# design 1

Design 1, cell placement:
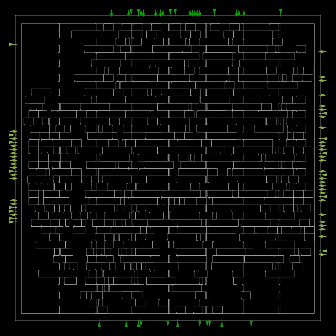

==> src/rtl/stream_demux.sv <==
// -----------------------------------------------------------------------------
// stream_demux
//
// 1-to-NUM_OUT handshaked stream demultiplexer. Each accepted input word goes
// into the FIFO of the channel named by in_sel. Words whose in_sel is
// NUM_OUT or higher are consumed and dropped, and a saturating counter counts
// them. While a channel is idle its data bus is driven to zero.
//
// Handshake rules (valid/ready):
//   A word is transferred on a rising clk edge when valid and ready are both
//   high. Ready never depends on valid. Once a producer raises valid it may
//   drop it again before any transfer on the input side. On each output side,
//   out_valid[k] stays high and out_data[k] stays stable until that channel
//   transfers. The input side is the exception: in_valid may fall without a
//   transfer.
//
// Ports:
//   clk          sole clock, rising edge
//   rst_n        synchronous active-low reset
//   in_data      input word
//   in_sel       destination channel; in_sel >= NUM_OUT means drop
//   in_valid     in_data/in_sel valid
//   in_ready     block can accept this cycle (comb from in_sel and FIFO state)
//   flush        synchronous clear of all FIFOs
//   out_data     channel k at bits [k*DATA_W +: DATA_W], zero when not valid
//   out_valid    per-channel valid (FIFO not empty)
//   out_ready    per-channel downstream ready
//   drop_cnt     saturating count of dropped words
//   overflow_err sticky, set if a push ever targets a full FIFO
// -----------------------------------------------------------------------------
module stream_demux #(
    parameter int  DATA_W     = 16,
    parameter int  NUM_OUT    = 3,
    parameter int  FIFO_DEPTH = 2,
    parameter int  CNT_W      = 8,
    localparam int SEL_W      = $clog2(NUM_OUT + 1)
) (
    input  logic                      clk,
    input  logic                      rst_n,
    input  logic [DATA_W-1:0]         in_data,
    input  logic [SEL_W-1:0]          in_sel,
    input  logic                      in_valid,
    output logic                      in_ready,
    input  logic                      flush,
    output logic [NUM_OUT*DATA_W-1:0] out_data,
    output logic [NUM_OUT-1:0]        out_valid,
    input  logic [NUM_OUT-1:0]        out_ready,
    output logic [CNT_W-1:0]          drop_cnt,
    output logic                      overflow_err
);

    localparam int PTR_W = (FIFO_DEPTH > 1) ? $clog2(FIFO_DEPTH) : 1;
    localparam int OCC_W = $clog2(FIFO_DEPTH + 1);

    logic [DATA_W-1:0] mem    [NUM_OUT][FIFO_DEPTH];
    logic [PTR_W-1:0]  rd_ptr [NUM_OUT];
    logic [PTR_W-1:0]  wr_ptr [NUM_OUT];
    logic [OCC_W-1:0]  occ    [NUM_OUT];

    logic [NUM_OUT-1:0] full;
    logic [NUM_OUT-1:0] empty;
    logic [NUM_OUT-1:0] push;
    logic [NUM_OUT-1:0] pop;
    logic               sel_in_range;
    logic               sel_full;
    logic               accept;
    logic               drop;

    always_comb begin
        full         = '0;
        empty        = '0;
        push         = '0;
        pop          = '0;
        out_valid    = '0;
        out_data     = '0;
        sel_full     = 1'b0;
        sel_in_range = (in_sel < SEL_W'(NUM_OUT));

        for (int k = 0; k < NUM_OUT; k++) begin
            full[k]  = (occ[k] == OCC_W'(FIFO_DEPTH));
            empty[k] = (occ[k] == '0);
            // Fullness of the addressed channel only; out-of-range selects
            // never match, so they see no backpressure.
            if (in_sel == SEL_W'(k)) begin
                sel_full = full[k];
            end
        end

        // No full-bypass: a pop in the same cycle does not make room.
        in_ready = rst_n & ~flush & (~sel_in_range | ~sel_full);
        accept   = in_valid & in_ready;
        drop     = accept & ~sel_in_range;

        for (int k = 0; k < NUM_OUT; k++) begin
            push[k]      = accept & (in_sel == SEL_W'(k));
            pop[k]       = ~empty[k] & out_ready[k];
            out_valid[k] = ~empty[k];
            if (!empty[k]) begin
                out_data[k*DATA_W +: DATA_W] = mem[k][rd_ptr[k]];
            end
        end
    end

    always_ff @(posedge clk) begin
        if (!rst_n) begin
            for (int k = 0; k < NUM_OUT; k++) begin
                rd_ptr[k] <= '0;
                wr_ptr[k] <= '0;
                occ[k]    <= '0;
            end
            drop_cnt     <= '0;
            overflow_err <= 1'b0;
        end else if (flush) begin
            // Handshakes in a flush cycle are ignored. Counters are kept.
            for (int k = 0; k < NUM_OUT; k++) begin
                rd_ptr[k] <= '0;
                wr_ptr[k] <= '0;
                occ[k]    <= '0;
            end
        end else begin
            for (int k = 0; k < NUM_OUT; k++) begin
                if (push[k]) begin
                    mem[k][wr_ptr[k]] <= in_data;
                    wr_ptr[k]         <= wr_ptr[k] + PTR_W'(1);
                end
                if (pop[k]) begin
                    rd_ptr[k] <= rd_ptr[k] + PTR_W'(1);
                end
                if (push[k] && !pop[k]) begin
                    occ[k] <= occ[k] + OCC_W'(1);
                end else if (pop[k] && !push[k]) begin
                    occ[k] <= occ[k] - OCC_W'(1);
                end
            end
            if (drop && (drop_cnt != '1)) begin
                drop_cnt <= drop_cnt + CNT_W'(1);
            end
            // Guard against a broken ready path ever letting a push through.
            if (|(push & full)) begin
                overflow_err <= 1'b1;
            end
        end
    end

endmodule

==> config.mk <==
export PLATFORM = sky130hd
export DESIGN_NAME = stream_demux
export DESIGN_NICKNAME = d
export VERILOG_FILES = /design/src/rtl/stream_demux.sv
export SDC_FILE = /design/constraint.sdc
export NUM_CORES = 1
export LEC_CHECK = 0
export CORE_MARGIN = 2
export CORE_UTILIZATION = 40
export CTS_BUF_LIST = sky130_fd_sc_hd__clkbuf_16
export CTS_CLUSTER_DIAMETER = 120
export CTS_CLUSTER_SIZE = 20
export DETAILED_ROUTE_END_ITERATION = 6
export GPL_TIMING_DRIVEN = 0
export HOLD_SLACK_MARGIN = 0.1
export PLACE_DENSITY = 0.6
export REMOVE_ABC_BUFFERS = 1
export SLEW_MARGIN = 15
export SYNTH_ARGS = -nofsm -noshare
export SYNTH_HDL_FRONTEND = slang
export SYNTH_SLANG_ARGS = --single-unit
==> constraint.sdc <==
create_clock -name clk -period 9.75 [get_ports clk]
set_clock_uncertainty 0.15 [all_clocks]
set_input_delay 1.4625 -clock clk [delete_from_list [all_inputs] [get_ports clk]]
set_output_delay 1.4625 -clock clk [all_outputs]
set_load 0.02 [all_outputs]
# design 2

## src/rtl/mmu_port_arbiter.sv

```systemverilog
// Shares the single l1mmu request port between the L1I (read-only) and L1D (read/write)
// line requesters; one owner per transaction, round-robin on ties, sticky grant timeout flag.
module mmu_port_arbiter #(
  parameter int LINE_W  = 256,
  parameter int ADDR_W  = 32,
  parameter int TIMEOUT = 1024,
  parameter int D_FIRST = 1
) (
  input  logic              sys_clk,
  input  logic              rst_n,
  input  logic              i_req_read,
  input  logic [ADDR_W-1:0] i_addr,
  output logic              i_done,
  output logic [LINE_W-1:0] i_read_data,
  input  logic              d_req_read,
  input  logic              d_req_write,
  input  logic [ADDR_W-1:0] d_addr,
  input  logic [LINE_W-1:0] d_write_data,
  output logic              d_done,
  output logic [LINE_W-1:0] d_read_data,
  output logic              mmu_req_read,
  output logic              mmu_req_write,
  output logic [ADDR_W-1:0] mmu_addr,
  output logic [LINE_W-1:0] mmu_write_data,
  input  logic              mmu_done,
  input  logic [LINE_W-1:0] mmu_read_data,
  output logic [1:0]        grant,
  output logic              timeout_err
);

  localparam int CNT_W = (TIMEOUT > 0) ? $clog2(TIMEOUT + 1) : 1;

  // Encoding doubles as the {D,I} one-hot grant vector.
  typedef enum logic [1:0] {
    IDLE  = 2'b00,
    GNT_I = 2'b01,
    GNT_D = 2'b10
  } state_e;

  state_e           state_q, state_d;
  logic             last_d_q, last_d_d;  // 1: D owned the most recent completed grant
  logic [CNT_W-1:0] cnt_q, cnt_d;
  logic             err_q, err_d;
  logic             d_req;

  assign d_req = d_req_read | d_req_write;

  // NOTE: every variable gets its default before the case so no path leaves it unassigned (no latch).
  always_comb begin
    state_d  = state_q;
    last_d_d = last_d_q;
    cnt_d    = cnt_q;
    err_d    = err_q;
    case (state_q)
      IDLE: begin
        cnt_d = '0;
        if (i_req_read && d_req) state_d = last_d_q ? GNT_I : GNT_D;
        else if (d_req)          state_d = GNT_D;
        else if (i_req_read)     state_d = GNT_I;
      end
      GNT_I, GNT_D: begin
        if (mmu_done) begin
          state_d  = IDLE;
          last_d_d = (state_q == GNT_D);
        end else if ((TIMEOUT > 0) && (cnt_q != CNT_W'(TIMEOUT))) begin
          cnt_d = cnt_q + 1'b1;
          if (cnt_d == CNT_W'(TIMEOUT)) err_d = 1'b1;
        end
      end
      default: state_d = IDLE;
    endcase
  end

  // NOTE: state registers use non-blocking assignments so every flop samples pre-edge values.
  always_ff @(posedge sys_clk or negedge rst_n) begin
    if (!rst_n) begin
      state_q  <= IDLE;
      last_d_q <= (D_FIRST == 0);
      cnt_q    <= '0;
      err_q    <= 1'b0;
    end else begin
      state_q  <= state_d;
      last_d_q <= last_d_d;
      cnt_q    <= cnt_d;
      err_q    <= err_d;
    end
  end

  // Owner's request is muxed straight through; the port reads all-zero while idle.
  always_comb begin
    mmu_req_read   = 1'b0;
    mmu_req_write  = 1'b0;
    mmu_addr       = '0;
    mmu_write_data = '0;
    case (state_q)
      GNT_I: begin
        mmu_req_read   = i_req_read;
        mmu_addr       = i_addr;
        mmu_write_data = d_write_data;
      end
      GNT_D: begin
        mmu_req_read   = d_req_read;
        mmu_req_write  = d_req_write;
        mmu_addr       = d_addr;
        mmu_write_data = d_write_data;
      end
      default: ;
    endcase
  end

  assign grant       = state_q;
  assign i_done      = mmu_done & grant[0];
  assign d_done      = mmu_done & grant[1];
  assign i_read_data = mmu_read_data;
  assign d_read_data = mmu_read_data;
  assign timeout_err = err_q;

endmodule

```

## config.mk

```make
export PLATFORM = sky130hd
export DESIGN_NAME = mmu_port_arbiter
export DESIGN_NICKNAME = d
export VERILOG_FILES = /design/src/rtl/mmu_port_arbiter.sv
export SDC_FILE = /design/constraint.sdc
export NUM_CORES = 1
export LEC_CHECK = 0
export ABC_CLOCK_PERIOD_IN_PS = 5050
export CORE_AREA = 2 2 544 546
export DETAILED_ROUTE_END_ITERATION = 10
export DIE_AREA = 0 0 546 548
export SLEW_MARGIN = 20
export SYNTH_ARGS = -nofsm -noshare
export SYNTH_HDL_FRONTEND = slang
export SYNTH_SLANG_ARGS = --single-unit
```

## constraint.sdc

```tcl
create_clock -name sys_clk -period 5.05 [get_ports sys_clk]
set_input_delay 1.515 -clock sys_clk [delete_from_list [all_inputs] [get_ports sys_clk]]
set_output_delay 1.515 -clock sys_clk [all_outputs]
set_load 0.01 [all_outputs]
```

# design 3

File: config.mk
export PLATFORM = sky130hd
export DESIGN_NAME = ad2s1210_register_reader_flat
export DESIGN_NICKNAME = d
export VERILOG_FILES = /design/src/rtl/ad2s1210_pkg.sv /design/src/rtl/axi_stream.sv /design/src/rtl/ad2s1210_response_timer.sv /design/src/rtl/ad2s1210_register_reader.sv /design/src/flat_wrapper.sv
export SDC_FILE = /design/constraint.sdc
export NUM_CORES = 1
export LEC_CHECK = 0
export ABC_CLOCK_PERIOD_IN_PS = 2000
export CORE_ASPECT_RATIO = 1.5
export CORE_UTILIZATION = 50
export DETAILED_ROUTE_END_ITERATION = 12
export DONT_BUFFER_PORTS = 1
export MAX_ROUTING_LAYER = met4
export PLACE_DENSITY = 0.66
export SYNTH_ARGS = -nofsm -noshare
export SYNTH_HDL_FRONTEND = slang
export SYNTH_SLANG_ARGS = --single-unit
File: constraint.sdc
create_clock -name clock -period 2 [get_ports clock]
set_input_delay 0.2 -clock clock [delete_from_list [all_inputs] [get_ports clock]]
set_output_delay 0.2 -clock clock [all_outputs]
set_load 0.03 [all_outputs]
File: src/rtl/ad2s1210_pkg.sv
//------------------------------------------------------------------------------
// Module   : ad2s1210_pkg
// Purpose  : Shared reader FSM states, dummy byte and AD2S1210 register map.
// Revision : 1.0
//------------------------------------------------------------------------------
`default_nettype none

package ad2s1210_pkg;

  typedef enum logic [2:0] {
    IDLE           = 3'd0,
    SEND_ADDR      = 3'd1,
    WAIT_ADDR_RESP = 3'd2,
    SEND_DUMMY     = 3'd3,
    WAIT_DATA_RESP = 3'd4,
    FINISH         = 3'd5
  } reader_state_t;

  localparam logic [7:0] DUMMY_BYTE = 8'h00;

  // AD2S1210 configuration-mode register addresses
  localparam logic [7:0] REG_POSITION_MSB    = 8'h80;
  localparam logic [7:0] REG_POSITION_LSB    = 8'h81;
  localparam logic [7:0] REG_VELOCITY_MSB    = 8'h82;
  localparam logic [7:0] REG_VELOCITY_LSB    = 8'h83;
  localparam logic [7:0] REG_LOS_THRESHOLD   = 8'h88;
  localparam logic [7:0] REG_DOS_OVERRANGE   = 8'h89;
  localparam logic [7:0] REG_DOS_MISMATCH    = 8'h8A;
  localparam logic [7:0] REG_DOS_RESET_MAX   = 8'h8B;
  localparam logic [7:0] REG_DOS_RESET_MIN   = 8'h8C;
  localparam logic [7:0] REG_LOT_HIGH        = 8'h8D;
  localparam logic [7:0] REG_LOT_LOW         = 8'h8E;
  localparam logic [7:0] REG_EXCITATION_FREQ = 8'h91;
  localparam logic [7:0] REG_CONTROL         = 8'hF2;
  localparam logic [7:0] REG_SOFT_RESET      = 8'hF0;
  localparam logic [7:0] REG_FAULT           = 8'hFF;

  function automatic logic is_wait_state(input reader_state_t state);
    return (state == WAIT_ADDR_RESP) || (state == WAIT_DATA_RESP);
  endfunction

endpackage

`default_nettype wire

File: src/rtl/axi_stream.sv
//------------------------------------------------------------------------------
// Module   : axi_stream
// Purpose  : Minimal valid/ready byte stream with master and slave views.
// Revision : 1.0
//------------------------------------------------------------------------------
`default_nettype none

interface axi_stream #(
  parameter int DATA_WIDTH = 8
);
  logic [DATA_WIDTH-1:0] data;
  logic                  valid;
  logic                  ready;

  modport master (output data, output valid, input ready);
  modport slave  (input data, input valid, output ready);
endinterface

`default_nettype wire

File: src/rtl/ad2s1210_response_timer.sv
//------------------------------------------------------------------------------
// Module   : ad2s1210_response_timer
// Purpose  : Reloadable watchdog; expired flags the last enabled cycle of the window.
// Revision : 1.0
//------------------------------------------------------------------------------
`default_nettype none

module ad2s1210_response_timer #(
  parameter int TIMEOUT_CYCLES = 1024
) (
  input  logic clock,
  input  logic reset,
  input  logic restart,
  input  logic enable,
  output logic expired
);

  localparam int              C_COUNT_WIDTH = $clog2(TIMEOUT_CYCLES + 1);
  localparam logic [C_COUNT_WIDTH-1:0] c_last_count = C_COUNT_WIDTH'(TIMEOUT_CYCLES - 1);

  logic [C_COUNT_WIDTH-1:0] r_count;

  // Counter holds at the terminal value so expired stays asserted until restarted.
  assign expired = enable && (r_count == c_last_count);

  always_ff @(posedge clock or negedge reset) begin
    if (!reset) begin
      r_count <= '0;
    end else if (restart) begin
      r_count <= '0;
    end else if (enable && !expired) begin
      r_count <= r_count + 1'b1;
    end
  end

endmodule

`default_nettype wire

File: src/rtl/ad2s1210_register_reader.sv
//------------------------------------------------------------------------------
// Module   : ad2s1210_register_reader
// Purpose  : Reads a table of AD2S1210 registers over an SPI byte stream.
//            Optional READBACK_VERIFY_EN adds expected-value mismatch reporting.
// Revision : 1.0
//------------------------------------------------------------------------------
`default_nettype none

module ad2s1210_register_reader
  import ad2s1210_pkg::*;
#(
  parameter int FIRST_INDEX    = 4,
  parameter int LAST_INDEX     = 12,
  parameter int TIMEOUT_CYCLES = 1024
) (
  input  logic             clock,
  input  logic             reset,
  input  logic             start,
  input  logic [7:0]       read_address [0:14],
  axi_stream.master        spi_transfer,
  axi_stream.slave         spi_response,
  output logic [7:0]       readback_data [0:14],
  output logic             busy,
  output logic             done,
  output logic             timeout
`ifdef READBACK_VERIFY_EN
  ,
  input  logic [7:0]       expected_data [0:14],
  output logic [14:0]      mismatch_mask,
  output logic             mismatch
`endif
);

  localparam logic [3:0] c_first_index = 4'(FIRST_INDEX);
  localparam logic [3:0] c_last_index  = 4'(LAST_INDEX);

  reader_state_t r_state;
  reader_state_t w_next_state;
  logic [3:0]    r_index;
  logic [3:0]    w_next_index;
  logic          r_timeout;
  logic          w_timeout_set;
  logic          w_store;
  logic          w_restart;
  logic          w_wait;
  logic          w_expired;
  logic          w_valid;
  logic [7:0]    w_data;
  logic          w_ready;

  assign w_wait = is_wait_state(r_state);

  ad2s1210_response_timer #(
    .TIMEOUT_CYCLES(TIMEOUT_CYCLES)
  ) u_response_timer (
    .clock  (clock),
    .reset  (reset),
    .restart(w_restart),
    .enable (w_wait),
    .expired(w_expired)
  );

  always_comb begin
    w_next_state  = r_state;
    w_next_index  = r_index;
    w_timeout_set = 1'b0;
    w_store       = 1'b0;
    w_restart     = 1'b0;
    w_valid       = 1'b0;
    w_data        = '0;
    w_ready       = 1'b0;
    unique case (r_state)
      IDLE: begin
        if (start) begin
          w_next_state = SEND_ADDR;
          w_next_index = c_first_index;
        end
      end
      SEND_ADDR: begin
        w_valid = 1'b1;
        w_data  = read_address[r_index];
        if (spi_transfer.ready) begin
          w_next_state = WAIT_ADDR_RESP;
          w_restart    = 1'b1;
        end
      end
      WAIT_ADDR_RESP: begin
        w_ready = 1'b1;
        // A response in the expiry cycle still counts.
        if (spi_response.valid) begin
          w_next_state = SEND_DUMMY;
        end else if (w_expired) begin
          w_next_state  = IDLE;
          w_timeout_set = 1'b1;
        end
      end
      SEND_DUMMY: begin
        w_valid = 1'b1;
        w_data  = DUMMY_BYTE;
        if (spi_transfer.ready) begin
          w_next_state = WAIT_DATA_RESP;
          w_restart    = 1'b1;
        end
      end
      WAIT_DATA_RESP: begin
        w_ready = 1'b1;
        if (spi_response.valid) begin
          w_store = 1'b1;
          if (r_index < c_last_index) begin
            w_next_state = SEND_ADDR;
            w_next_index = r_index + 4'd1;
          end else begin
            w_next_state = FINISH;
          end
        end else if (w_expired) begin
          w_next_state  = IDLE;
          w_timeout_set = 1'b1;
        end
      end
      FINISH: begin
        w_next_state = IDLE;
      end
      default: begin
        w_next_state = IDLE;
      end
    endcase
  end

  always_ff @(posedge clock or negedge reset) begin
    if (!reset) begin
      r_state   <= IDLE;
      r_index   <= c_first_index;
      r_timeout <= 1'b0;
    end else begin
      r_state   <= w_next_state;
      r_index   <= w_next_index;
      r_timeout <= w_timeout_set;
    end
  end

  always_ff @(posedge clock or negedge reset) begin
    if (!reset) begin
      for (int i = 0; i < 15; i++) begin
        readback_data[i] <= '0;
      end
    end else if (w_store) begin
      readback_data[r_index] <= spi_response.data;
    end
  end

  assign spi_transfer.valid = w_valid;
  assign spi_transfer.data  = w_data;
  assign spi_response.ready = w_ready;

  assign busy    = (r_state != IDLE) && (r_state != FINISH);
  assign done    = (r_state == FINISH);
  assign timeout = r_timeout;

`ifdef READBACK_VERIFY_EN
  always_ff @(posedge clock or negedge reset) begin
    if (!reset) begin
      mismatch_mask <= '0;
    end else if ((r_state == IDLE) && start) begin
      mismatch_mask <= '0;
    end else if (w_store && (spi_response.data != expected_data[r_index])) begin
      mismatch_mask[r_index] <= 1'b1;
    end
  end

  assign mismatch = done && (|mismatch_mask);
`endif

endmodule

`default_nettype wire

File: src/flat_wrapper.sv
// flat-port wrapper written by rule: the top's interface ports become plain ports
module ad2s1210_register_reader_flat import ad2s1210_pkg::*;
#(
  parameter int FIRST_INDEX    = 4,
  parameter int LAST_INDEX     = 12,
  parameter int TIMEOUT_CYCLES = 1024
)
  (clock, reset, start, read_address, readback_data, busy, done, timeout, spi_transfer_data, spi_transfer_valid, spi_transfer_ready, spi_response_data, spi_response_valid, spi_response_ready);
  axi_stream #(.DATA_WIDTH(8)) spi_transfer_i ();
  axi_stream #(.DATA_WIDTH(8)) spi_response_i ();
  input  logic clock;
  input  logic reset;
  input  logic start;
  input  logic [7:0] read_address[0:14];
  output logic [7:0] readback_data[0:14];
  output logic busy;
  output logic done;
  output logic timeout;
  output wire logic [$bits(spi_transfer_i.data)-1:0] spi_transfer_data;
  output wire logic [$bits(spi_transfer_i.valid)-1:0] spi_transfer_valid;
  input wire logic [$bits(spi_transfer_i.ready)-1:0] spi_transfer_ready;
  input wire logic [$bits(spi_response_i.data)-1:0] spi_response_data;
  input wire logic [$bits(spi_response_i.valid)-1:0] spi_response_valid;
  output wire logic [$bits(spi_response_i.ready)-1:0] spi_response_ready;
  assign spi_transfer_data = spi_transfer_i.data;
  assign spi_transfer_valid = spi_transfer_i.valid;
  assign spi_transfer_i.ready = spi_transfer_ready;
  assign spi_response_i.data = spi_response_data;
  assign spi_response_i.valid = spi_response_valid;
  assign spi_response_ready = spi_response_i.ready;
  ad2s1210_register_reader #(.FIRST_INDEX(FIRST_INDEX), .LAST_INDEX(LAST_INDEX), .TIMEOUT_CYCLES(TIMEOUT_CYCLES)) u_core (.clock(clock), .reset(reset), .start(start), .read_address(read_address), .spi_transfer(spi_transfer_i), .spi_response(spi_response_i), .readback_data(readback_data), .busy(busy), .done(done), .timeout(timeout));
endmodule

==> layout pictures side by side <==
Signal wires on met3.
panel A
Scale bar: 20 µm.
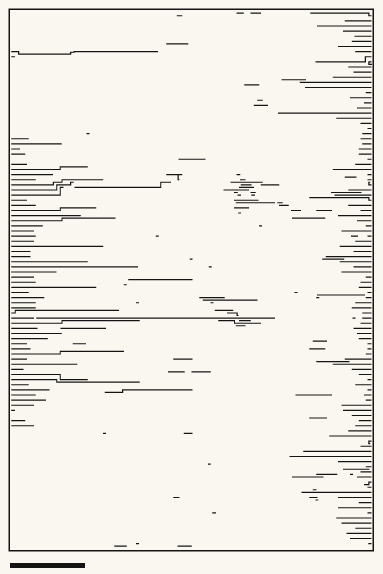
panel B
Scale bar: 20 µm.
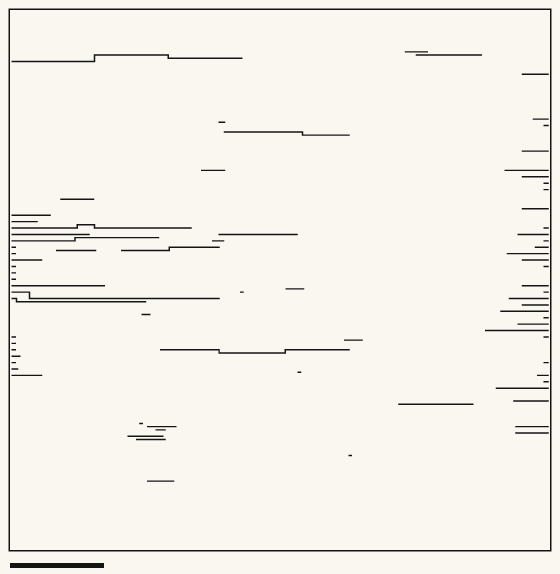
panel C
Scale bar: 200 µm.
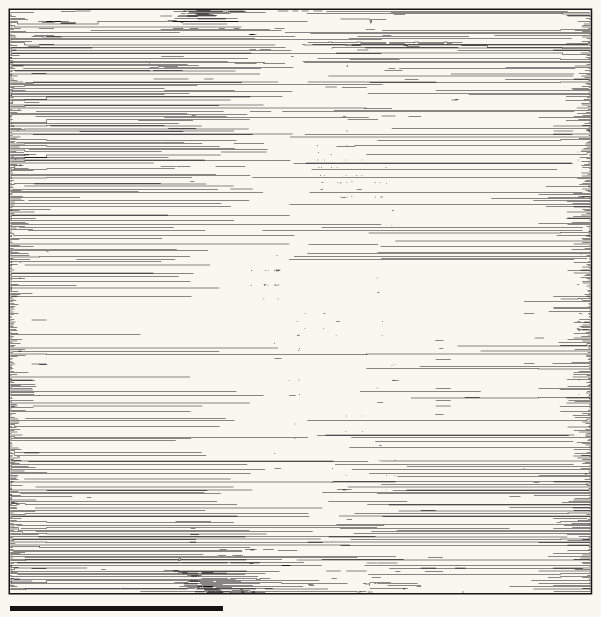
design 3 -> panel A
design 1 -> panel B
design 2 -> panel C
- largest die: panel C

Key to panel C:
main direction = horizontal
share of all routed wire = 34%
nets with wire on the layer = 658
wire length on this layer = 66.4 mm

Design 2, placement density heat map:
The die is cut into 27 by 27 equal tiles; black is low, pale yellow is high, 0 to 100% covered.
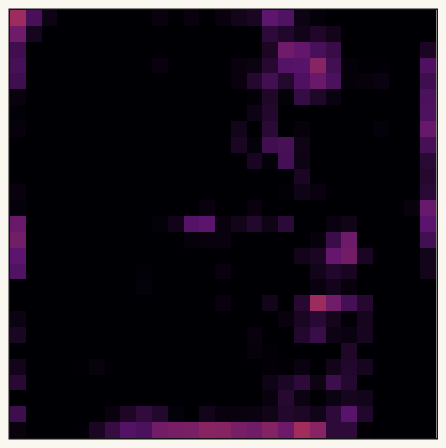
nearly empty tiles = 75%
fullest tile = 43%
mean over tiles = 3.3%
emptiest ninth of the die = middle left

==> qor.yml, design 2 <==
drtIter0Drc: 345
crit_start: "d_write_data[177]"
status: "finished clean"
yosys_cells: 1011
rrSetupSlack_ns: 2.90
area_leaders: "buf_4, and2_1, dfrtp_1"
final_antenna_net_count: 0
criticalPathCategory: "in2out"
worst_clock_skew_ns: 0.00136
worstReg2RegEnd: "cnt_q[9]$_DFFE_PN0P_"
layout.nonclk_buf_frac: 0.445
r2r_cells: 6
drtPass1Iterations: 5
fill_cells: 34800
fin_crit_sh: 0.953
pwr-share-clk: 0.021
slew_headroom: 0.448
p_sw_frac: 0.556
cts.sink_count: 15
fp_util: 0.0246
setup_tns_ns: 0
n_tap_cell: 3919
comb-power_mw: 7.47
clk_pin_slew_ns: 0.06
largest-register: "cnt_q"
grt_overflow: 0
clockNetworkPower_uw: 165
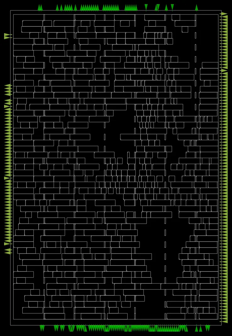
Design 3: cell placement
share of the core filled with cells: 0.634
Tap Count: 159

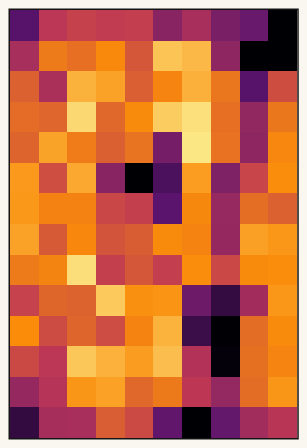
Design 3: placement density heat map
The die is cut into 10 by 14 equal tiles; black is low, pale yellow is high, 0 to 100% covered.
mean over tiles = 58%
nearly empty tiles = 5.0%
fullest tile = 95%
tiles over 75% full = 24%
fp util: 0.514
Placeable Area: 13000 µm²

==> qor.yml, design 3 <==
status: "finished with violations"
violations: "hold timing, setup timing"
cts_buffer_depth: 2
fin_crit_sh: 1.20
fa_ha_area_frac: 0.00940
comb_cells: 307
slowest_delay_ns: 0.51
h-tree-depth: 4
viasPerCell: 6.45
layout.nets: 671
finalHoldViolCount: 139
criticalPathCategory: "reg2out"
mux_area_frac: 0.307
hold_ws_ns: -0.518
setup_viol: 8
ff_count: 139
cp.depth: 6
top_regs: "u_core.readback_data x120, u_core.u_response_timer.r_count x11, u_core.r_index x4"
setup_ws_ns: -0.391
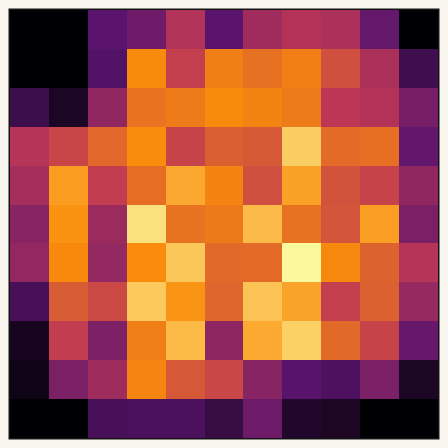
Design 1: placement density heat map
The die is cut into 11 by 11 equal tiles; black is low, pale yellow is high, 0 to 100% covered.
emptiest ninth of the die = upper left
tiles over 75% full = 15%
densest ninth of the die = centre
mean over tiles = 49%
fullest tile = 99%
nearly empty tiles = 7.4%
Placeable Area: 12000 µm²
fp util: 0.409
share of the core filled with cells: 0.551

Notes on 'cell placement' of design 1 above:
Seq/total area: 0.519
non-filler cells, final: 606
Rows: 40
filler cell count: 978

==> qor.yml, design 1 <==
worstReg2RegEnd: "rd_ptr[0][1]$_SDFFCE_PP0P_"
dp_hpwl_um: 6980
status: "finished clean"
crit_top_cell: "clkdlybuf4s50_1"
clk_latency_ns: 0.40
hp-start: "overflow_err$_SDFFE_PN0P_"
track_usage: 0.171
hold_ws_ns: 0.311
setup_viol: 0
hp-class: "reg2reg"
r2r-start: "occ[2][0]$_DFFE_PP_"
worstPathMaxFanout: 16
cts_hold_buf: 0
finalInstanceArea_um2: 6600
tool_warnings: 26

# design 4

Design 4, port wiring:
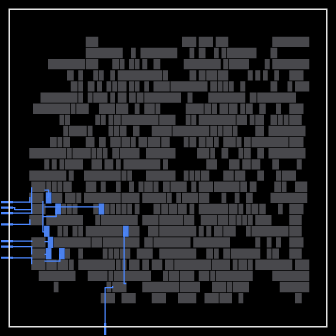

===== src/rtl/decoder_seq_pkg.sv =====
// Shared definitions for the decoder address sequencer: FSM encoding and default widths.
package decoder_seq_pkg;

    localparam int unsigned ADDR_W_DEF  = 6;
    localparam int unsigned DWELL_W_DEF = 8;

    typedef enum logic [1:0] {
        ST_IDLE  = 2'd0,
        ST_DWELL = 2'd1,
        ST_GAP   = 2'd2
    } state_t;

endpackage


===== src/rtl/dwell_timer.sv =====
// Per-address dwell timer: loads max(load_val,1) and flags the final dwell cycle.
module dwell_timer #(
    parameter int unsigned W = 8
) (
    input  logic         clk,
    input  logic         rst_n,
    input  logic         load,
    input  logic         dec,
    input  logic [W-1:0] load_val,
    output logic         expire
);

    logic [W-1:0] cnt;

    // Countdown; expire is registered so it is high exactly while cnt==1.
    always_ff @(posedge clk or negedge rst_n) begin
        if (!rst_n) begin
            cnt    <= '0;
            expire <= 1'b0;
        end else if (load) begin
            cnt    <= (load_val == '0) ? W'(1) : load_val;
            expire <= (load_val <= W'(1));
        end else if (dec && (cnt != '0)) begin
            cnt    <= cnt - W'(1);
            expire <= (cnt == W'(2));
        end
    end

endmodule


===== src/rtl/decoder_addr_sequencer.sv =====
// Drives en/a for the 6x64 one-hot decoder, stepping first..last (ascending, modulo
// 2**ADDR_W) with a programmable dwell and optional one-cycle blanking between lines.
module decoder_addr_sequencer
    import decoder_seq_pkg::*;
#(
    parameter int unsigned ADDR_W  = ADDR_W_DEF,
    parameter int unsigned DWELL_W = DWELL_W_DEF,
    parameter bit          GAP_EN  = 1'b1
) (
    input  logic               clk,
    input  logic               rst_n,
    input  logic               start,
    input  logic               stop,
    input  logic               cont,
    input  logic [ADDR_W-1:0]  first_addr,
    input  logic [ADDR_W-1:0]  last_addr,
    input  logic [DWELL_W-1:0] dwell,
    output logic               en,
    output logic [ADDR_W-1:0]  a,
    output logic               busy,
    output logic               done,
    output logic               wrap
);

    state_t              state_q, state_d;
    logic [ADDR_W-1:0]   first_q, last_q;
    logic [DWELL_W-1:0]  dwell_q;
    logic                cont_q;

    logic                en_d, done_d, wrap_d, cap_c;
    logic [ADDR_W-1:0]   a_d, nxt_addr_c;
    logic                tmr_load_c, tmr_dec_c, tmr_expire;
    logic [DWELL_W-1:0]  tmr_val_c;

    dwell_timer #(.W(DWELL_W)) u_dwell_timer (
        .clk      (clk),
        .rst_n    (rst_n),
        .load     (tmr_load_c),
        .dec      (tmr_dec_c),
        .load_val (tmr_val_c),
        .expire   (tmr_expire)
    );

    // Next-state, next-output and timer control.
    always_comb begin
        state_d    = state_q;
        en_d       = 1'b0;
        a_d        = a;
        done_d     = 1'b0;
        wrap_d     = 1'b0;
        cap_c      = 1'b0;
        tmr_load_c = 1'b0;
        tmr_dec_c  = 1'b0;
        tmr_val_c  = dwell_q;
        nxt_addr_c = (a == last_q) ? first_q : ADDR_W'(a + 1'b1);

        case (state_q)
            ST_IDLE: begin
                if (start && !stop) begin
                    cap_c      = 1'b1;
                    state_d    = ST_DWELL;
                    en_d       = 1'b1;
                    a_d        = first_addr;
                    tmr_load_c = 1'b1;
                    tmr_val_c  = dwell;
                end
            end
            ST_DWELL: begin
                tmr_dec_c = 1'b1;
                if (stop) begin
                    state_d = ST_IDLE;
                end else if (!tmr_expire) begin
                    en_d = 1'b1;
                end else if ((a == last_q) && !cont_q) begin
                    state_d = ST_IDLE;
                    done_d  = 1'b1;
                end else begin
                    wrap_d = (a == last_q);
                    if (GAP_EN) begin
                        state_d = ST_GAP;
                    end else begin
                        en_d       = 1'b1;
                        a_d        = nxt_addr_c;
                        tmr_load_c = 1'b1;
                    end
                end
            end
            ST_GAP: begin
                if (stop) begin
                    state_d = ST_IDLE;
                end else begin
                    state_d    = ST_DWELL;
                    en_d       = 1'b1;
                    a_d        = nxt_addr_c;
                    tmr_load_c = 1'b1;
                end
            end
            default: state_d = ST_IDLE;
        endcase
    end

    // State and registered decoder-facing outputs.
    always_ff @(posedge clk or negedge rst_n) begin
        if (!rst_n) begin
            state_q <= ST_IDLE;
            en      <= 1'b0;
            a       <= '0;
            busy    <= 1'b0;
            done    <= 1'b0;
            wrap    <= 1'b0;
        end else begin
            state_q <= state_d;
            en      <= en_d;
            a       <= a_d;
            busy    <= (state_d != ST_IDLE);
            done    <= done_d;
            wrap    <= wrap_d;
        end
    end

    // Scan configuration is frozen at start so mid-scan input changes are ignored.
    always_ff @(posedge clk or negedge rst_n) begin
        if (!rst_n) begin
            first_q <= '0;
            last_q  <= '0;
            dwell_q <= '0;
            cont_q  <= 1'b0;
        end else if (cap_c) begin
            first_q <= first_addr;
            last_q  <= last_addr;
            dwell_q <= dwell;
            cont_q  <= cont;
        end
    end

endmodule


===== config.mk =====
export PLATFORM = sky130hd
export DESIGN_NAME = decoder_addr_sequencer
export DESIGN_NICKNAME = d
export VERILOG_FILES = /design/src/rtl/decoder_seq_pkg.sv /design/src/rtl/dwell_timer.sv /design/src/rtl/decoder_addr_sequencer.sv
export SDC_FILE = /design/constraint.sdc
export NUM_CORES = 1
export LEC_CHECK = 0
export ABC_AREA = 1
export CAP_MARGIN = 20
export CORE_MARGIN = 4
export CORE_UTILIZATION = 49
export CTS_CLUSTER_SIZE = 40
export DETAILED_ROUTE_END_ITERATION = 7
export MAX_ROUTING_LAYER = met4
export PLACE_DENSITY = 0.76
export SETUP_SLACK_MARGIN = 0.05
export SLEW_MARGIN = 20
export SYNTH_ARGS = -nofsm -noshare
export SYNTH_HDL_FRONTEND = slang
export SYNTH_HIERARCHICAL = 1
export SYNTH_SLANG_ARGS = --single-unit

===== constraint.sdc =====
create_clock -name clk -period 1.53 [get_ports clk]
set_input_delay 0.2295 -clock clk [delete_from_list [all_inputs] [get_ports clk]]
set_output_delay 0.2295 -clock clk [all_outputs]
set_load 0.02 [all_outputs]

# design 5

===== src/rtl/seq_div_32_pkg.sv =====
`default_nettype none
// ============================================================================
// Module   : seq_div_32_pkg
// Purpose  : Shared definitions for the sequential restoring divider: datapath
//            width, index limit and the 3-bit FSM state encodings.
// Ports    : none (package)
// Revision : 1.0  initial release
// ============================================================================
package seq_div_32_pkg;

    localparam int c_data_width       = 32;
    localparam int c_data_index_limit = c_data_width - 1;

    localparam logic [2:0] c_st_idle = 3'd0;
    localparam logic [2:0] c_st_init = 3'd1;
    localparam logic [2:0] c_st_iter = 3'd2;
    localparam logic [2:0] c_st_fix  = 3'd3;
    localparam logic [2:0] c_st_fin  = 3'd4;

    typedef enum logic [2:0] {
        st_idle = c_st_idle,
        st_init = c_st_init,
        st_iter = c_st_iter,
        st_fix  = c_st_fix,
        st_fin  = c_st_fin
    } state_t;

endpackage
`default_nettype wire


===== src/rtl/seq_div_32_if.sv =====
`default_nettype none
// ============================================================================
// Module   : seq_div_32_if
// Purpose  : Request/response bundle between the control unit (master) and
//            the sequential divider (slave).
// Signals  : start, signed_op, a, b      master -> divider
//            q, r, busy, done, div_by_zero divider -> master
// Revision : 1.0  initial release
// ============================================================================
interface seq_div_32_if
    import seq_div_32_pkg::*;
#(
    parameter int WIDTH = c_data_width
);
    logic             start;
    logic             signed_op;
    logic [WIDTH-1:0] a;
    logic [WIDTH-1:0] b;
    logic [WIDTH-1:0] q;
    logic [WIDTH-1:0] r;
    logic             busy;
    logic             done;
    logic             div_by_zero;

    modport master (
        output start, signed_op, a, b,
        input  q, r, busy, done, div_by_zero
    );

    modport slave (
        input  start, signed_op, a, b,
        output q, r, busy, done, div_by_zero
    );
endinterface
`default_nettype wire


===== src/rtl/seq_div_32_div_step.sv =====
`default_nettype none
// ============================================================================
// Module   : seq_div_32_div_step
// Purpose  : One combinational restoring-division iteration: shift the next
//            dividend bit into the partial remainder, trial-subtract the
//            divisor, keep the difference when it does not go negative.
// Ports    : i_p        WIDTH+1  current partial remainder
//            i_bit      1        next dividend bit (MSB first)
//            i_divisor  WIDTH    divisor magnitude
//            o_p        WIDTH+1  updated partial remainder
//            o_q_bit    1        quotient bit produced by this step
// Revision : 1.0  initial release
// ============================================================================
module seq_div_32_div_step
    import seq_div_32_pkg::*;
#(
    parameter int WIDTH = c_data_width
) (
    input  wire logic [WIDTH:0]   i_p,
    input  wire logic             i_bit,
    input  wire logic [WIDTH-1:0] i_divisor,
    output logic      [WIDTH:0]   o_p,
    output logic                  o_q_bit
);
    logic [WIDTH:0] w_shifted;
    logic [WIDTH:0] w_diff;

    assign w_shifted = {i_p[WIDTH-1:0], i_bit};
    assign w_diff    = w_shifted - {1'b0, i_divisor};

    // Bit WIDTH of the difference is the borrow. A set top bit in i_p would
    // mean the shifted value already exceeds any divisor, so it forces success.
    assign o_q_bit = i_p[WIDTH] | ~w_diff[WIDTH];
    assign o_p     = o_q_bit ? w_diff : w_shifted;

endmodule
`default_nettype wire


===== src/rtl/seq_div_32.sv =====
`default_nettype none
// ============================================================================
// Module   : seq_div_32
// Purpose  : Multi-cycle restoring divider (signed or unsigned). One
//            conditional subtract per cycle; quotient truncates toward zero
//            and the remainder takes the dividend's sign.
// Ports    : clk   system clock, rising edge
//            rst   synchronous active-high reset, aborts any operation
//            bus   seq_div_32_if.slave: start/signed_op/a/b in,
//                  q/r/busy/done/div_by_zero out
// Revision : 1.0  initial release
// ============================================================================
module seq_div_32
    import seq_div_32_pkg::*;
#(
    parameter int WIDTH = c_data_width
) (
    input  wire logic   clk,
    input  wire logic   rst,
    seq_div_32_if.slave bus
);
    localparam int                 c_cnt_w    = $clog2(WIDTH);
    localparam logic [c_cnt_w-1:0] c_cnt_last = c_cnt_w'(WIDTH - 1);

    state_t             r_state;
    state_t             w_state_next;
    logic [c_cnt_w-1:0] r_count;
    logic [WIDTH-1:0]   r_a;
    logic [WIDTH-1:0]   r_b;
    logic               r_signed;
    logic               r_q_neg;
    logic               r_r_neg;
    logic [WIDTH:0]     r_p;
    logic [WIDTH-1:0]   r_d;
    logic [WIDTH-1:0]   r_div;
    logic [WIDTH-1:0]   r_q;
    logic [WIDTH-1:0]   r_r;
    logic               r_dbz;

    logic               w_busy;
    logic               w_done;
    logic               w_a_neg;
    logic               w_b_neg;
    logic               w_b_zero;
    logic [WIDTH-1:0]   w_a_mag;
    logic [WIDTH-1:0]   w_b_mag;
    logic [WIDTH:0]     w_p_next;
    logic               w_q_bit;

    // Magnitudes; negating the most negative value wraps to itself, which
    // is still the correct unsigned magnitude.
    assign w_a_neg  = r_signed & r_a[WIDTH-1];
    assign w_b_neg  = r_signed & r_b[WIDTH-1];
    assign w_a_mag  = w_a_neg ? -r_a : r_a;
    assign w_b_mag  = w_b_neg ? -r_b : r_b;
    assign w_b_zero = (r_b == '0);

    seq_div_32_div_step #(
        .WIDTH (WIDTH)
    ) u_step (
        .i_p       (r_p),
        .i_bit     (r_d[WIDTH-1]),
        .i_divisor (r_div),
        .o_p       (w_p_next),
        .o_q_bit   (w_q_bit)
    );

    always_ff @(posedge clk) begin
        if (rst) r_state <= st_idle;
        else     r_state <= w_state_next;
    end

    always_comb begin
        w_state_next = r_state;
        w_busy       = 1'b0;
        w_done       = 1'b0;
        unique case (r_state)
            st_idle: if (bus.start) w_state_next = st_init;
            st_init: begin
                w_busy       = 1'b1;
                w_state_next = w_b_zero ? st_fix : st_iter;
            end
            st_iter: begin
                w_busy = 1'b1;
                if (r_count == '0) w_state_next = st_fix;
            end
            st_fix: begin
                w_busy       = 1'b1;
                w_state_next = st_fin;
            end
            st_fin: begin
                w_busy       = 1'b1;
                w_done       = 1'b1;
                w_state_next = st_idle;
            end
            default: w_state_next = st_idle;
        endcase
    end

    always_ff @(posedge clk) begin
        if (rst) begin
            r_count  <= '0;
            r_a      <= '0;
            r_b      <= '0;
            r_signed <= 1'b0;
            r_q_neg  <= 1'b0;
            r_r_neg  <= 1'b0;
            r_p      <= '0;
            r_d      <= '0;
            r_div    <= '0;
            r_q      <= '0;
            r_r      <= '0;
            r_dbz    <= 1'b0;
        end else begin
            unique case (r_state)
                st_idle: begin
                    if (bus.start) begin
                        r_a      <= bus.a;
                        r_b      <= bus.b;
                        r_signed <= bus.signed_op;
                    end
                end
                st_init: begin
                    r_q_neg <= w_a_neg ^ w_b_neg;
                    r_r_neg <= w_a_neg;
                    r_p     <= '0;
                    r_d     <= w_a_mag;
                    r_div   <= w_b_mag;
                    r_count <= c_cnt_last;
                end
                st_iter: begin
                    // {P,D} shifts left together; D's LSB collects quotient bits.
                    r_p <= w_p_next;
                    r_d <= {r_d[WIDTH-2:0], w_q_bit};
                    if (r_count != '0) r_count <= r_count - c_cnt_w'(1);
                end
                st_fix: begin
                    if (w_b_zero) begin
                        r_q   <= '1;
                        r_r   <= r_a;
                        r_dbz <= 1'b1;
                    end else begin
                        r_q   <= r_q_neg ? -r_d : r_d;
                        r_r   <= r_r_neg ? -r_p[WIDTH-1:0] : r_p[WIDTH-1:0];
                        r_dbz <= 1'b0;
                    end
                end
                default: ;
            endcase
        end
    end

    assign bus.q           = r_q;
    assign bus.r           = r_r;
    assign bus.div_by_zero = r_dbz;
    assign bus.busy        = w_busy;
    assign bus.done        = w_done;

endmodule
`default_nettype wire

===== src/flat_wrapper.sv =====
// flat-port wrapper written by rule: the top's interface ports become plain ports
module seq_div_32_flat import seq_div_32_pkg::*;
#(
    parameter int WIDTH = c_data_width
)
  (clk, rst, bus_start, bus_signed_op, bus_a, bus_b, bus_q, bus_r, bus_busy, bus_done, bus_div_by_zero);
  seq_div_32_if #(.WIDTH(WIDTH)) bus_i ();
  input  wire logic clk;
  input  wire logic rst;
  input wire logic [$bits(bus_i.start)-1:0] bus_start;
  input wire logic [$bits(bus_i.signed_op)-1:0] bus_signed_op;
  input wire logic [$bits(bus_i.a)-1:0] bus_a;
  input wire logic [$bits(bus_i.b)-1:0] bus_b;
  output wire logic [$bits(bus_i.q)-1:0] bus_q;
  output wire logic [$bits(bus_i.r)-1:0] bus_r;
  output wire logic [$bits(bus_i.busy)-1:0] bus_busy;
  output wire logic [$bits(bus_i.done)-1:0] bus_done;
  output wire logic [$bits(bus_i.div_by_zero)-1:0] bus_div_by_zero;
  assign bus_i.start = bus_start;
  assign bus_i.signed_op = bus_signed_op;
  assign bus_i.a = bus_a;
  assign bus_i.b = bus_b;
  assign bus_q = bus_i.q;
  assign bus_r = bus_i.r;
  assign bus_busy = bus_i.busy;
  assign bus_done = bus_i.done;
  assign bus_div_by_zero = bus_i.div_by_zero;
  seq_div_32 #(.WIDTH(WIDTH)) u_core (.clk(clk), .rst(rst), .bus(bus_i));
endmodule

===== config.mk =====
export PLATFORM = sky130hd
export DESIGN_NAME = seq_div_32_flat
export DESIGN_NICKNAME = d
export VERILOG_FILES = /design/src/rtl/seq_div_32_pkg.sv /design/src/rtl/seq_div_32_if.sv /design/src/rtl/seq_div_32_div_step.sv /design/src/rtl/seq_div_32.sv /design/src/flat_wrapper.sv
export SDC_FILE = /design/constraint.sdc
export NUM_CORES = 1
export LEC_CHECK = 0
export CORE_MARGIN = 2
export CORE_UTILIZATION = 64
export CTS_BUF_LIST = sky130_fd_sc_hd__clkbuf_4 sky130_fd_sc_hd__clkbuf_8
export CTS_CLUSTER_DIAMETER = 50
export CTS_CLUSTER_SIZE = 14
export DETAILED_ROUTE_END_ITERATION = 8
export PLACE_DENSITY = 0.88
export SLEW_MARGIN = 0
export SYNTH_ARGS = -nofsm -noshare
export SYNTH_HDL_FRONTEND = slang
export SYNTH_SLANG_ARGS = --single-unit

===== constraint.sdc =====
create_clock -name clk -period 8.5 [get_ports clk]
set_clock_uncertainty 0.05 [all_clocks]
set_input_delay 1.275 -clock clk [delete_from_list [all_inputs] [get_ports clk]]
set_output_delay 1.275 -clock clk [all_outputs]
set_load 0.01 [all_outputs]

# design 6

==> src/rtl/fir_pkg.sv <==
// Shared FIR constants, loader state encoding and sizing helper.
package fir_pkg;

   localparam int unsigned DEF_NUM_TAPS     = 71;
   localparam int unsigned DEF_COEFF_W      = 8;
   localparam int unsigned DEF_ADDR_W       = 7;
   localparam int unsigned DEF_SAMPLE_W     = 4;
   localparam int unsigned DEF_FLUSH_CYCLES = 150;

   typedef enum logic [1:0] {
      ST_IDLE  = 2'd0,
      ST_LOAD  = 2'd1,
      ST_FLUSH = 2'd2,
      ST_READY = 2'd3
   } fir_state_e;

   // Bits needed to hold the value n (at least one bit).
   function automatic int unsigned bits_for(input int unsigned n);
      bits_for = (n < 2) ? 1 : $clog2(n + 1);
   endfunction

endpackage

==> src/rtl/fir_coeff_loader_if.sv <==
// Coefficient stream handshake between a source and the loader.
interface fir_coeff_loader_if
   import fir_pkg::*;
#(
   parameter int unsigned COEFF_W = DEF_COEFF_W
);
   logic                      s_valid;
   logic signed [COEFF_W-1:0] s_data;
   logic                      s_ready;

   modport master (output s_valid, output s_data, input s_ready);
   modport slave  (input s_valid, input s_data, output s_ready);
endinterface

==> src/rtl/fir_flush_timer.sv <==
// Loadable count-down timer; expire_c is high in the last enabled cycle.
module fir_flush_timer
   import fir_pkg::*;
#(
   parameter int unsigned CYCLES = DEF_FLUSH_CYCLES
) (
   input  logic clk,
   input  logic rst,
   input  logic load,
   input  logic en,
   output logic expire_c
);
   localparam int unsigned CNT_W = bits_for(CYCLES);

   logic [CNT_W-1:0] cnt;

   // Reload on request, otherwise count down while enabled until zero.
   always_ff @(posedge clk) begin
      if (rst) begin
         cnt <= '0;
      end else if (load) begin
         cnt <= CNT_W'(CYCLES);
      end else if (en && (cnt != '0)) begin
         cnt <= cnt - CNT_W'(1);
      end
   end

   assign expire_c = en && (cnt == CNT_W'(1));
endmodule

==> src/rtl/fir_coeff_loader.sv <==
// Streams NUM_TAPS coefficients into the filter, waits for the pipeline
// to flush, then gates samples through and flags the filter ready.
module fir_coeff_loader
   import fir_pkg::*;
#(
   parameter int unsigned NUM_TAPS     = DEF_NUM_TAPS,
   parameter int unsigned COEFF_W      = DEF_COEFF_W,
   parameter int unsigned ADDR_W       = DEF_ADDR_W,
   parameter int unsigned SAMPLE_W     = DEF_SAMPLE_W,
   parameter int unsigned FLUSH_CYCLES = DEF_FLUSH_CYCLES
) (
   input  logic                       clk,
   input  logic                       rst,
   input  logic                       start,
   fir_coeff_loader_if.slave          s_bus,
   input  logic signed [SAMPLE_W-1:0] sample_in,
   output logic                       coeff_write,
   output logic [ADDR_W-1:0]          coeff_addr,
   output logic signed [COEFF_W-1:0]  coeff_in,
   output logic signed [SAMPLE_W-1:0] sample_out,
   output logic                       filt_ready,
   output logic                       done
);
   localparam logic [ADDR_W-1:0] LAST_ADDR = ADDR_W'(NUM_TAPS - 1);

   fir_state_e        state;
   logic [ADDR_W-1:0] addr_cnt;
   logic              accept_c;
   logic              last_beat_c;
   logic              flush_en_c;
   logic              flush_done_c;

   // A beat coincident with start is swallowed without a write.
   assign accept_c    = (state == ST_LOAD) && s_bus.s_valid && s_bus.s_ready && !start;
   assign last_beat_c = accept_c && (addr_cnt == LAST_ADDR);
   assign flush_en_c  = (state == ST_FLUSH);

   fir_flush_timer #(.CYCLES(FLUSH_CYCLES)) u_flush_timer (
      .clk      (clk),
      .rst      (rst),
      .load     (last_beat_c),
      .en       (flush_en_c),
      .expire_c (flush_done_c)
   );

   // Load sequencer with registered handshake, write port and sample gate.
   always_ff @(posedge clk) begin
      if (rst) begin
         state         <= ST_IDLE;
         addr_cnt      <= '0;
         s_bus.s_ready <= 1'b0;
         coeff_write   <= 1'b0;
         coeff_addr    <= '0;
         coeff_in      <= '0;
         sample_out    <= '0;
         filt_ready    <= 1'b0;
         done          <= 1'b0;
      end else begin
         coeff_write <= 1'b0;
         done        <= 1'b0;
         sample_out  <= ((state == ST_READY) && !start) ? sample_in : '0;

         if (start) begin
            state         <= ST_LOAD;
            addr_cnt      <= '0;
            s_bus.s_ready <= 1'b1;
            filt_ready    <= 1'b0;
         end else begin
            case (state)
               ST_LOAD: begin
                  if (accept_c) begin
                     coeff_write <= 1'b1;
                     coeff_addr  <= addr_cnt;
                     coeff_in    <= s_bus.s_data;
                     if (last_beat_c) begin
                        state         <= ST_FLUSH;
                        s_bus.s_ready <= 1'b0;
                     end else begin
                        addr_cnt <= addr_cnt + ADDR_W'(1);
                     end
                  end
               end
               ST_FLUSH: begin
                  if (flush_done_c) begin
                     state      <= ST_READY;
                     filt_ready <= 1'b1;
                     done       <= 1'b1;
                  end
               end
               default: begin
               end
            endcase
         end
      end
   end
endmodule

==> src/flat_wrapper.sv <==
// flat-port wrapper written by rule: the top's interface ports become plain ports
module fir_coeff_loader_flat import fir_pkg::*;
#(
   parameter int unsigned NUM_TAPS     = DEF_NUM_TAPS,
   parameter int unsigned COEFF_W      = DEF_COEFF_W,
   parameter int unsigned ADDR_W       = DEF_ADDR_W,
   parameter int unsigned SAMPLE_W     = DEF_SAMPLE_W,
   parameter int unsigned FLUSH_CYCLES = DEF_FLUSH_CYCLES
)
  (clk, rst, start, sample_in, coeff_write, coeff_addr, coeff_in, sample_out, filt_ready, done, s_bus_s_valid, s_bus_s_data, s_bus_s_ready);
  fir_coeff_loader_if #(.COEFF_W(COEFF_W)) s_bus_i ();
  input  logic clk;
  input  logic rst;
  input  logic start;
  input  logic signed [SAMPLE_W-1:0] sample_in;
  output logic coeff_write;
  output logic [ADDR_W-1:0] coeff_addr;
  output logic signed [COEFF_W-1:0] coeff_in;
  output logic signed [SAMPLE_W-1:0] sample_out;
  output logic filt_ready;
  output logic done;
  input wire logic [$bits(s_bus_i.s_valid)-1:0] s_bus_s_valid;
  input wire logic [$bits(s_bus_i.s_data)-1:0] s_bus_s_data;
  output wire logic [$bits(s_bus_i.s_ready)-1:0] s_bus_s_ready;
  assign s_bus_i.s_valid = s_bus_s_valid;
  assign s_bus_i.s_data = s_bus_s_data;
  assign s_bus_s_ready = s_bus_i.s_ready;
  fir_coeff_loader #(.NUM_TAPS(NUM_TAPS), .COEFF_W(COEFF_W), .ADDR_W(ADDR_W), .SAMPLE_W(SAMPLE_W), .FLUSH_CYCLES(FLUSH_CYCLES)) u_core (.clk(clk), .rst(rst), .start(start), .s_bus(s_bus_i), .sample_in(sample_in), .coeff_write(coeff_write), .coeff_addr(coeff_addr), .coeff_in(coeff_in), .sample_out(sample_out), .filt_ready(filt_ready), .done(done));
endmodule
==> config.mk <==
export PLATFORM = sky130hd
export DESIGN_NAME = fir_coeff_loader_flat
export DESIGN_NICKNAME = d
export VERILOG_FILES = /design/src/rtl/fir_pkg.sv /design/src/rtl/fir_coeff_loader_if.sv /design/src/rtl/fir_flush_timer.sv /design/src/rtl/fir_coeff_loader.sv /design/src/flat_wrapper.sv
export SDC_FILE = /design/constraint.sdc
export NUM_CORES = 1
export LEC_CHECK = 0
export CAP_MARGIN = 20
export CORE_ASPECT_RATIO = 0.5
export CORE_MARGIN = 3
export CORE_UTILIZATION = 48
export DETAILED_ROUTE_END_ITERATION = 10
export PLACE_DENSITY = 0.77
export REMOVE_ABC_BUFFERS = 1
export SETUP_SLACK_MARGIN = 0.02
export SYNTH_ARGS = -nofsm -noshare
export SYNTH_HDL_FRONTEND = slang
export SYNTH_SLANG_ARGS = --single-unit
export TNS_END_PERCENT = 20
==> constraint.sdc <==
create_clock -name clk -period 1.9 [get_ports clk]
set_input_delay 0.38 -clock clk [delete_from_list [all_inputs] [get_ports clk]]
set_output_delay 0.38 -clock clk [all_outputs]
set_load 0.02 [all_outputs]
Design 5, placement density heat map:
The die is cut into 15 by 15 equal tiles; black is low, pale yellow is high, 0 to 100% covered.
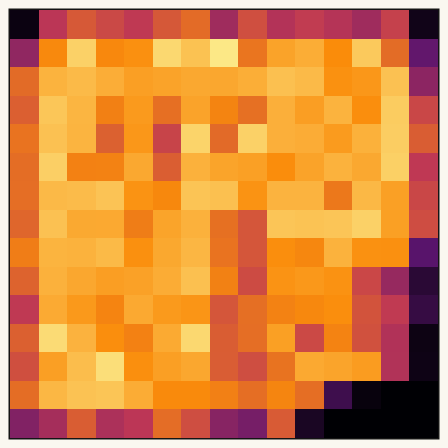
fullest tile = 95%
nearly empty tiles = 2.7%
emptiest ninth of the die = lower right
tiles over 75% full = 51%
mean over tiles = 68%

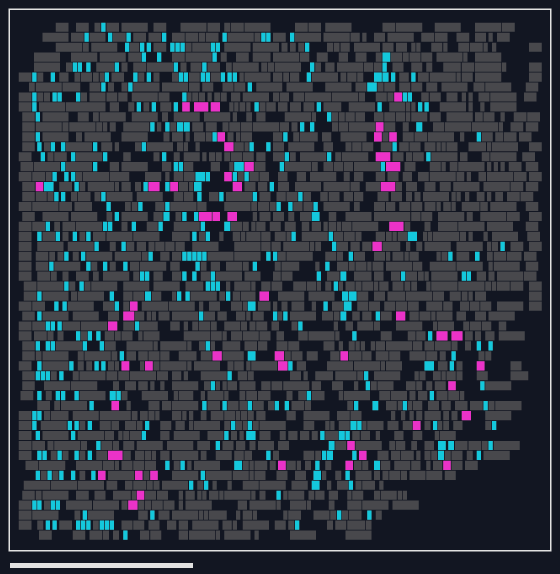
Design 5: selected gate families
Scale bar: 50 µm.
magenta -> and/or cells  # cells 52
cyan -> nand cells  # cells 338, where spread over the die

==> qor.yml, design 5 <==
register_area_um2: 4740
layout.nonclk_buf_frac: 0.0961
grt_use_met1: 0.489
ys_area_um2: 13200
dr_wl_met2_um: 15900
r2r-start: "u_core.r_d[31]$_SDFFE_PP0P_"
drive_gt1_frac: 0.0449
crit_family: "AND-OR/OR-AND gates"
syn_nets: 1794
post_drt_wl_per_cell_um: 18.3
largest_reg_flops: 33
postSynthSeqShare: 0.360
place_ws_ns: 4.43
slowest_delay_ns: 0.73
edf_count: 0
cts_tree: "yes"
slew_violations: 0
synth.most_common_cell: "nand2_1"
drtIter0Drc: 1515
layout_top_cell: "nand2_1"
crit_buf_inv: 2
core.rowCount: 52
status: "finished clean"
endpoint: "u_core.r_p[14]$_SDFFE_PP0P_"
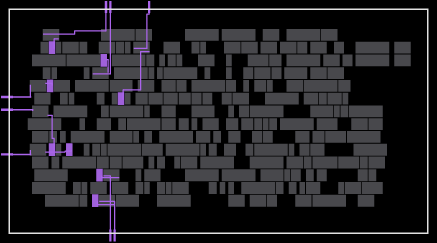
Design 6: port wiring
purple -> s_bus_s_data  # bits 8, direction input, end cells 8, buffers 8, wire 132 µm

==> qor.yml, design 6 <==
die_y_um: 47.5
final_cell_count_no_fill: 271
worstPathRequired_ns: 2.12
pwr-share-seq: 0.561
r2r-start: "u_core.addr_cnt[0]$_SDFFE_PP0P_"
criticalPathCategory: "in2reg"
finalHoldViolCount: 0
die_w_um: 88.9
setup_ws_ns: 0.194
postCtsSetupBuffers: 0
comb-power_uw: 86.9
clockNetworkPower_uw: 578
top_cell_area_share: 0.485
r2r_cells: 5
edf_count: 0
cp-start-kind: "input port"
cts_hold_buf: 0
slew_violations: 0
yosys_cells: 183
grt_overflow: 0
ys_ff: 40
crit_family: "simple AND/OR/NAND/NOR gates"
m1WireLength_um: 1740
status: "finished clean"
syn_avg_cell_area_um2: 9.02
layout.nonclk_buf_frac: 0.214
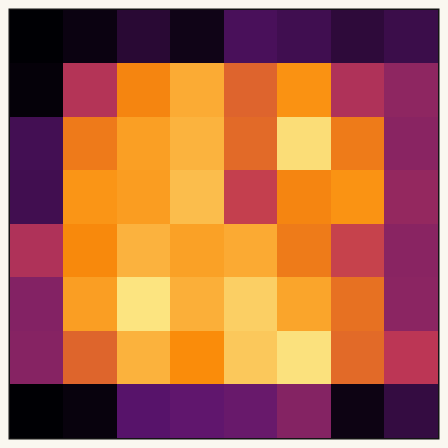
Design 4: placement density heat map
The die is cut into 8 by 8 equal tiles; black is low, pale yellow is high, 0 to 100% covered.
nearly empty tiles = 4.7%
fullest tile = 94%
emptiest ninth of the die = upper left
tiles over 75% full = 33%
densest ninth of the die = centre
fp util: 0.520
share of the core filled with cells: 0.697
Placeable Area: 4500 µm²

About 'port wiring' of design 4:
blue -> dwell  # bits 8, direction input, end cells 8, buffers 8, wire 107 µm

==> qor.yml, design 4 <==
finalInstanceArea_um2: 3140
setup_ws_ns: -0.0320
die_w_um: 77.1
cp-start-kind: "flop"
post_drt_wl_per_cell_um: 12.9
rsz0062_at_grt: "yes"
cts_buffers: 5
p_total_mw: 4.94
worstPathRequired_ns: 1.72
violations: "setup timing"
status: "finished with violations"
setup_viol: 2
place_ws_ns: -0.392
m1WireLength_um: 2140
critPathArrivalTime_ns: 1.75
crit_slowest_cell: "dfrtp_1"
fill_cells: 374
ys_area_um2: 2340
h-tree-depth: 2
yosysWarningCount: 6
cts_buffer_depth: 2
p_int_mw: 2.91
top_power_group: "combinational logic"
yosys-top-cells-count: "nand2_1, dfrtp_1, inv_1"
die_y_um: 77.1
grt_pass1_wl_um: 9230
mux_area_frac: 0
power.leakage_nw: 1.60
synthesis.area_um2: 2340
met3_usage: 0.0527

==> notes/layouts.md <==
Pictures saved along the way, in no particular order.

Cell placement.
picture 1
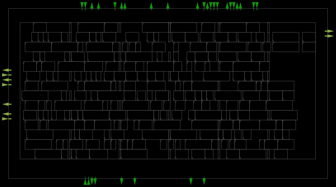
picture 2
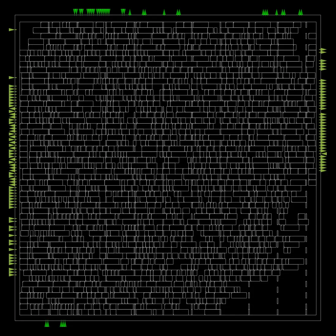
picture 3
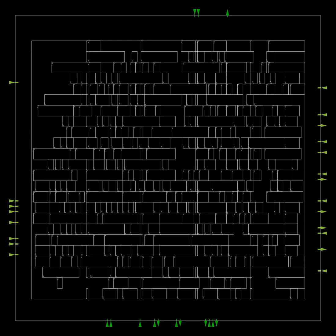
For design 4, see picture 3.
For design 5, see picture 2.
For design 6, see picture 1.


# design 7

--- src/rtl/noise_adder.sv ---
// Channel-noise stage of the spread-spectrum transmit chain. A 15-bit LFSR
// produces a small signed noise term every chip clock. The term is added to
// the signed 2-bit chip symbol, and the 3-bit sum is registered with
// one-cycle latency.
module noise_adder #(
  parameter logic [14:0] LFSR_SEED = 15'h0001,
  parameter int unsigned NOISE_LVL = 2
) (
  input  logic       clk31,
  input  logic       rst_n,
  input  logic [1:0] un_noised_data,
  output logic [2:0] noised_data
);

  // An all-zero LFSR would lock up, so a zero seed is replaced by 1
  localparam logic [14:0] SeedEff = (LFSR_SEED == 15'd0) ? 15'h0001 : LFSR_SEED;

  logic [14:0] lfsr_q, lfsr_d;
  logic [2:0]  noise;
  logic [2:0]  out_q, out_d;

  // Fibonacci step for x^15 + x^14 + 1
  always_comb begin
    lfsr_d = {lfsr_q[13:0], lfsr_q[14] ^ lfsr_q[13]};
  end

  // Map the pre-shift LFSR bits [1:0] to a sign-extended noise term
  always_comb begin
    noise = 3'b000;
    if (NOISE_LVL == 32'd2) begin
      noise = {lfsr_q[1], lfsr_q[1:0]};
    end else if (NOISE_LVL == 32'd1) begin
      unique case (lfsr_q[1:0])
        2'b01:   noise = 3'b001;
        2'b10:   noise = 3'b111;
        default: noise = 3'b000;
      endcase
    end
  end

  // The sum spans -4..+2, so the 3-bit result never overflows
  always_comb begin
    out_d = {un_noised_data[1], un_noised_data} + noise;
  end

  // The LFSR and the output register share the asynchronous reset
  always_ff @(posedge clk31 or negedge rst_n) begin
    if (!rst_n) begin
      lfsr_q <= SeedEff;
      out_q  <= 3'b000;
    end else begin
      lfsr_q <= lfsr_d;
      out_q  <= out_d;
    end
  end

  assign noised_data = out_q;

endmodule

--- config.mk ---
export PLATFORM = sky130hd
export DESIGN_NAME = noise_adder
export DESIGN_NICKNAME = d
export VERILOG_FILES = /design/src/rtl/noise_adder.sv
export SDC_FILE = /design/constraint.sdc
export NUM_CORES = 1
export LEC_CHECK = 0
export CORE_AREA = 2 2 39 41
export DETAILED_ROUTE_END_ITERATION = 12
export DIE_AREA = 0 0 41 43
export PLACE_DENSITY = 0.65
export SLEW_MARGIN = 30
export SYNTH_ARGS = -nofsm -noshare
export SYNTH_HDL_FRONTEND = slang
export SYNTH_SLANG_ARGS = --single-unit
--- constraint.sdc ---
create_clock -name clk31 -period 3.82 [get_ports clk31]
set_clock_uncertainty 0.15 [all_clocks]
set_input_delay 0.764 -clock clk31 [delete_from_list [all_inputs] [get_ports clk31]]
set_output_delay 0.764 -clock clk31 [all_outputs]
set_load 0.1 [all_outputs]
# design 8

==> config.mk <==
export PLATFORM = sky130hd
export DESIGN_NAME = collision_scorer
export DESIGN_NICKNAME = d
export VERILOG_FILES = /design/src/rtl/dino_game_pkg.sv /design/src/rtl/bcd_incrementer.sv /design/src/rtl/collision_scorer.sv
export SDC_FILE = /design/constraint.sdc
export NUM_CORES = 1
export LEC_CHECK = 0
export ABC_CLOCK_PERIOD_IN_PS = 12900
export CELL_PAD_IN_SITES_DETAIL_PLACEMENT = 0
export CELL_PAD_IN_SITES_GLOBAL_PLACEMENT = 1
export CORE_ASPECT_RATIO = 1.75
export CORE_MARGIN = 4
export CORE_UTILIZATION = 37
export CTS_CLUSTER_SIZE = 12
export DETAILED_ROUTE_END_ITERATION = 10
export GPL_TIMING_DRIVEN = 1
export MAX_ROUTING_LAYER = met4
export PLACE_DENSITY = 0.79
export SLEW_MARGIN = 10
export SYNTH_ARGS = -nofsm -noshare
export SYNTH_HDL_FRONTEND = slang
export SYNTH_HIERARCHICAL = 1
export SYNTH_SLANG_ARGS = --single-unit
==> constraint.sdc <==
create_clock -name clk -period 12.9 [get_ports clk]
set_input_delay 2.58 -clock clk [delete_from_list [all_inputs] [get_ports clk]]
set_output_delay 2.58 -clock clk [all_outputs]
set_load 0.02 [all_outputs]
==> src/rtl/dino_game_pkg.sv <==
// Shared definitions for the dino game blocks.
// Holds the game-state encoding and the default playfield geometry.
// Also holds the packed-BCD score width and a small compare helper.
package dino_game_pkg;

  typedef enum logic [1:0] {
    IDLE = 2'd0,
    RUN  = 2'd1,
    OVER = 2'd2
  } state_t;

  localparam int DINO_X   = 80;   // left edge of dino box, pixels
  localparam int DINO_W   = 40;   // dino box width
  localparam int OBS_W    = 20;   // obstacle width
  localparam int OBS_H    = 40;   // minimum dino height that clears an obstacle
  localparam int SCREEN_W = 640;

  localparam int BCD_W = 16;
  localparam logic [BCD_W-1:0] SCORE_MAX = 16'h9999;

  // Packed BCD orders the same way as plain unsigned binary.
  function automatic logic [BCD_W-1:0] bcd_max(input logic [BCD_W-1:0] a,
                                               input logic [BCD_W-1:0] b);
    if (a > b) begin
      return a;
    end else begin
      return b;
    end
  endfunction

endpackage

==> src/rtl/bcd_incrementer.sv <==
// Combinational 4-digit packed-BCD adder of a small increment (0..2).
// The result saturates at 9999.
// Ports:
//   value_in  [15:0]  current packed-BCD value
//   inc       [1:0]   amount to add (0, 1 or 2)
//   value_out [15:0]  value_in + inc, clamped to 9999
module bcd_incrementer
  import dino_game_pkg::*;
(
  input  logic [BCD_W-1:0] value_in,
  input  logic [1:0]       inc,
  output logic [BCD_W-1:0] value_out
);

  // Ripple the increment through the four digits; bit 16 is the carry out of the top digit.
  function automatic logic [BCD_W:0] bcd_add(input logic [BCD_W-1:0] v,
                                             input logic [1:0]       n);
    logic [4:0]       carry;
    logic [4:0]       digit;
    logic [BCD_W-1:0] r;
    carry = {3'b000, n};
    r     = 16'h0000;
    for (int i = 0; i < 4; i++) begin
      digit = {1'b0, v[i*4 +: 4]} + carry;
      if (digit > 5'd9) begin
        r[i*4 +: 4] = 4'(digit - 5'd10);
        carry       = 5'd1;
      end else begin
        r[i*4 +: 4] = digit[3:0];
        carry       = 5'd0;
      end
    end
    return {carry[0], r};
  endfunction

  logic [BCD_W:0] sum_s;

  // Add, and clamp to 9999 when the top digit carries out.
  always_comb begin
    sum_s = bcd_add(value_in, inc);
    if (sum_s[BCD_W]) begin
      value_out = SCORE_MAX;
    end else begin
      value_out = sum_s[BCD_W-1:0];
    end
  end

endmodule

==> src/rtl/collision_scorer.sv <==
// Game-state controller for the dino game.
// On each game tick in RUN it checks both obstacles against the dino box,
// ends the game on a collision, and counts cleared obstacles as a BCD score.
// Ports:
//   clk, rst_n            clock, asynchronous active-low reset
//   game_tick             one-cycle frame strobe
//   start                 one-cycle button pulse
//   obstacle_x1/x2 [9:0]  obstacle left edges
//   dino_h         [9:0]  dino height above ground
//   running               high in RUN (gates the obstacle generator)
//   game_over             high in OVER
//   obs_restart           one-cycle pulse restarting the obstacle generator
//   score_bcd      [15:0] current score, packed BCD
//   hi_score_bcd   [15:0] best score since reset, packed BCD
module collision_scorer
  import dino_game_pkg::*;
#(
  parameter int DINO_X = dino_game_pkg::DINO_X,
  parameter int DINO_W = dino_game_pkg::DINO_W,
  parameter int OBS_W  = dino_game_pkg::OBS_W,
  parameter int OBS_H  = dino_game_pkg::OBS_H
) (
  input  logic        clk,
  input  logic        rst_n,
  input  logic        game_tick,
  input  logic        start,
  input  logic [9:0]  obstacle_x1,
  input  logic [9:0]  obstacle_x2,
  input  logic [9:0]  dino_h,
  output logic        running,
  output logic        game_over,
  output logic        obs_restart,
  output logic [15:0] score_bcd,
  output logic [15:0] hi_score_bcd
);

  // An obstacle overlaps when any of its columns falls inside the dino box.
  localparam logic [9:0] OVL_LO  = 10'(DINO_X - OBS_W + 1);
  localparam logic [9:0] OVL_HI  = 10'(DINO_X + DINO_W - 1);
  // An obstacle is cleared once its left edge crosses this threshold.
  localparam logic [9:0] PASS_X  = 10'(DINO_X - OBS_W);
  localparam logic [9:0] CLEAR_H = 10'(OBS_H);

  state_t           state_q, state_d;
  logic             running_q, running_d;
  logic             game_over_q, game_over_d;
  logic             obs_restart_q, obs_restart_d;
  logic [BCD_W-1:0] score_q, score_d;
  logic [BCD_W-1:0] hi_q, hi_d;
  logic [9:0]       prev_x1_q, prev_x1_d;
  logic [9:0]       prev_x2_q, prev_x2_d;
  logic             prev_valid_q, prev_valid_d;

  logic             ovl1_s, ovl2_s, collide_s;
  logic             pass1_s, pass2_s;
  logic [1:0]       inc_s;
  logic [BCD_W-1:0] score_inc_s;

  // Geometry checks; only meaningful on a RUN tick with prev_valid set.
  always_comb begin
    ovl1_s    = (obstacle_x1 >= OVL_LO) && (obstacle_x1 <= OVL_HI);
    ovl2_s    = (obstacle_x2 >= OVL_LO) && (obstacle_x2 <= OVL_HI);
    collide_s = (ovl1_s || ovl2_s) && (dino_h < CLEAR_H);
    // A reload jumps from a small x to a large one, so it never looks like a crossing.
    pass1_s   = (prev_x1_q >= PASS_X) && (obstacle_x1 < PASS_X);
    pass2_s   = (prev_x2_q >= PASS_X) && (obstacle_x2 < PASS_X);
    inc_s     = {1'b0, pass1_s} + {1'b0, pass2_s};
  end

  bcd_incrementer u_score_inc (
    .value_in  (score_q),
    .inc       (inc_s),
    .value_out (score_inc_s)
  );

  // Next-state logic; start wins over a tick in IDLE/OVER.
  always_comb begin
    state_d = state_q;
    case (state_q)
      IDLE, OVER: begin
        if (start) begin
          state_d = RUN;
        end else begin
          state_d = state_q;
        end
      end
      RUN: begin
        if (game_tick && prev_valid_q && collide_s) begin
          state_d = OVER;
        end else begin
          state_d = RUN;
        end
      end
      default: state_d = IDLE;
    endcase
  end

  // Datapath and registered-output values for the next cycle.
  always_comb begin
    score_d       = score_q;
    hi_d          = hi_q;
    prev_x1_d     = prev_x1_q;
    prev_x2_d     = prev_x2_q;
    prev_valid_d  = prev_valid_q;
    obs_restart_d = 1'b0;
    running_d     = (state_d == RUN);
    game_over_d   = (state_d == OVER);
    case (state_q)
      IDLE, OVER: begin
        if (start) begin
          score_d       = 16'h0000;
          prev_valid_d  = 1'b0;
          obs_restart_d = 1'b1;
        end else begin
          obs_restart_d = 1'b0;
        end
      end
      RUN: begin
        if (game_tick) begin
          prev_x1_d = obstacle_x1;
          prev_x2_d = obstacle_x2;
          if (!prev_valid_q) begin
            // First tick after entry only seeds the previous positions.
            prev_valid_d = 1'b1;
          end else if (collide_s) begin
            // Collision beats any pass on the same tick; score is frozen.
            hi_d = bcd_max(hi_q, score_q);
          end else begin
            score_d = score_inc_s;
          end
        end else begin
          prev_valid_d = prev_valid_q;
        end
      end
      default: begin
        score_d = score_q;
      end
    endcase
  end

  // State and output registers.
  always_ff @(posedge clk or negedge rst_n) begin
    if (!rst_n) begin
      state_q       <= IDLE;
      running_q     <= 1'b0;
      game_over_q   <= 1'b0;
      obs_restart_q <= 1'b0;
      score_q       <= 16'h0000;
      hi_q          <= 16'h0000;
      prev_x1_q     <= 10'd0;
      prev_x2_q     <= 10'd0;
      prev_valid_q  <= 1'b0;
    end else begin
      state_q       <= state_d;
      running_q     <= running_d;
      game_over_q   <= game_over_d;
      obs_restart_q <= obs_restart_d;
      score_q       <= score_d;
      hi_q          <= hi_d;
      prev_x1_q     <= prev_x1_d;
      prev_x2_q     <= prev_x2_d;
      prev_valid_q  <= prev_valid_d;
    end
  end

  assign running      = running_q;
  assign game_over    = game_over_q;
  assign obs_restart  = obs_restart_q;
  assign score_bcd    = score_q;
  assign hi_score_bcd = hi_q;

endmodule

Design 8, signal wires on met3:
Scale bar: 20 µm.
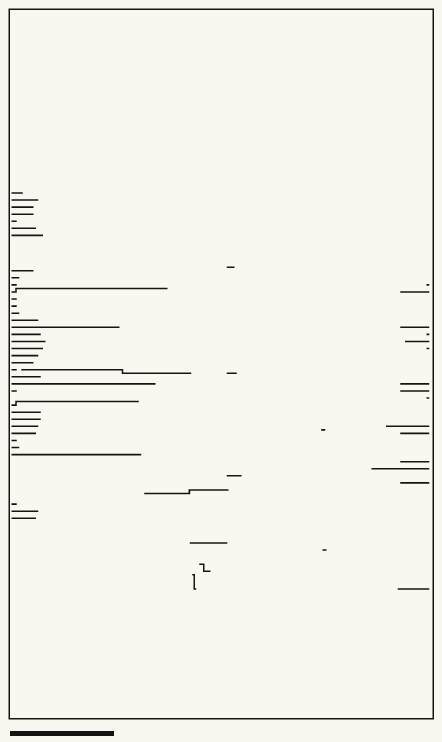
longest straight run = 29.0 µm
wire length on this layer = 366 µm
nets with wire on the layer = 56
met3 Use GR: 0.0371
final wirelength: 7710 µm

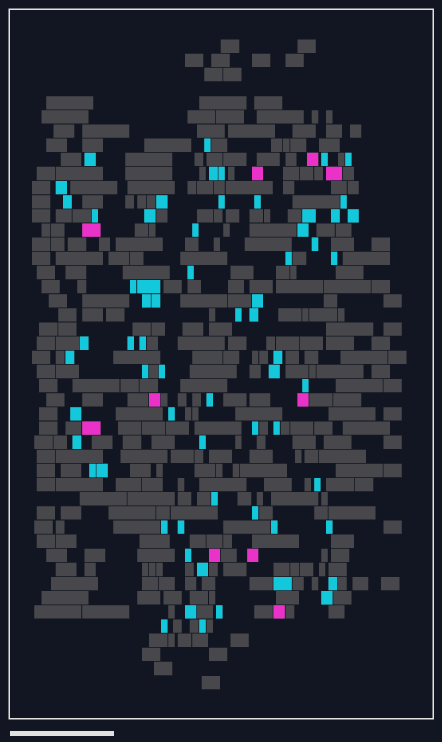
Design 8: selected gate families
Scale bar: 20 µm.
magenta -> and/or cells  # cells 10
cyan -> nand cells  # cells 64

==> qor.yml, design 8 <==
postSynthSeqShare: 0.389
worst_pin_slew_ns: 0.795
slowest_delay_ns: 0.65
crit_start: "obstacle_x2[8]"
final_cell_count_no_fill: 522
worstReg2RegEnd: "score_bcd[3]$_DFFE_PN0P_"
io_pins: 69
cp.depth: 26
finalInstanceArea_um2: 4360
p_total_uw: 677
ff_count: 54
whs_path_depth: 1
worstPathMaxFanout: 14
clk_share: 0.0339
cts_buffer_depth: 2
status: "finished clean"
m1WireLength_um: 2960
top_area_cell: "dfrtp_1"
criticalPathCategory: "in2reg"
synthCells: 341
dr_wl_met2_um: 4280
fp_util: 0.382
p_sw_frac: 0.380
num_vias: 2765
grt_overflow: 0
end_kind: "flop"
yosys_cells: 341
track_usage: 0.155
wl_met3_um: 365
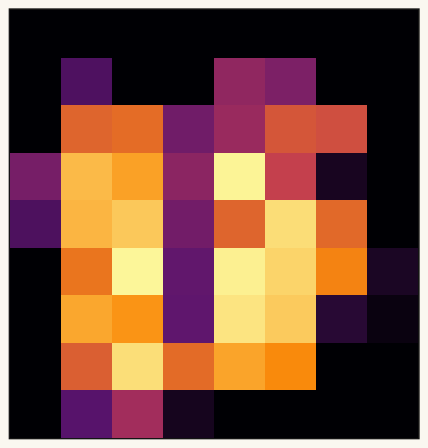
Design 7: placement density heat map
The die is cut into 8 by 9 equal tiles; black is low, pale yellow is high, 0 to 100% covered.
mean over tiles = 35%
fullest tile = 98%
nearly empty tiles = 38%
densest ninth of the die = centre
tiles over 75% full = 21%

==> qor.yml, design 7 <==
grt_max_degree: 19
whs_path_depth: 0
crit_path_cell_trace: "clkdlybuf4s50_1"
ys_area_um2: 524
status: "finished clean"
postCtsSetupBuffers: 0
cts.sink_count: 18
post_drt_wl_per_cell_um: 13.5
largest_reg_flops: 15
yosys_cells: 25
dp_cells: 47
top_area_cell: "dfrtp_1"
synth_xor_xnor_area_share: 0.0167
async_flop_share: 1.00
gp_congestion: 0.636
ys_ff: 18
ys.flop_type: "dfrtp_1"
hold_ws_ns: 0.203
worstPathMaxFanout: 1
p_total_uw: 325
layout_min_cycle_time_ns: 2.65
grt-busiest-layer: "met2"
drv_cap: 0
top_power_group: "registers"
end_kind: "primary output"
finalInstanceArea_um2: 641
finalHoldViolCount: 0
clk_share: 0.0566

# design 9

Design 9, signal wires on met3:
Scale bar: 50 µm.
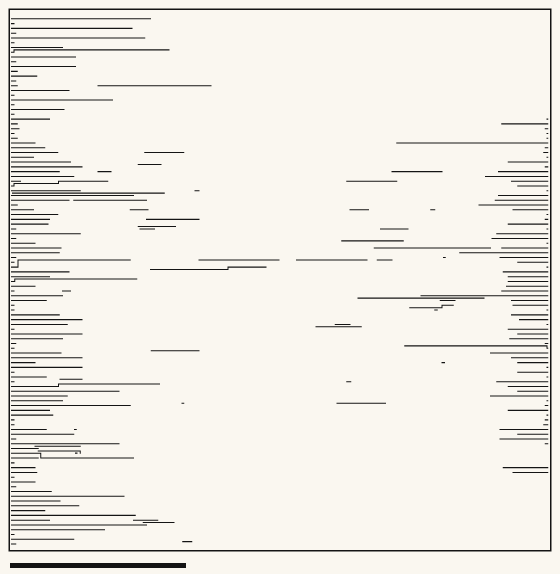

--- src/rtl/mem_port_arbiter.sv ---
// Single-port memory arbiter shared by the fetch (IF) and memory (ME) pipeline stages.
// Each access runs IDLE -> MEM -> RESP, with store lane steering and load extension.
module mem_port_arbiter #(
  parameter int unsigned ADDR_W      = 32,
  parameter int unsigned WORD_W      = 32,
  parameter int unsigned IF_MAX_WAIT = 4,
  parameter int unsigned MEM_OP_W    = 4
) (
  input  logic                clk,
  input  logic                clr_n,
  input  logic                i_if_req,
  input  logic [ADDR_W-1:0]   i_if_addr,
  output logic                o_if_ack,
  output logic [WORD_W-1:0]   o_if_rdata,
  output logic                o_if_busy,
  input  logic                i_me_req,
  input  logic [MEM_OP_W-1:0] i_me_op,
  input  logic [ADDR_W-1:0]   i_me_addr,
  input  logic [WORD_W-1:0]   i_me_wdata,
  output logic                o_me_ack,
  output logic [WORD_W-1:0]   o_me_rdata,
  output logic                o_me_misalign,
  output logic                o_me_busy,
  output logic                o_mem_req,
  output logic                o_mem_we,
  output logic [ADDR_W-1:0]   o_mem_addr,
  output logic [3:0]          o_mem_wstrb,
  output logic [WORD_W-1:0]   o_mem_wdata,
  input  logic                i_mem_ready,
  input  logic [WORD_W-1:0]   i_mem_rdata
);

  localparam logic [MEM_OP_W-1:0] MEM_OP_NONE     = MEM_OP_W'(0);
  localparam logic [MEM_OP_W-1:0] MEM_OP_RD_BYTE  = MEM_OP_W'(1);
  localparam logic [MEM_OP_W-1:0] MEM_OP_RD_HALF  = MEM_OP_W'(2);
  localparam logic [MEM_OP_W-1:0] MEM_OP_RD_WORD  = MEM_OP_W'(3);
  localparam logic [MEM_OP_W-1:0] MEM_OP_RD_UBYTE = MEM_OP_W'(4);
  localparam logic [MEM_OP_W-1:0] MEM_OP_RD_UHALF = MEM_OP_W'(5);
  localparam logic [MEM_OP_W-1:0] MEM_OP_WR_BYTE  = MEM_OP_W'(6);
  localparam logic [MEM_OP_W-1:0] MEM_OP_WR_HALF  = MEM_OP_W'(7);
  localparam logic [MEM_OP_W-1:0] MEM_OP_WR_WORD  = MEM_OP_W'(8);

  localparam logic [3:0] MaxWait = 4'(IF_MAX_WAIT);

  typedef enum logic [1:0] {StIdle, StMem, StResp} state_e;

  state_e                state_q, state_d;
  logic                  gnt_if_q, gnt_if_d;
  logic [MEM_OP_W-1:0]   op_q, op_d;
  logic [1:0]            lane_q, lane_d;
  logic [3:0]            cnt_q, cnt_d;
  logic                  mem_req_q, mem_req_d;
  logic                  mem_we_q, mem_we_d;
  logic [ADDR_W-1:0]     mem_addr_q, mem_addr_d;
  logic [3:0]            mem_wstrb_q, mem_wstrb_d;
  logic [WORD_W-1:0]     mem_wdata_q, mem_wdata_d;
  logic                  if_ack_q, if_ack_d;
  logic [WORD_W-1:0]     if_rdata_q, if_rdata_d;
  logic                  me_ack_q, me_ack_d;
  logic [WORD_W-1:0]     me_rdata_q, me_rdata_d;
  logic                  me_misalign_q, me_misalign_d;

  logic [1:0]            me_lane;
  logic                  me_is_load, me_is_store, me_mis;
  logic [3:0]            me_wstrb;
  logic [WORD_W-1:0]     me_wdata;
  logic                  grant_if, grant_me;
  logic [3:0]            cnt_inc;
  logic [WORD_W-1:0]     shifted, load_ext;
  logic                  unused_if_lane;

  assign unused_if_lane = ^i_if_addr[1:0];
  assign me_lane        = i_me_addr[1:0];

  // Decode the ME op: alignment, store strobes and lane-replicated data.
  always_comb begin
    me_is_load  = 1'b0;
    me_is_store = 1'b0;
    me_mis      = 1'b0;
    me_wstrb    = 4'b0000;
    me_wdata    = '0;
    case (i_me_op)
      MEM_OP_RD_BYTE, MEM_OP_RD_UBYTE: me_is_load = 1'b1;
      MEM_OP_RD_HALF, MEM_OP_RD_UHALF: begin
        me_is_load = 1'b1;
        me_mis     = i_me_addr[0];
      end
      MEM_OP_RD_WORD: begin
        me_is_load = 1'b1;
        me_mis     = |i_me_addr[1:0];
      end
      MEM_OP_WR_BYTE: begin
        me_is_store = 1'b1;
        me_wstrb    = 4'b0001 << me_lane;
        me_wdata    = {4{i_me_wdata[7:0]}};
      end
      MEM_OP_WR_HALF: begin
        me_is_store = 1'b1;
        me_mis      = i_me_addr[0];
        me_wstrb    = 4'b0011 << me_lane;
        me_wdata    = {2{i_me_wdata[15:0]}};
      end
      MEM_OP_WR_WORD: begin
        me_is_store = 1'b1;
        me_mis      = |i_me_addr[1:0];
        me_wstrb    = 4'b1111;
        me_wdata    = i_me_wdata;
      end
      default: ;
    endcase
  end

  // IF only beats a pending ME request once it has been passed over MaxWait times.
  assign grant_if = i_if_req & (~i_me_req | (cnt_q == MaxWait));
  assign grant_me = i_me_req & ~grant_if;
  assign cnt_inc  = (cnt_q == MaxWait) ? cnt_q : cnt_q + 4'd1;

  always_comb begin
    shifted  = i_mem_rdata >> {lane_q, 3'b000};
    load_ext = '0;
    case (op_q)
      MEM_OP_RD_BYTE:  load_ext = {{(WORD_W-8){shifted[7]}}, shifted[7:0]};
      MEM_OP_RD_UBYTE: load_ext = {{(WORD_W-8){1'b0}}, shifted[7:0]};
      MEM_OP_RD_HALF:  load_ext = {{(WORD_W-16){shifted[15]}}, shifted[15:0]};
      MEM_OP_RD_UHALF: load_ext = {{(WORD_W-16){1'b0}}, shifted[15:0]};
      MEM_OP_RD_WORD:  load_ext = shifted;
      default:         load_ext = '0;
    endcase
  end

  always_comb begin
    state_d       = state_q;
    gnt_if_d      = gnt_if_q;
    op_d          = op_q;
    lane_d        = lane_q;
    cnt_d         = cnt_q;
    mem_req_d     = mem_req_q;
    mem_we_d      = mem_we_q;
    mem_addr_d    = mem_addr_q;
    mem_wstrb_d   = mem_wstrb_q;
    mem_wdata_d   = mem_wdata_q;
    if_ack_d      = 1'b0;
    if_rdata_d    = if_rdata_q;
    me_ack_d      = 1'b0;
    me_rdata_d    = me_rdata_q;
    me_misalign_d = me_misalign_q;
    unique case (state_q)
      StIdle: begin
        if (grant_if) begin
          gnt_if_d    = 1'b1;
          cnt_d       = 4'd0;
          mem_req_d   = 1'b1;
          mem_we_d    = 1'b0;
          mem_addr_d  = {i_if_addr[ADDR_W-1:2], 2'b00};
          mem_wstrb_d = 4'b0000;
          mem_wdata_d = '0;
          state_d     = StMem;
        end else if (grant_me) begin
          gnt_if_d = 1'b0;
          op_d     = i_me_op;
          lane_d   = me_lane;
          cnt_d    = i_if_req ? cnt_inc : 4'd0;
          if ((me_is_load | me_is_store) & ~me_mis) begin
            mem_req_d   = 1'b1;
            mem_we_d    = me_is_store;
            mem_addr_d  = {i_me_addr[ADDR_W-1:2], 2'b00};
            mem_wstrb_d = me_wstrb;
            mem_wdata_d = me_wdata;
            state_d     = StMem;
          end else begin
            me_ack_d      = 1'b1;
            me_rdata_d    = '0;
            me_misalign_d = me_mis;
            state_d       = StResp;
          end
        end else begin
          cnt_d = 4'd0;
        end
      end
      StMem: begin
        if (i_mem_ready) begin
          mem_req_d   = 1'b0;
          mem_we_d    = 1'b0;
          mem_wstrb_d = 4'b0000;
          state_d     = StResp;
          if (gnt_if_q) begin
            if_ack_d   = 1'b1;
            if_rdata_d = i_mem_rdata;
          end else begin
            me_ack_d      = 1'b1;
            me_rdata_d    = load_ext;
            me_misalign_d = 1'b0;
          end
        end
      end
      StResp: state_d = StIdle;
      default: state_d = StIdle;
    endcase
  end

  always_ff @(posedge clk or negedge clr_n) begin
    if (!clr_n) begin
      state_q       <= StIdle;
      gnt_if_q      <= 1'b0;
      op_q          <= '0;
      lane_q        <= 2'b00;
      cnt_q         <= 4'd0;
      mem_req_q     <= 1'b0;
      mem_we_q      <= 1'b0;
      mem_addr_q    <= '0;
      mem_wstrb_q   <= 4'b0000;
      mem_wdata_q   <= '0;
      if_ack_q      <= 1'b0;
      if_rdata_q    <= '0;
      me_ack_q      <= 1'b0;
      me_rdata_q    <= '0;
      me_misalign_q <= 1'b0;
    end else begin
      state_q       <= state_d;
      gnt_if_q      <= gnt_if_d;
      op_q          <= op_d;
      lane_q        <= lane_d;
      cnt_q         <= cnt_d;
      mem_req_q     <= mem_req_d;
      mem_we_q      <= mem_we_d;
      mem_addr_q    <= mem_addr_d;
      mem_wstrb_q   <= mem_wstrb_d;
      mem_wdata_q   <= mem_wdata_d;
      if_ack_q      <= if_ack_d;
      if_rdata_q    <= if_rdata_d;
      me_ack_q      <= me_ack_d;
      me_rdata_q    <= me_rdata_d;
      me_misalign_q <= me_misalign_d;
    end
  end

  assign o_if_ack      = if_ack_q;
  assign o_if_rdata    = if_rdata_q;
  assign o_if_busy     = i_if_req & ~if_ack_q;
  assign o_me_ack      = me_ack_q;
  assign o_me_rdata    = me_rdata_q;
  assign o_me_misalign = me_misalign_q;
  assign o_me_busy     = i_me_req & ~me_ack_q;
  assign o_mem_req     = mem_req_q;
  assign o_mem_we      = mem_we_q;
  assign o_mem_addr    = mem_addr_q;
  assign o_mem_wstrb   = mem_wstrb_q;
  assign o_mem_wdata   = mem_wdata_q;

endmodule

--- config.mk ---
export PLATFORM = sky130hd
export DESIGN_NAME = mem_port_arbiter
export DESIGN_NICKNAME = d
export VERILOG_FILES = /design/src/rtl/mem_port_arbiter.sv
export SDC_FILE = /design/constraint.sdc
export NUM_CORES = 1
export LEC_CHECK = 0
export CAP_MARGIN = 0
export CORE_MARGIN = 10
export CORE_UTILIZATION = 40
export CTS_BUF_LIST = sky130_fd_sc_hd__clkbuf_8
export DETAILED_ROUTE_END_ITERATION = 8
export PLACE_DENSITY = 0.77
export SYNTH_ARGS = -nofsm -noshare
export SYNTH_HDL_FRONTEND = slang
export SYNTH_SLANG_ARGS = --single-unit
--- constraint.sdc ---
create_clock -name clk -period 2.2 [get_ports clk]
set_input_delay 0.33 -clock clk [delete_from_list [all_inputs] [get_ports clk]]
set_output_delay 0.33 -clock clk [all_outputs]
set_load 0.01 [all_outputs]
# design 10

## src/rtl/seq_mult_pkg.sv

```systemverilog
// Shared types and constants for the sequential shift-and-add multiplier.
// Optional build macro used by this slice: SEQ_MULT_ZERO_BYPASS_EN.
package seq_mult_pkg;

   localparam int unsigned DEF_WIDTH = 4;

   typedef enum logic [1:0] {
      IDLE,
      BUSY,
      DONE
   } mult_state_t;

endpackage

```

## src/rtl/seq_mult_shift_add_if.sv

```systemverilog
// Operand/result handshake bundle for seq_mult_shift_add.
// master drives operands and out_ready; slave is the multiplier.
interface seq_mult_shift_add_if
   import seq_mult_pkg::*;
#(
   parameter int unsigned WIDTH = DEF_WIDTH
);

   logic                 in_valid;
   logic                 in_ready;
   logic [WIDTH-1:0]     a;
   logic [WIDTH-1:0]     b;
   logic                 out_valid;
   logic                 out_ready;
   logic [2*WIDTH-1:0]   product;
   logic                 busy;

   modport master (
      output in_valid, a, b, out_ready,
      input  in_ready, out_valid, product, busy
   );

   modport slave (
      input  in_valid, a, b, out_ready,
      output in_ready, out_valid, product, busy
   );

endinterface

```

## src/rtl/seq_mult_shift_add_fa_4bit.sv

```systemverilog
// Ripple-carry adder, generalised to WIDTH bits; one full-adder cell per bit.
module fa_4bit #(
   parameter int unsigned WIDTH = 4
) (
   input  logic [WIDTH-1:0] a,
   input  logic [WIDTH-1:0] b,
   input  logic             c_in,
   output logic [WIDTH-1:0] sum,
   output logic             c_out
);

   logic [WIDTH:0] carry;

   // Carry ripples from bit 0 upward through the full-adder chain.
   always_comb begin
      carry    = '0;
      sum      = '0;
      carry[0] = c_in;
      for (int unsigned i = 0; i < WIDTH; i++) begin
         sum[i]       = a[i] ^ b[i] ^ carry[i];
         carry[i + 1] = (a[i] & b[i]) | (carry[i] & (a[i] ^ b[i]));
      end
      c_out = carry[WIDTH];
   end

endmodule

```

## src/rtl/seq_mult_shift_add.sv

```systemverilog
// Sequential unsigned shift-and-add multiplier: one adder pass per cycle,
// 2*WIDTH-bit product after WIDTH iterations, valid/ready on both sides.
// Build option: SEQ_MULT_ZERO_BYPASS_EN skips the iterations for zero operands.
module seq_mult_shift_add
   import seq_mult_pkg::*;
#(
   parameter int unsigned WIDTH = DEF_WIDTH
) (
   input  logic                clk,
   input  logic                rst_n,
   seq_mult_shift_add_if.slave bus
);

   localparam int unsigned     CW       = $clog2(WIDTH) + 1;
   localparam logic [CW-1:0]   CNT_LAST = CW'(WIDTH - 1);

   mult_state_t        state;
   mult_state_t        state_next;
   logic [WIDTH-1:0]   mcand;
   logic [2*WIDTH:0]   acc;
   logic [CW-1:0]      cnt;
   logic [WIDTH-1:0]   addend;
   logic [WIDTH-1:0]   sum;
   logic               cout;
   logic               accept;
   logic               zero_op;

   assign accept = bus.in_valid && (state == IDLE);

`ifdef SEQ_MULT_ZERO_BYPASS_EN
   assign zero_op = (bus.a == '0) || (bus.b == '0);
`else
   assign zero_op = 1'b0;
`endif

   // Upper half of acc plus the multiplicand when the current multiplier bit is set.
   assign addend = acc[0] ? mcand : '0;

   fa_4bit #(
      .WIDTH (WIDTH)
   ) u_add (
      .a     (acc[2*WIDTH-1:WIDTH]),
      .b     (addend),
      .c_in  (1'b0),
      .sum   (sum),
      .c_out (cout)
   );

   // State register.
   always_ff @(posedge clk or negedge rst_n) begin
      if (!rst_n) state <= IDLE;
      else        state <= state_next;
   end

   // Next-state logic: accept in IDLE, iterate in BUSY, hold in DONE until taken.
   always_comb begin
      state_next = state;
      unique case (state)
         IDLE:    if (accept) state_next = zero_op ? DONE : BUSY;
         BUSY:    if (cnt == CNT_LAST) state_next = DONE;
         DONE:    if (bus.out_ready) state_next = IDLE;
         default: state_next = IDLE;
      endcase
   end

   // Datapath: load operands on accept, add-and-shift right once per BUSY cycle.
   always_ff @(posedge clk or negedge rst_n) begin
      if (!rst_n) begin
         mcand <= '0;
         acc   <= '0;
         cnt   <= '0;
      end else begin
         unique case (state)
            IDLE: begin
               if (accept) begin
                  mcand <= bus.a;
                  acc   <= zero_op ? '0 : {1'b0, {WIDTH{1'b0}}, bus.b};
                  cnt   <= '0;
               end
            end
            BUSY: begin
               acc <= {1'b0, cout, sum, acc[WIDTH-1:1]};
               cnt <= cnt + 1'b1;
            end
            default: ;
         endcase
      end
   end

   assign bus.in_ready  = (state == IDLE);
   assign bus.busy      = (state == BUSY);
   assign bus.out_valid = (state == DONE);
   assign bus.product   = acc[2*WIDTH-1:0];

   // The product always fits in 2*WIDTH bits, so the guard bit is clear once done.
   a_no_overflow: assert property (@(posedge clk) disable iff (!rst_n)
      (state == DONE) |-> !acc[2*WIDTH]);

endmodule

```

## src/flat_wrapper.sv

```systemverilog
// flat-port wrapper written by rule: the top's interface ports become plain ports
module seq_mult_shift_add_flat import seq_mult_pkg::*;
#(
   parameter int unsigned WIDTH = DEF_WIDTH
)
  (clk, rst_n, bus_in_valid, bus_a, bus_b, bus_out_ready, bus_in_ready, bus_out_valid, bus_product, bus_busy);
  seq_mult_shift_add_if #(.WIDTH(WIDTH)) bus_i ();
  input  logic clk;
  input  logic rst_n;
  input wire logic [$bits(bus_i.in_valid)-1:0] bus_in_valid;
  input wire logic [$bits(bus_i.a)-1:0] bus_a;
  input wire logic [$bits(bus_i.b)-1:0] bus_b;
  input wire logic [$bits(bus_i.out_ready)-1:0] bus_out_ready;
  output wire logic [$bits(bus_i.in_ready)-1:0] bus_in_ready;
  output wire logic [$bits(bus_i.out_valid)-1:0] bus_out_valid;
  output wire logic [$bits(bus_i.product)-1:0] bus_product;
  output wire logic [$bits(bus_i.busy)-1:0] bus_busy;
  assign bus_i.in_valid = bus_in_valid;
  assign bus_i.a = bus_a;
  assign bus_i.b = bus_b;
  assign bus_i.out_ready = bus_out_ready;
  assign bus_in_ready = bus_i.in_ready;
  assign bus_out_valid = bus_i.out_valid;
  assign bus_product = bus_i.product;
  assign bus_busy = bus_i.busy;
  seq_mult_shift_add #(.WIDTH(WIDTH)) u_core (.clk(clk), .rst_n(rst_n), .bus(bus_i));
endmodule
```

## config.mk

```make
export PLATFORM = sky130hd
export DESIGN_NAME = seq_mult_shift_add_flat
export DESIGN_NICKNAME = d
export VERILOG_FILES = /design/src/rtl/seq_mult_pkg.sv /design/src/rtl/seq_mult_shift_add_if.sv /design/src/rtl/seq_mult_shift_add_fa_4bit.sv /design/src/rtl/seq_mult_shift_add.sv /design/src/flat_wrapper.sv
export SDC_FILE = /design/constraint.sdc
export NUM_CORES = 1
export LEC_CHECK = 0
export ABC_CLOCK_PERIOD_IN_PS = 2100
export CELL_PAD_IN_SITES_DETAIL_PLACEMENT = 1
export CELL_PAD_IN_SITES_GLOBAL_PLACEMENT = 1
export CORE_MARGIN = 2
export CORE_UTILIZATION = 33
export DETAILED_ROUTE_END_ITERATION = 7
export GPL_ROUTABILITY_DRIVEN = 0
export PLACE_DENSITY = 0.84
export SETUP_SLACK_MARGIN = 0.02
export SLEW_MARGIN = 5
export SYNTH_ARGS = -nofsm -noshare
export SYNTH_HDL_FRONTEND = slang
export SYNTH_SLANG_ARGS = --single-unit
```

## constraint.sdc

```tcl
create_clock -name clk -period 2.1 [get_ports clk]
set_clock_uncertainty 0.2 [all_clocks]
set_input_delay 0.315 -clock clk [delete_from_list [all_inputs] [get_ports clk]]
set_output_delay 0.315 -clock clk [all_outputs]
set_load 0.03 [all_outputs]
```

# design 11

## src/rtl/mc_pkg.sv

```systemverilog
// Shared types and encodings for the multicycle ARM-subset controller:
// FSM states, datapath mux/ALU encodings, condition and command codes.
package mc_pkg;

  typedef enum logic [3:0] {
    S_FETCH  = 4'd0,
    S_DECODE = 4'd1,
    S_MEMADR = 4'd2,
    S_MEMRD  = 4'd3,
    S_MEMWB  = 4'd4,
    S_MEMWR  = 4'd5,
    S_EXECR  = 4'd6,
    S_EXECI  = 4'd7,
    S_ALUWB  = 4'd8,
    S_BRANCH = 4'd9
  } state_e;

  // ALU operation select
  localparam logic [2:0] ALU_ADD   = 3'b000;
  localparam logic [2:0] ALU_SUB   = 3'b001;
  localparam logic [2:0] ALU_AND   = 3'b010;
  localparam logic [2:0] ALU_ORR   = 3'b011;
  localparam logic [2:0] ALU_PASSB = 3'b100;

  // Immediate extension select
  localparam logic [1:0] IMM_8  = 2'b00;
  localparam logic [1:0] IMM_12 = 2'b01;
  localparam logic [1:0] IMM_24 = 2'b10;

  // Result mux select
  localparam logic [1:0] RES_ALUREG = 2'b00;
  localparam logic [1:0] RES_RDATA  = 2'b01;
  localparam logic [1:0] RES_ALUOUT = 2'b10;

  // ALU operand selects
  localparam logic [1:0] SRCA_RN  = 2'b00;
  localparam logic [1:0] SRCA_PC  = 2'b01;
  localparam logic [1:0] SRCB_RM  = 2'b00;
  localparam logic [1:0] SRCB_IMM = 2'b01;
  localparam logic [1:0] SRCB_4   = 2'b10;

  // Instruction class (op field)
  localparam logic [1:0] OP_DP  = 2'b00;
  localparam logic [1:0] OP_MEM = 2'b01;
  localparam logic [1:0] OP_BR  = 2'b10;

  // Condition codes
  localparam logic [3:0] COND_EQ = 4'b0000;
  localparam logic [3:0] COND_NE = 4'b0001;
  localparam logic [3:0] COND_CS = 4'b0010;
  localparam logic [3:0] COND_CC = 4'b0011;
  localparam logic [3:0] COND_MI = 4'b0100;
  localparam logic [3:0] COND_PL = 4'b0101;
  localparam logic [3:0] COND_VS = 4'b0110;
  localparam logic [3:0] COND_VC = 4'b0111;
  localparam logic [3:0] COND_HI = 4'b1000;
  localparam logic [3:0] COND_LS = 4'b1001;
  localparam logic [3:0] COND_GE = 4'b1010;
  localparam logic [3:0] COND_LT = 4'b1011;
  localparam logic [3:0] COND_GT = 4'b1100;
  localparam logic [3:0] COND_LE = 4'b1101;
  localparam logic [3:0] COND_AL = 4'b1110;

  // Data-processing commands (funct[4:1])
  localparam logic [3:0] CMD_AND = 4'b0000;
  localparam logic [3:0] CMD_SUB = 4'b0010;
  localparam logic [3:0] CMD_ADD = 4'b0100;
  localparam logic [3:0] CMD_CMP = 4'b1010;
  localparam logic [3:0] CMD_ORR = 4'b1100;
  localparam logic [3:0] CMD_MOV = 4'b1101;

  localparam logic [3:0] REG_PC = 4'd15;

  // True for the data-processing commands this controller implements
  function automatic logic cmd_valid(input logic [3:0] cmd);
    logic ok;
    case (cmd)
      CMD_AND, CMD_SUB, CMD_ADD, CMD_CMP, CMD_ORR, CMD_MOV: ok = 1'b1;
      default:                                              ok = 1'b0;
    endcase
    return ok;
  endfunction

  // ALU operation driven for a data-processing command
  function automatic logic [2:0] cmd_alu(input logic [3:0] cmd);
    logic [2:0] alu;
    case (cmd)
      CMD_ADD: alu = ALU_ADD;
      CMD_SUB: alu = ALU_SUB;
      CMD_CMP: alu = ALU_SUB;
      CMD_AND: alu = ALU_AND;
      CMD_ORR: alu = ALU_ORR;
      CMD_MOV: alu = ALU_PASSB;
      default: alu = ALU_ADD;
    endcase
    return alu;
  endfunction

endpackage

```

## src/rtl/multicycle_control_if.sv

```systemverilog
// Memory handshake between the controller and the shared-memory datapath.
interface multicycle_control_if;
  logic mem_req;
  logic mem_write;
  logic adr_src;
  logic mem_ready;

  modport master (
    output mem_req,
    output mem_write,
    output adr_src,
    input  mem_ready
  );

  modport slave (
    input  mem_req,
    input  mem_write,
    input  adr_src,
    output mem_ready
  );
endinterface

```

## src/rtl/cond_check.sv

```systemverilog
// Combinational ARM condition-code evaluation against the NZCV register.
// With COND_FULL=0 only EQ, NE and AL can pass.
module cond_check
  import mc_pkg::*;
#(
  parameter bit COND_FULL = 1'b1
) (
  input  logic [3:0] cond,
  input  logic [3:0] flags_q,
  output logic       cond_ok
);

  logic n_s, z_s, c_s, v_s;
  logic full_ok_s;
  logic lite_ok_s;

  assign {n_s, z_s, c_s, v_s} = flags_q;

  // Full table of the fifteen architectural condition codes
  always_comb begin
    full_ok_s = 1'b0;
    case (cond)
      COND_EQ: full_ok_s = z_s;
      COND_NE: full_ok_s = ~z_s;
      COND_CS: full_ok_s = c_s;
      COND_CC: full_ok_s = ~c_s;
      COND_MI: full_ok_s = n_s;
      COND_PL: full_ok_s = ~n_s;
      COND_VS: full_ok_s = v_s;
      COND_VC: full_ok_s = ~v_s;
      COND_HI: full_ok_s = c_s & ~z_s;
      COND_LS: full_ok_s = ~c_s | z_s;
      COND_GE: full_ok_s = (n_s == v_s);
      COND_LT: full_ok_s = (n_s != v_s);
      COND_GT: full_ok_s = ~z_s & (n_s == v_s);
      COND_LE: full_ok_s = z_s | (n_s != v_s);
      COND_AL: full_ok_s = 1'b1;
      default: full_ok_s = 1'b0;
    endcase
  end

  // Reduced table: equality tests and always, everything else fails
  always_comb begin
    lite_ok_s = 1'b0;
    case (cond)
      COND_EQ: lite_ok_s = z_s;
      COND_NE: lite_ok_s = ~z_s;
      COND_AL: lite_ok_s = 1'b1;
      default: lite_ok_s = 1'b0;
    endcase
  end

  assign cond_ok = COND_FULL ? full_ok_s : lite_ok_s;

endmodule

```

## src/rtl/multicycle_control.sv

```systemverilog
// Multicycle ARM-subset controller: sequences fetch, decode, execute,
// memory and writeback, stalls on the memory ready handshake, and owns
// the architectural NZCV flag register.
module multicycle_control
  import mc_pkg::*;
#(
  parameter bit COND_FULL = 1'b1,
  parameter bit MEM_HS    = 1'b1
) (
  input  logic                        clk,
  input  logic                        reset_n,
  input  logic [3:0]                  cond,
  input  logic [1:0]                  op,
  input  logic [5:0]                  funct,
  input  logic [3:0]                  rd,
  input  logic [3:0]                  alu_flags,
  multicycle_control_if.master        mem,
  output logic                        ir_write,
  output logic                        pc_write,
  output logic                        reg_write,
  output logic                        link,
  output logic [1:0]                  alu_src_a,
  output logic [1:0]                  alu_src_b,
  output logic [2:0]                  alu_control,
  output logic [1:0]                  imm_src,
  output logic [1:0]                  result_src,
  output logic [3:0]                  flags_q,
  output logic                        undef
);

  state_e     state_q, state_d;
  logic [3:0] flags_d;
  logic       ready_s;
  logic       cond_ok_s;
  logic [3:0] cmd_s;
  logic       cmd_ok_s;
  logic       is_cmp_s;
  logic       rd_pc_s;

  logic       mem_req_s, mem_write_s, adr_src_s;
  logic       ir_write_s, pc_write_s, reg_write_s, link_s, undef_s;
  logic [1:0] alu_src_a_s, alu_src_b_s, imm_src_s, result_src_s;
  logic [2:0] alu_control_s;

  // Without a handshake every memory access completes in its first cycle
  assign ready_s  = MEM_HS ? mem.mem_ready : 1'b1;
  assign cmd_s    = funct[4:1];
  assign cmd_ok_s = cmd_valid(cmd_s);
  assign is_cmp_s = (cmd_s == CMD_CMP);
  assign rd_pc_s  = (rd == REG_PC);

  cond_check #(
    .COND_FULL (COND_FULL)
  ) u_cond_check (
    .cond    (cond),
    .flags_q (flags_q),
    .cond_ok (cond_ok_s)
  );

  // State and flag registers; reset aborts any instruction in flight
  always_ff @(posedge clk or negedge reset_n) begin
    if (!reset_n) begin
      state_q <= S_FETCH;
      flags_q <= 4'b0000;
    end else begin
      state_q <= state_d;
      flags_q <= flags_d;
    end
  end

  // Next-state and control decode; flags only change when leaving EXEC
  always_comb begin
    state_d       = state_q;
    flags_d       = flags_q;
    mem_req_s     = 1'b0;
    mem_write_s   = 1'b0;
    adr_src_s     = 1'b0;
    ir_write_s    = 1'b0;
    pc_write_s    = 1'b0;
    reg_write_s   = 1'b0;
    link_s        = 1'b0;
    undef_s       = 1'b0;
    alu_src_a_s   = SRCA_RN;
    alu_src_b_s   = SRCB_RM;
    alu_control_s = ALU_ADD;
    imm_src_s     = IMM_8;
    result_src_s  = RES_ALUREG;

    case (state_q)
      S_FETCH: begin
        mem_req_s     = 1'b1;
        alu_src_a_s   = SRCA_PC;
        alu_src_b_s   = SRCB_4;
        alu_control_s = ALU_ADD;
        result_src_s  = RES_ALUOUT;
        if (ready_s) begin
          ir_write_s = 1'b1;
          pc_write_s = 1'b1;
          state_d    = S_DECODE;
        end else begin
          state_d    = S_FETCH;
        end
      end

      S_DECODE: begin
        if (!cond_ok_s) begin
          state_d = S_FETCH;
        end else begin
          case (op)
            OP_DP:   state_d = funct[5] ? S_EXECI : S_EXECR;
            OP_MEM:  state_d = S_MEMADR;
            OP_BR:   state_d = S_BRANCH;
            default: begin
              undef_s = 1'b1;
              state_d = S_FETCH;
            end
          endcase
        end
      end

      S_EXECR, S_EXECI: begin
        alu_src_b_s   = (state_q == S_EXECI) ? SRCB_IMM : SRCB_RM;
        imm_src_s     = IMM_8;
        alu_control_s = cmd_alu(cmd_s);
        if (funct[0] || is_cmp_s) begin
          flags_d = alu_flags;
        end else begin
          flags_d = flags_q;
        end
        if (!cmd_ok_s) begin
          undef_s = 1'b1;
          state_d = S_FETCH;
        end else if (is_cmp_s) begin
          state_d = S_FETCH;
        end else begin
          state_d = S_ALUWB;
        end
      end

      S_ALUWB: begin
        result_src_s = RES_ALUREG;
        // A write to R15 is a jump: it goes to PC, not the register file
        if (rd_pc_s) begin
          pc_write_s = 1'b1;
        end else begin
          reg_write_s = 1'b1;
        end
        state_d = S_FETCH;
      end

      S_MEMADR: begin
        alu_control_s = ALU_ADD;
        alu_src_b_s   = SRCB_IMM;
        imm_src_s     = IMM_12;
        state_d       = funct[0] ? S_MEMRD : S_MEMWR;
      end

      S_MEMRD: begin
        mem_req_s = 1'b1;
        adr_src_s = 1'b1;
        state_d   = ready_s ? S_MEMWB : S_MEMRD;
      end

      S_MEMWB: begin
        result_src_s = RES_RDATA;
        if (rd_pc_s) begin
          pc_write_s = 1'b1;
        end else begin
          reg_write_s = 1'b1;
        end
        state_d = S_FETCH;
      end

      S_MEMWR: begin
        mem_req_s   = 1'b1;
        mem_write_s = 1'b1;
        adr_src_s   = 1'b1;
        state_d     = ready_s ? S_FETCH : S_MEMWR;
      end

      S_BRANCH: begin
        alu_src_a_s   = SRCA_PC;
        alu_src_b_s   = SRCB_IMM;
        imm_src_s     = IMM_24;
        alu_control_s = ALU_ADD;
        result_src_s  = RES_ALUOUT;
        pc_write_s    = 1'b1;
        // BL: the datapath routes PC+4 into R14
        if (funct[4]) begin
          reg_write_s = 1'b1;
          link_s      = 1'b1;
        end else begin
          reg_write_s = 1'b0;
          link_s      = 1'b0;
        end
        state_d = S_FETCH;
      end

      default: begin
        state_d = S_FETCH;
      end
    endcase
  end

  // Memory request and FETCH-time writes are suppressed while in reset
  assign mem.mem_req   = mem_req_s & reset_n;
  assign mem.mem_write = mem_write_s;
  assign mem.adr_src   = adr_src_s;
  assign ir_write      = ir_write_s & reset_n;
  assign pc_write      = pc_write_s & reset_n;
  assign reg_write     = reg_write_s;
  assign link          = link_s;
  assign undef         = undef_s;
  assign alu_src_a     = alu_src_a_s;
  assign alu_src_b     = alu_src_b_s;
  assign alu_control   = alu_control_s;
  assign imm_src       = imm_src_s;
  assign result_src    = result_src_s;

endmodule

```

## src/flat_wrapper.sv

```systemverilog
// flat-port wrapper written by rule: the top's interface ports become plain ports
module multicycle_control_flat import mc_pkg::*;
#(
  parameter bit COND_FULL = 1'b1,
  parameter bit MEM_HS    = 1'b1
)
  (clk, reset_n, cond, op, funct, rd, alu_flags, ir_write, pc_write, reg_write, link, alu_src_a, alu_src_b, alu_control, imm_src, result_src, flags_q, undef, mem_mem_req, mem_mem_write, mem_adr_src, mem_mem_ready);
  multicycle_control_if mem_i ();
  input  logic clk;
  input  logic reset_n;
  input  logic [3:0] cond;
  input  logic [1:0] op;
  input  logic [5:0] funct;
  input  logic [3:0] rd;
  input  logic [3:0] alu_flags;
  output logic ir_write;
  output logic pc_write;
  output logic reg_write;
  output logic link;
  output logic [1:0] alu_src_a;
  output logic [1:0] alu_src_b;
  output logic [2:0] alu_control;
  output logic [1:0] imm_src;
  output logic [1:0] result_src;
  output logic [3:0] flags_q;
  output logic undef;
  output wire logic [$bits(mem_i.mem_req)-1:0] mem_mem_req;
  output wire logic [$bits(mem_i.mem_write)-1:0] mem_mem_write;
  output wire logic [$bits(mem_i.adr_src)-1:0] mem_adr_src;
  input wire logic [$bits(mem_i.mem_ready)-1:0] mem_mem_ready;
  assign mem_mem_req = mem_i.mem_req;
  assign mem_mem_write = mem_i.mem_write;
  assign mem_adr_src = mem_i.adr_src;
  assign mem_i.mem_ready = mem_mem_ready;
  multicycle_control #(.COND_FULL(COND_FULL), .MEM_HS(MEM_HS)) u_core (.clk(clk), .reset_n(reset_n), .cond(cond), .op(op), .funct(funct), .rd(rd), .alu_flags(alu_flags), .mem(mem_i), .ir_write(ir_write), .pc_write(pc_write), .reg_write(reg_write), .link(link), .alu_src_a(alu_src_a), .alu_src_b(alu_src_b), .alu_control(alu_control), .imm_src(imm_src), .result_src(result_src), .flags_q(flags_q), .undef(undef));
endmodule
```

## config.mk

```make
export PLATFORM = sky130hd
export DESIGN_NAME = multicycle_control_flat
export DESIGN_NICKNAME = d
export VERILOG_FILES = /design/src/rtl/mc_pkg.sv /design/src/rtl/multicycle_control_if.sv /design/src/rtl/cond_check.sv /design/src/rtl/multicycle_control.sv /design/src/flat_wrapper.sv
export SDC_FILE = /design/constraint.sdc
export NUM_CORES = 1
export LEC_CHECK = 0
export CAP_MARGIN = 20
export CORE_ASPECT_RATIO = 0.6
export CORE_MARGIN = 10
export CORE_UTILIZATION = 29
export CTS_CLUSTER_DIAMETER = 100
export DETAILED_ROUTE_END_ITERATION = 6
export GPL_ROUTABILITY_DRIVEN = 0
export GPL_TIMING_DRIVEN = 0
export RECOVER_POWER = 25
export SKIP_LAST_GASP = 1
export SLEW_MARGIN = 10
export SYNTH_ARGS = -nofsm -noshare
export SYNTH_HDL_FRONTEND = slang
export SYNTH_SLANG_ARGS = --single-unit
```

## constraint.sdc

```tcl
create_clock -name clk -period 2.1 [get_ports clk]
set_input_delay 0.315 -clock clk [delete_from_list [all_inputs] [get_ports clk]]
set_output_delay 0.315 -clock clk [all_outputs]
set_load 0.1 [all_outputs]
```

Design 9, port wiring:
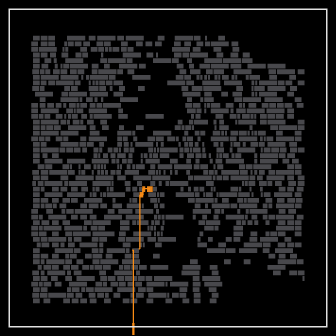
orange -> i_mem_ready  # bits 1, direction input, end cells 3, buffers 1, wire 71.7 µm

About 'signal wires on met3' of design 9:
nets with wire on the layer = 207
longest straight run = 44.2 µm
wire length on this layer = 2550 µm
main direction = horizontal
share of all routed wire = 10%

==> qor.yml, design 9 <==
status: "finished clean"
crit_slowest_cell: "clkdlybuf4s50_1"
worstPathMaxFanout: 8
finalInstanceArea_um2: 10700
track_usage: 0.200
ff_count: 148
slew_violations: 0
core.rowCount: 48
dp_cells: 1123
fp_util: 0.411
ys.flop_type: "dfrtp_1"
setup_viol: 0
register_area_um2: 3700
grt_pass1_wl_um: 37900
grt-busiest-layer: "met2"
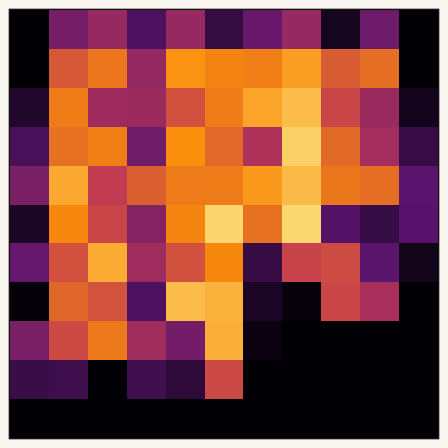
Design 10: placement density heat map
The die is cut into 11 by 11 equal tiles; black is low, pale yellow is high, 0 to 100% covered.
emptiest ninth of the die = lower right
fullest tile = 91%
tiles over 75% full = 12%
fp util: 0.345
share of the core filled with cells: 0.477
Placeable Area: 2450 µm²

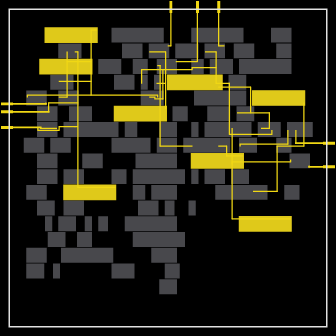
Design 10: port wiring
yellow -> bus_product  # bits 8, direction output, end cells 8, buffers 10, wire 335 µm

==> qor.yml, design 10 <==
place_area_um2: 1120
setup_ws_ns: -0.204
mostFrequentLayoutCells: "clkdlybuf4s50_1, dfrtp_1"
synth_xor_xnor_area_share: 0
fill_cells: 257
syn_to_final_growth_pct: 38.3
fmax_ghz: 0.434
crit_family: "adder cells"
numPortBuffers: 22
post_drt_wl_per_cell_um: 17.4
post_cts_resized: 7
yosysUniqueCellTypes: 23
setup_viol: 1
violations: "setup timing"
drive_gt1_frac: 0.333
final_cell_count_no_fill: 120
die_w_um: 54.7
crit_start: "u_core.acc[0]$_DFFE_PN0P_"
status: "finished with violations"
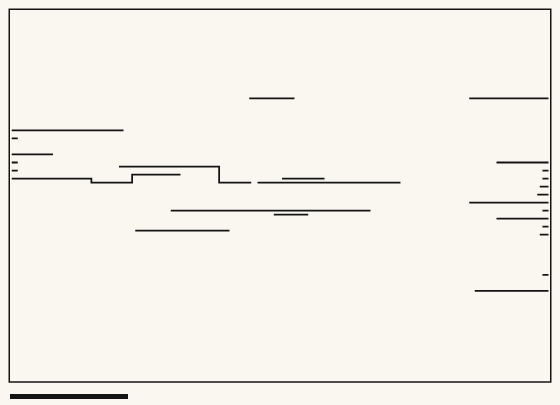
Design 11: signal wires on met3
Scale bar: 20 µm.
main direction = horizontal
nets with wire on the layer = 26
longest straight run = 33.6 µm
share of all routed wire = 7.0%
wire length on this layer = 239 µm

==> qor.yml, design 11 <==
async_flop_share: 1.00
setup_viol: 1
status: "finished with violations"
top_regs: "u_core.flags_q x4, u_core.state_q x4"
ys.flop_type: "dfrtp_1"
cp-start-kind: "flop"
syn_avg_cell_area_um2: 7.80
area_leaders: "dfrtp_1, mux2_2, nor2_1"
criticalPathCategory: "reg2out"
register_area_um2: 215
io_pins: 46
edf_count: 0
postSynthSeqShare: 0.225
grt_pass1_vias: 1011
cts_buffers: 3
yosys-top-cells-count: "nor2_1, dfrtp_1, nand2_1"
grt_max_degree: 12
place_ws_ns: -1.09
cts_hold_buf: 0
finalInstanceArea_um2: 1680
cts-root-buf: "clkbuf_8"
violations: "setup timing"
synth.most_common_cell: "nor2_1"
setup_ws_ns: -0.0974
fmax_ghz: 0.455

==> notes/layouts.md <==
Pictures saved along the way, in no particular order.

Cell placement.
image #1
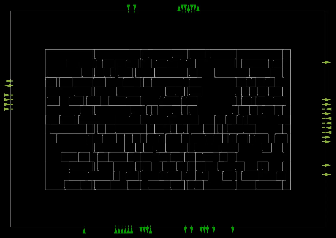
image #2
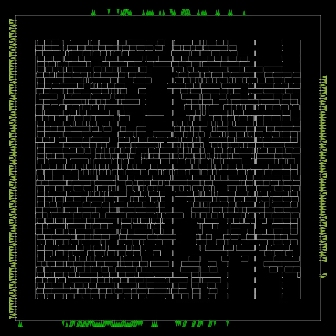
image #3
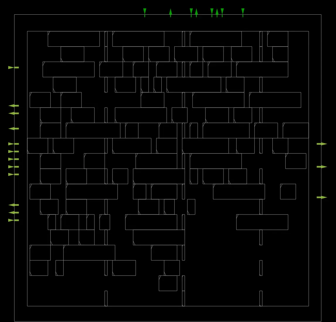
image #1: design 11
image #3: design 10
image #2: design 9



## Gallery

Cell placement.
shot_01.png
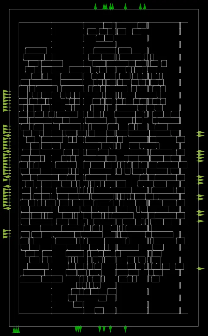
shot_02.png
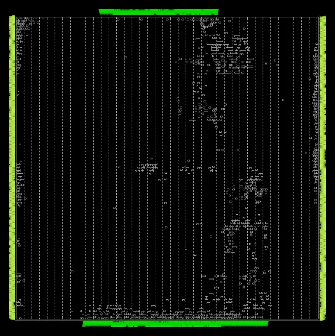
shot_03.png
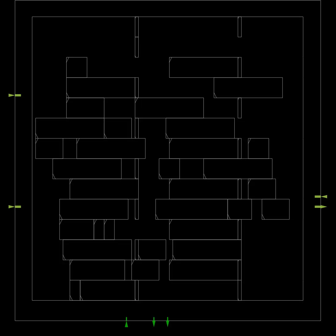
shot_01.png comes from design 8.
shot_03.png comes from design 7.
shot_02.png comes from design 2.
Of these, most cells: shot_02.png
Of these, fewest cells: shot_03.png


==> layout pictures side by side <==
Signal wires on met3.
Plate I
Scale bar: 20 µm.
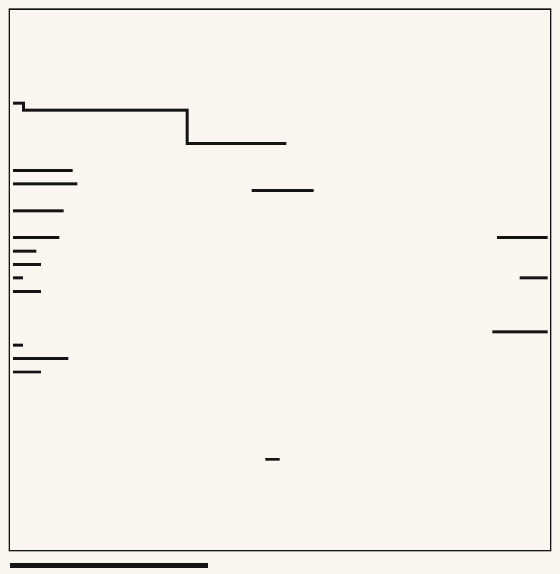
Plate II
Scale bar: 20 µm.
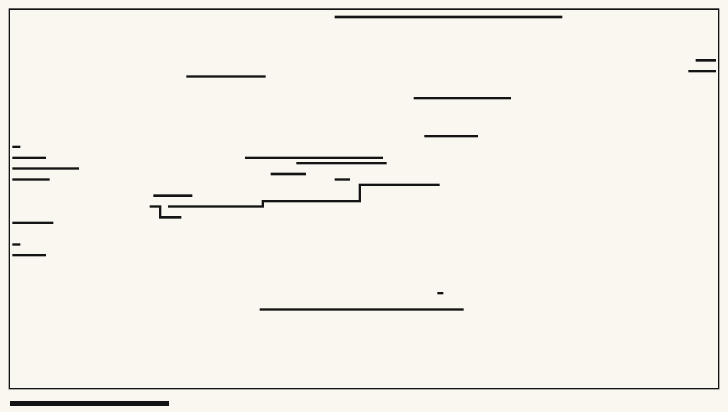
Plate III
Scale bar: 50 µm.
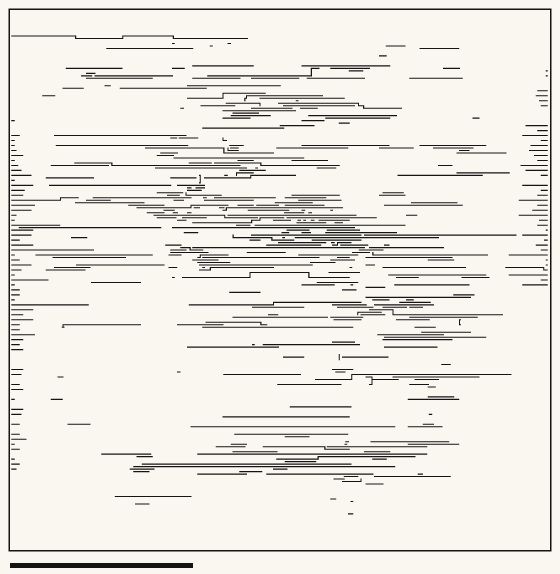
Plate IV
Scale bar: 20 µm.
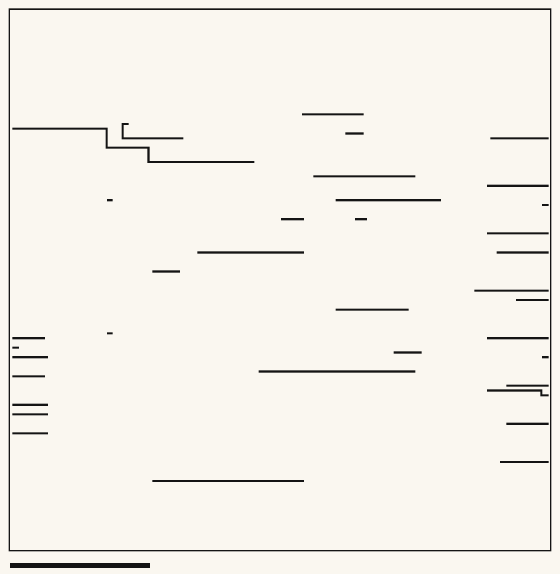
| from | picture |
|---|---|
| design 10 | Plate I |
| design 6 | Plate II |
| design 5 | Plate III |
| design 4 | Plate IV |
Of these, smallest die: Plate I
Of these, largest die: Plate III

Key to Plate I:
share of all routed wire = 4.2%
wire length on this layer = 88.7 µm

No activity file was given, so power comes from the tool's default toggle rates.
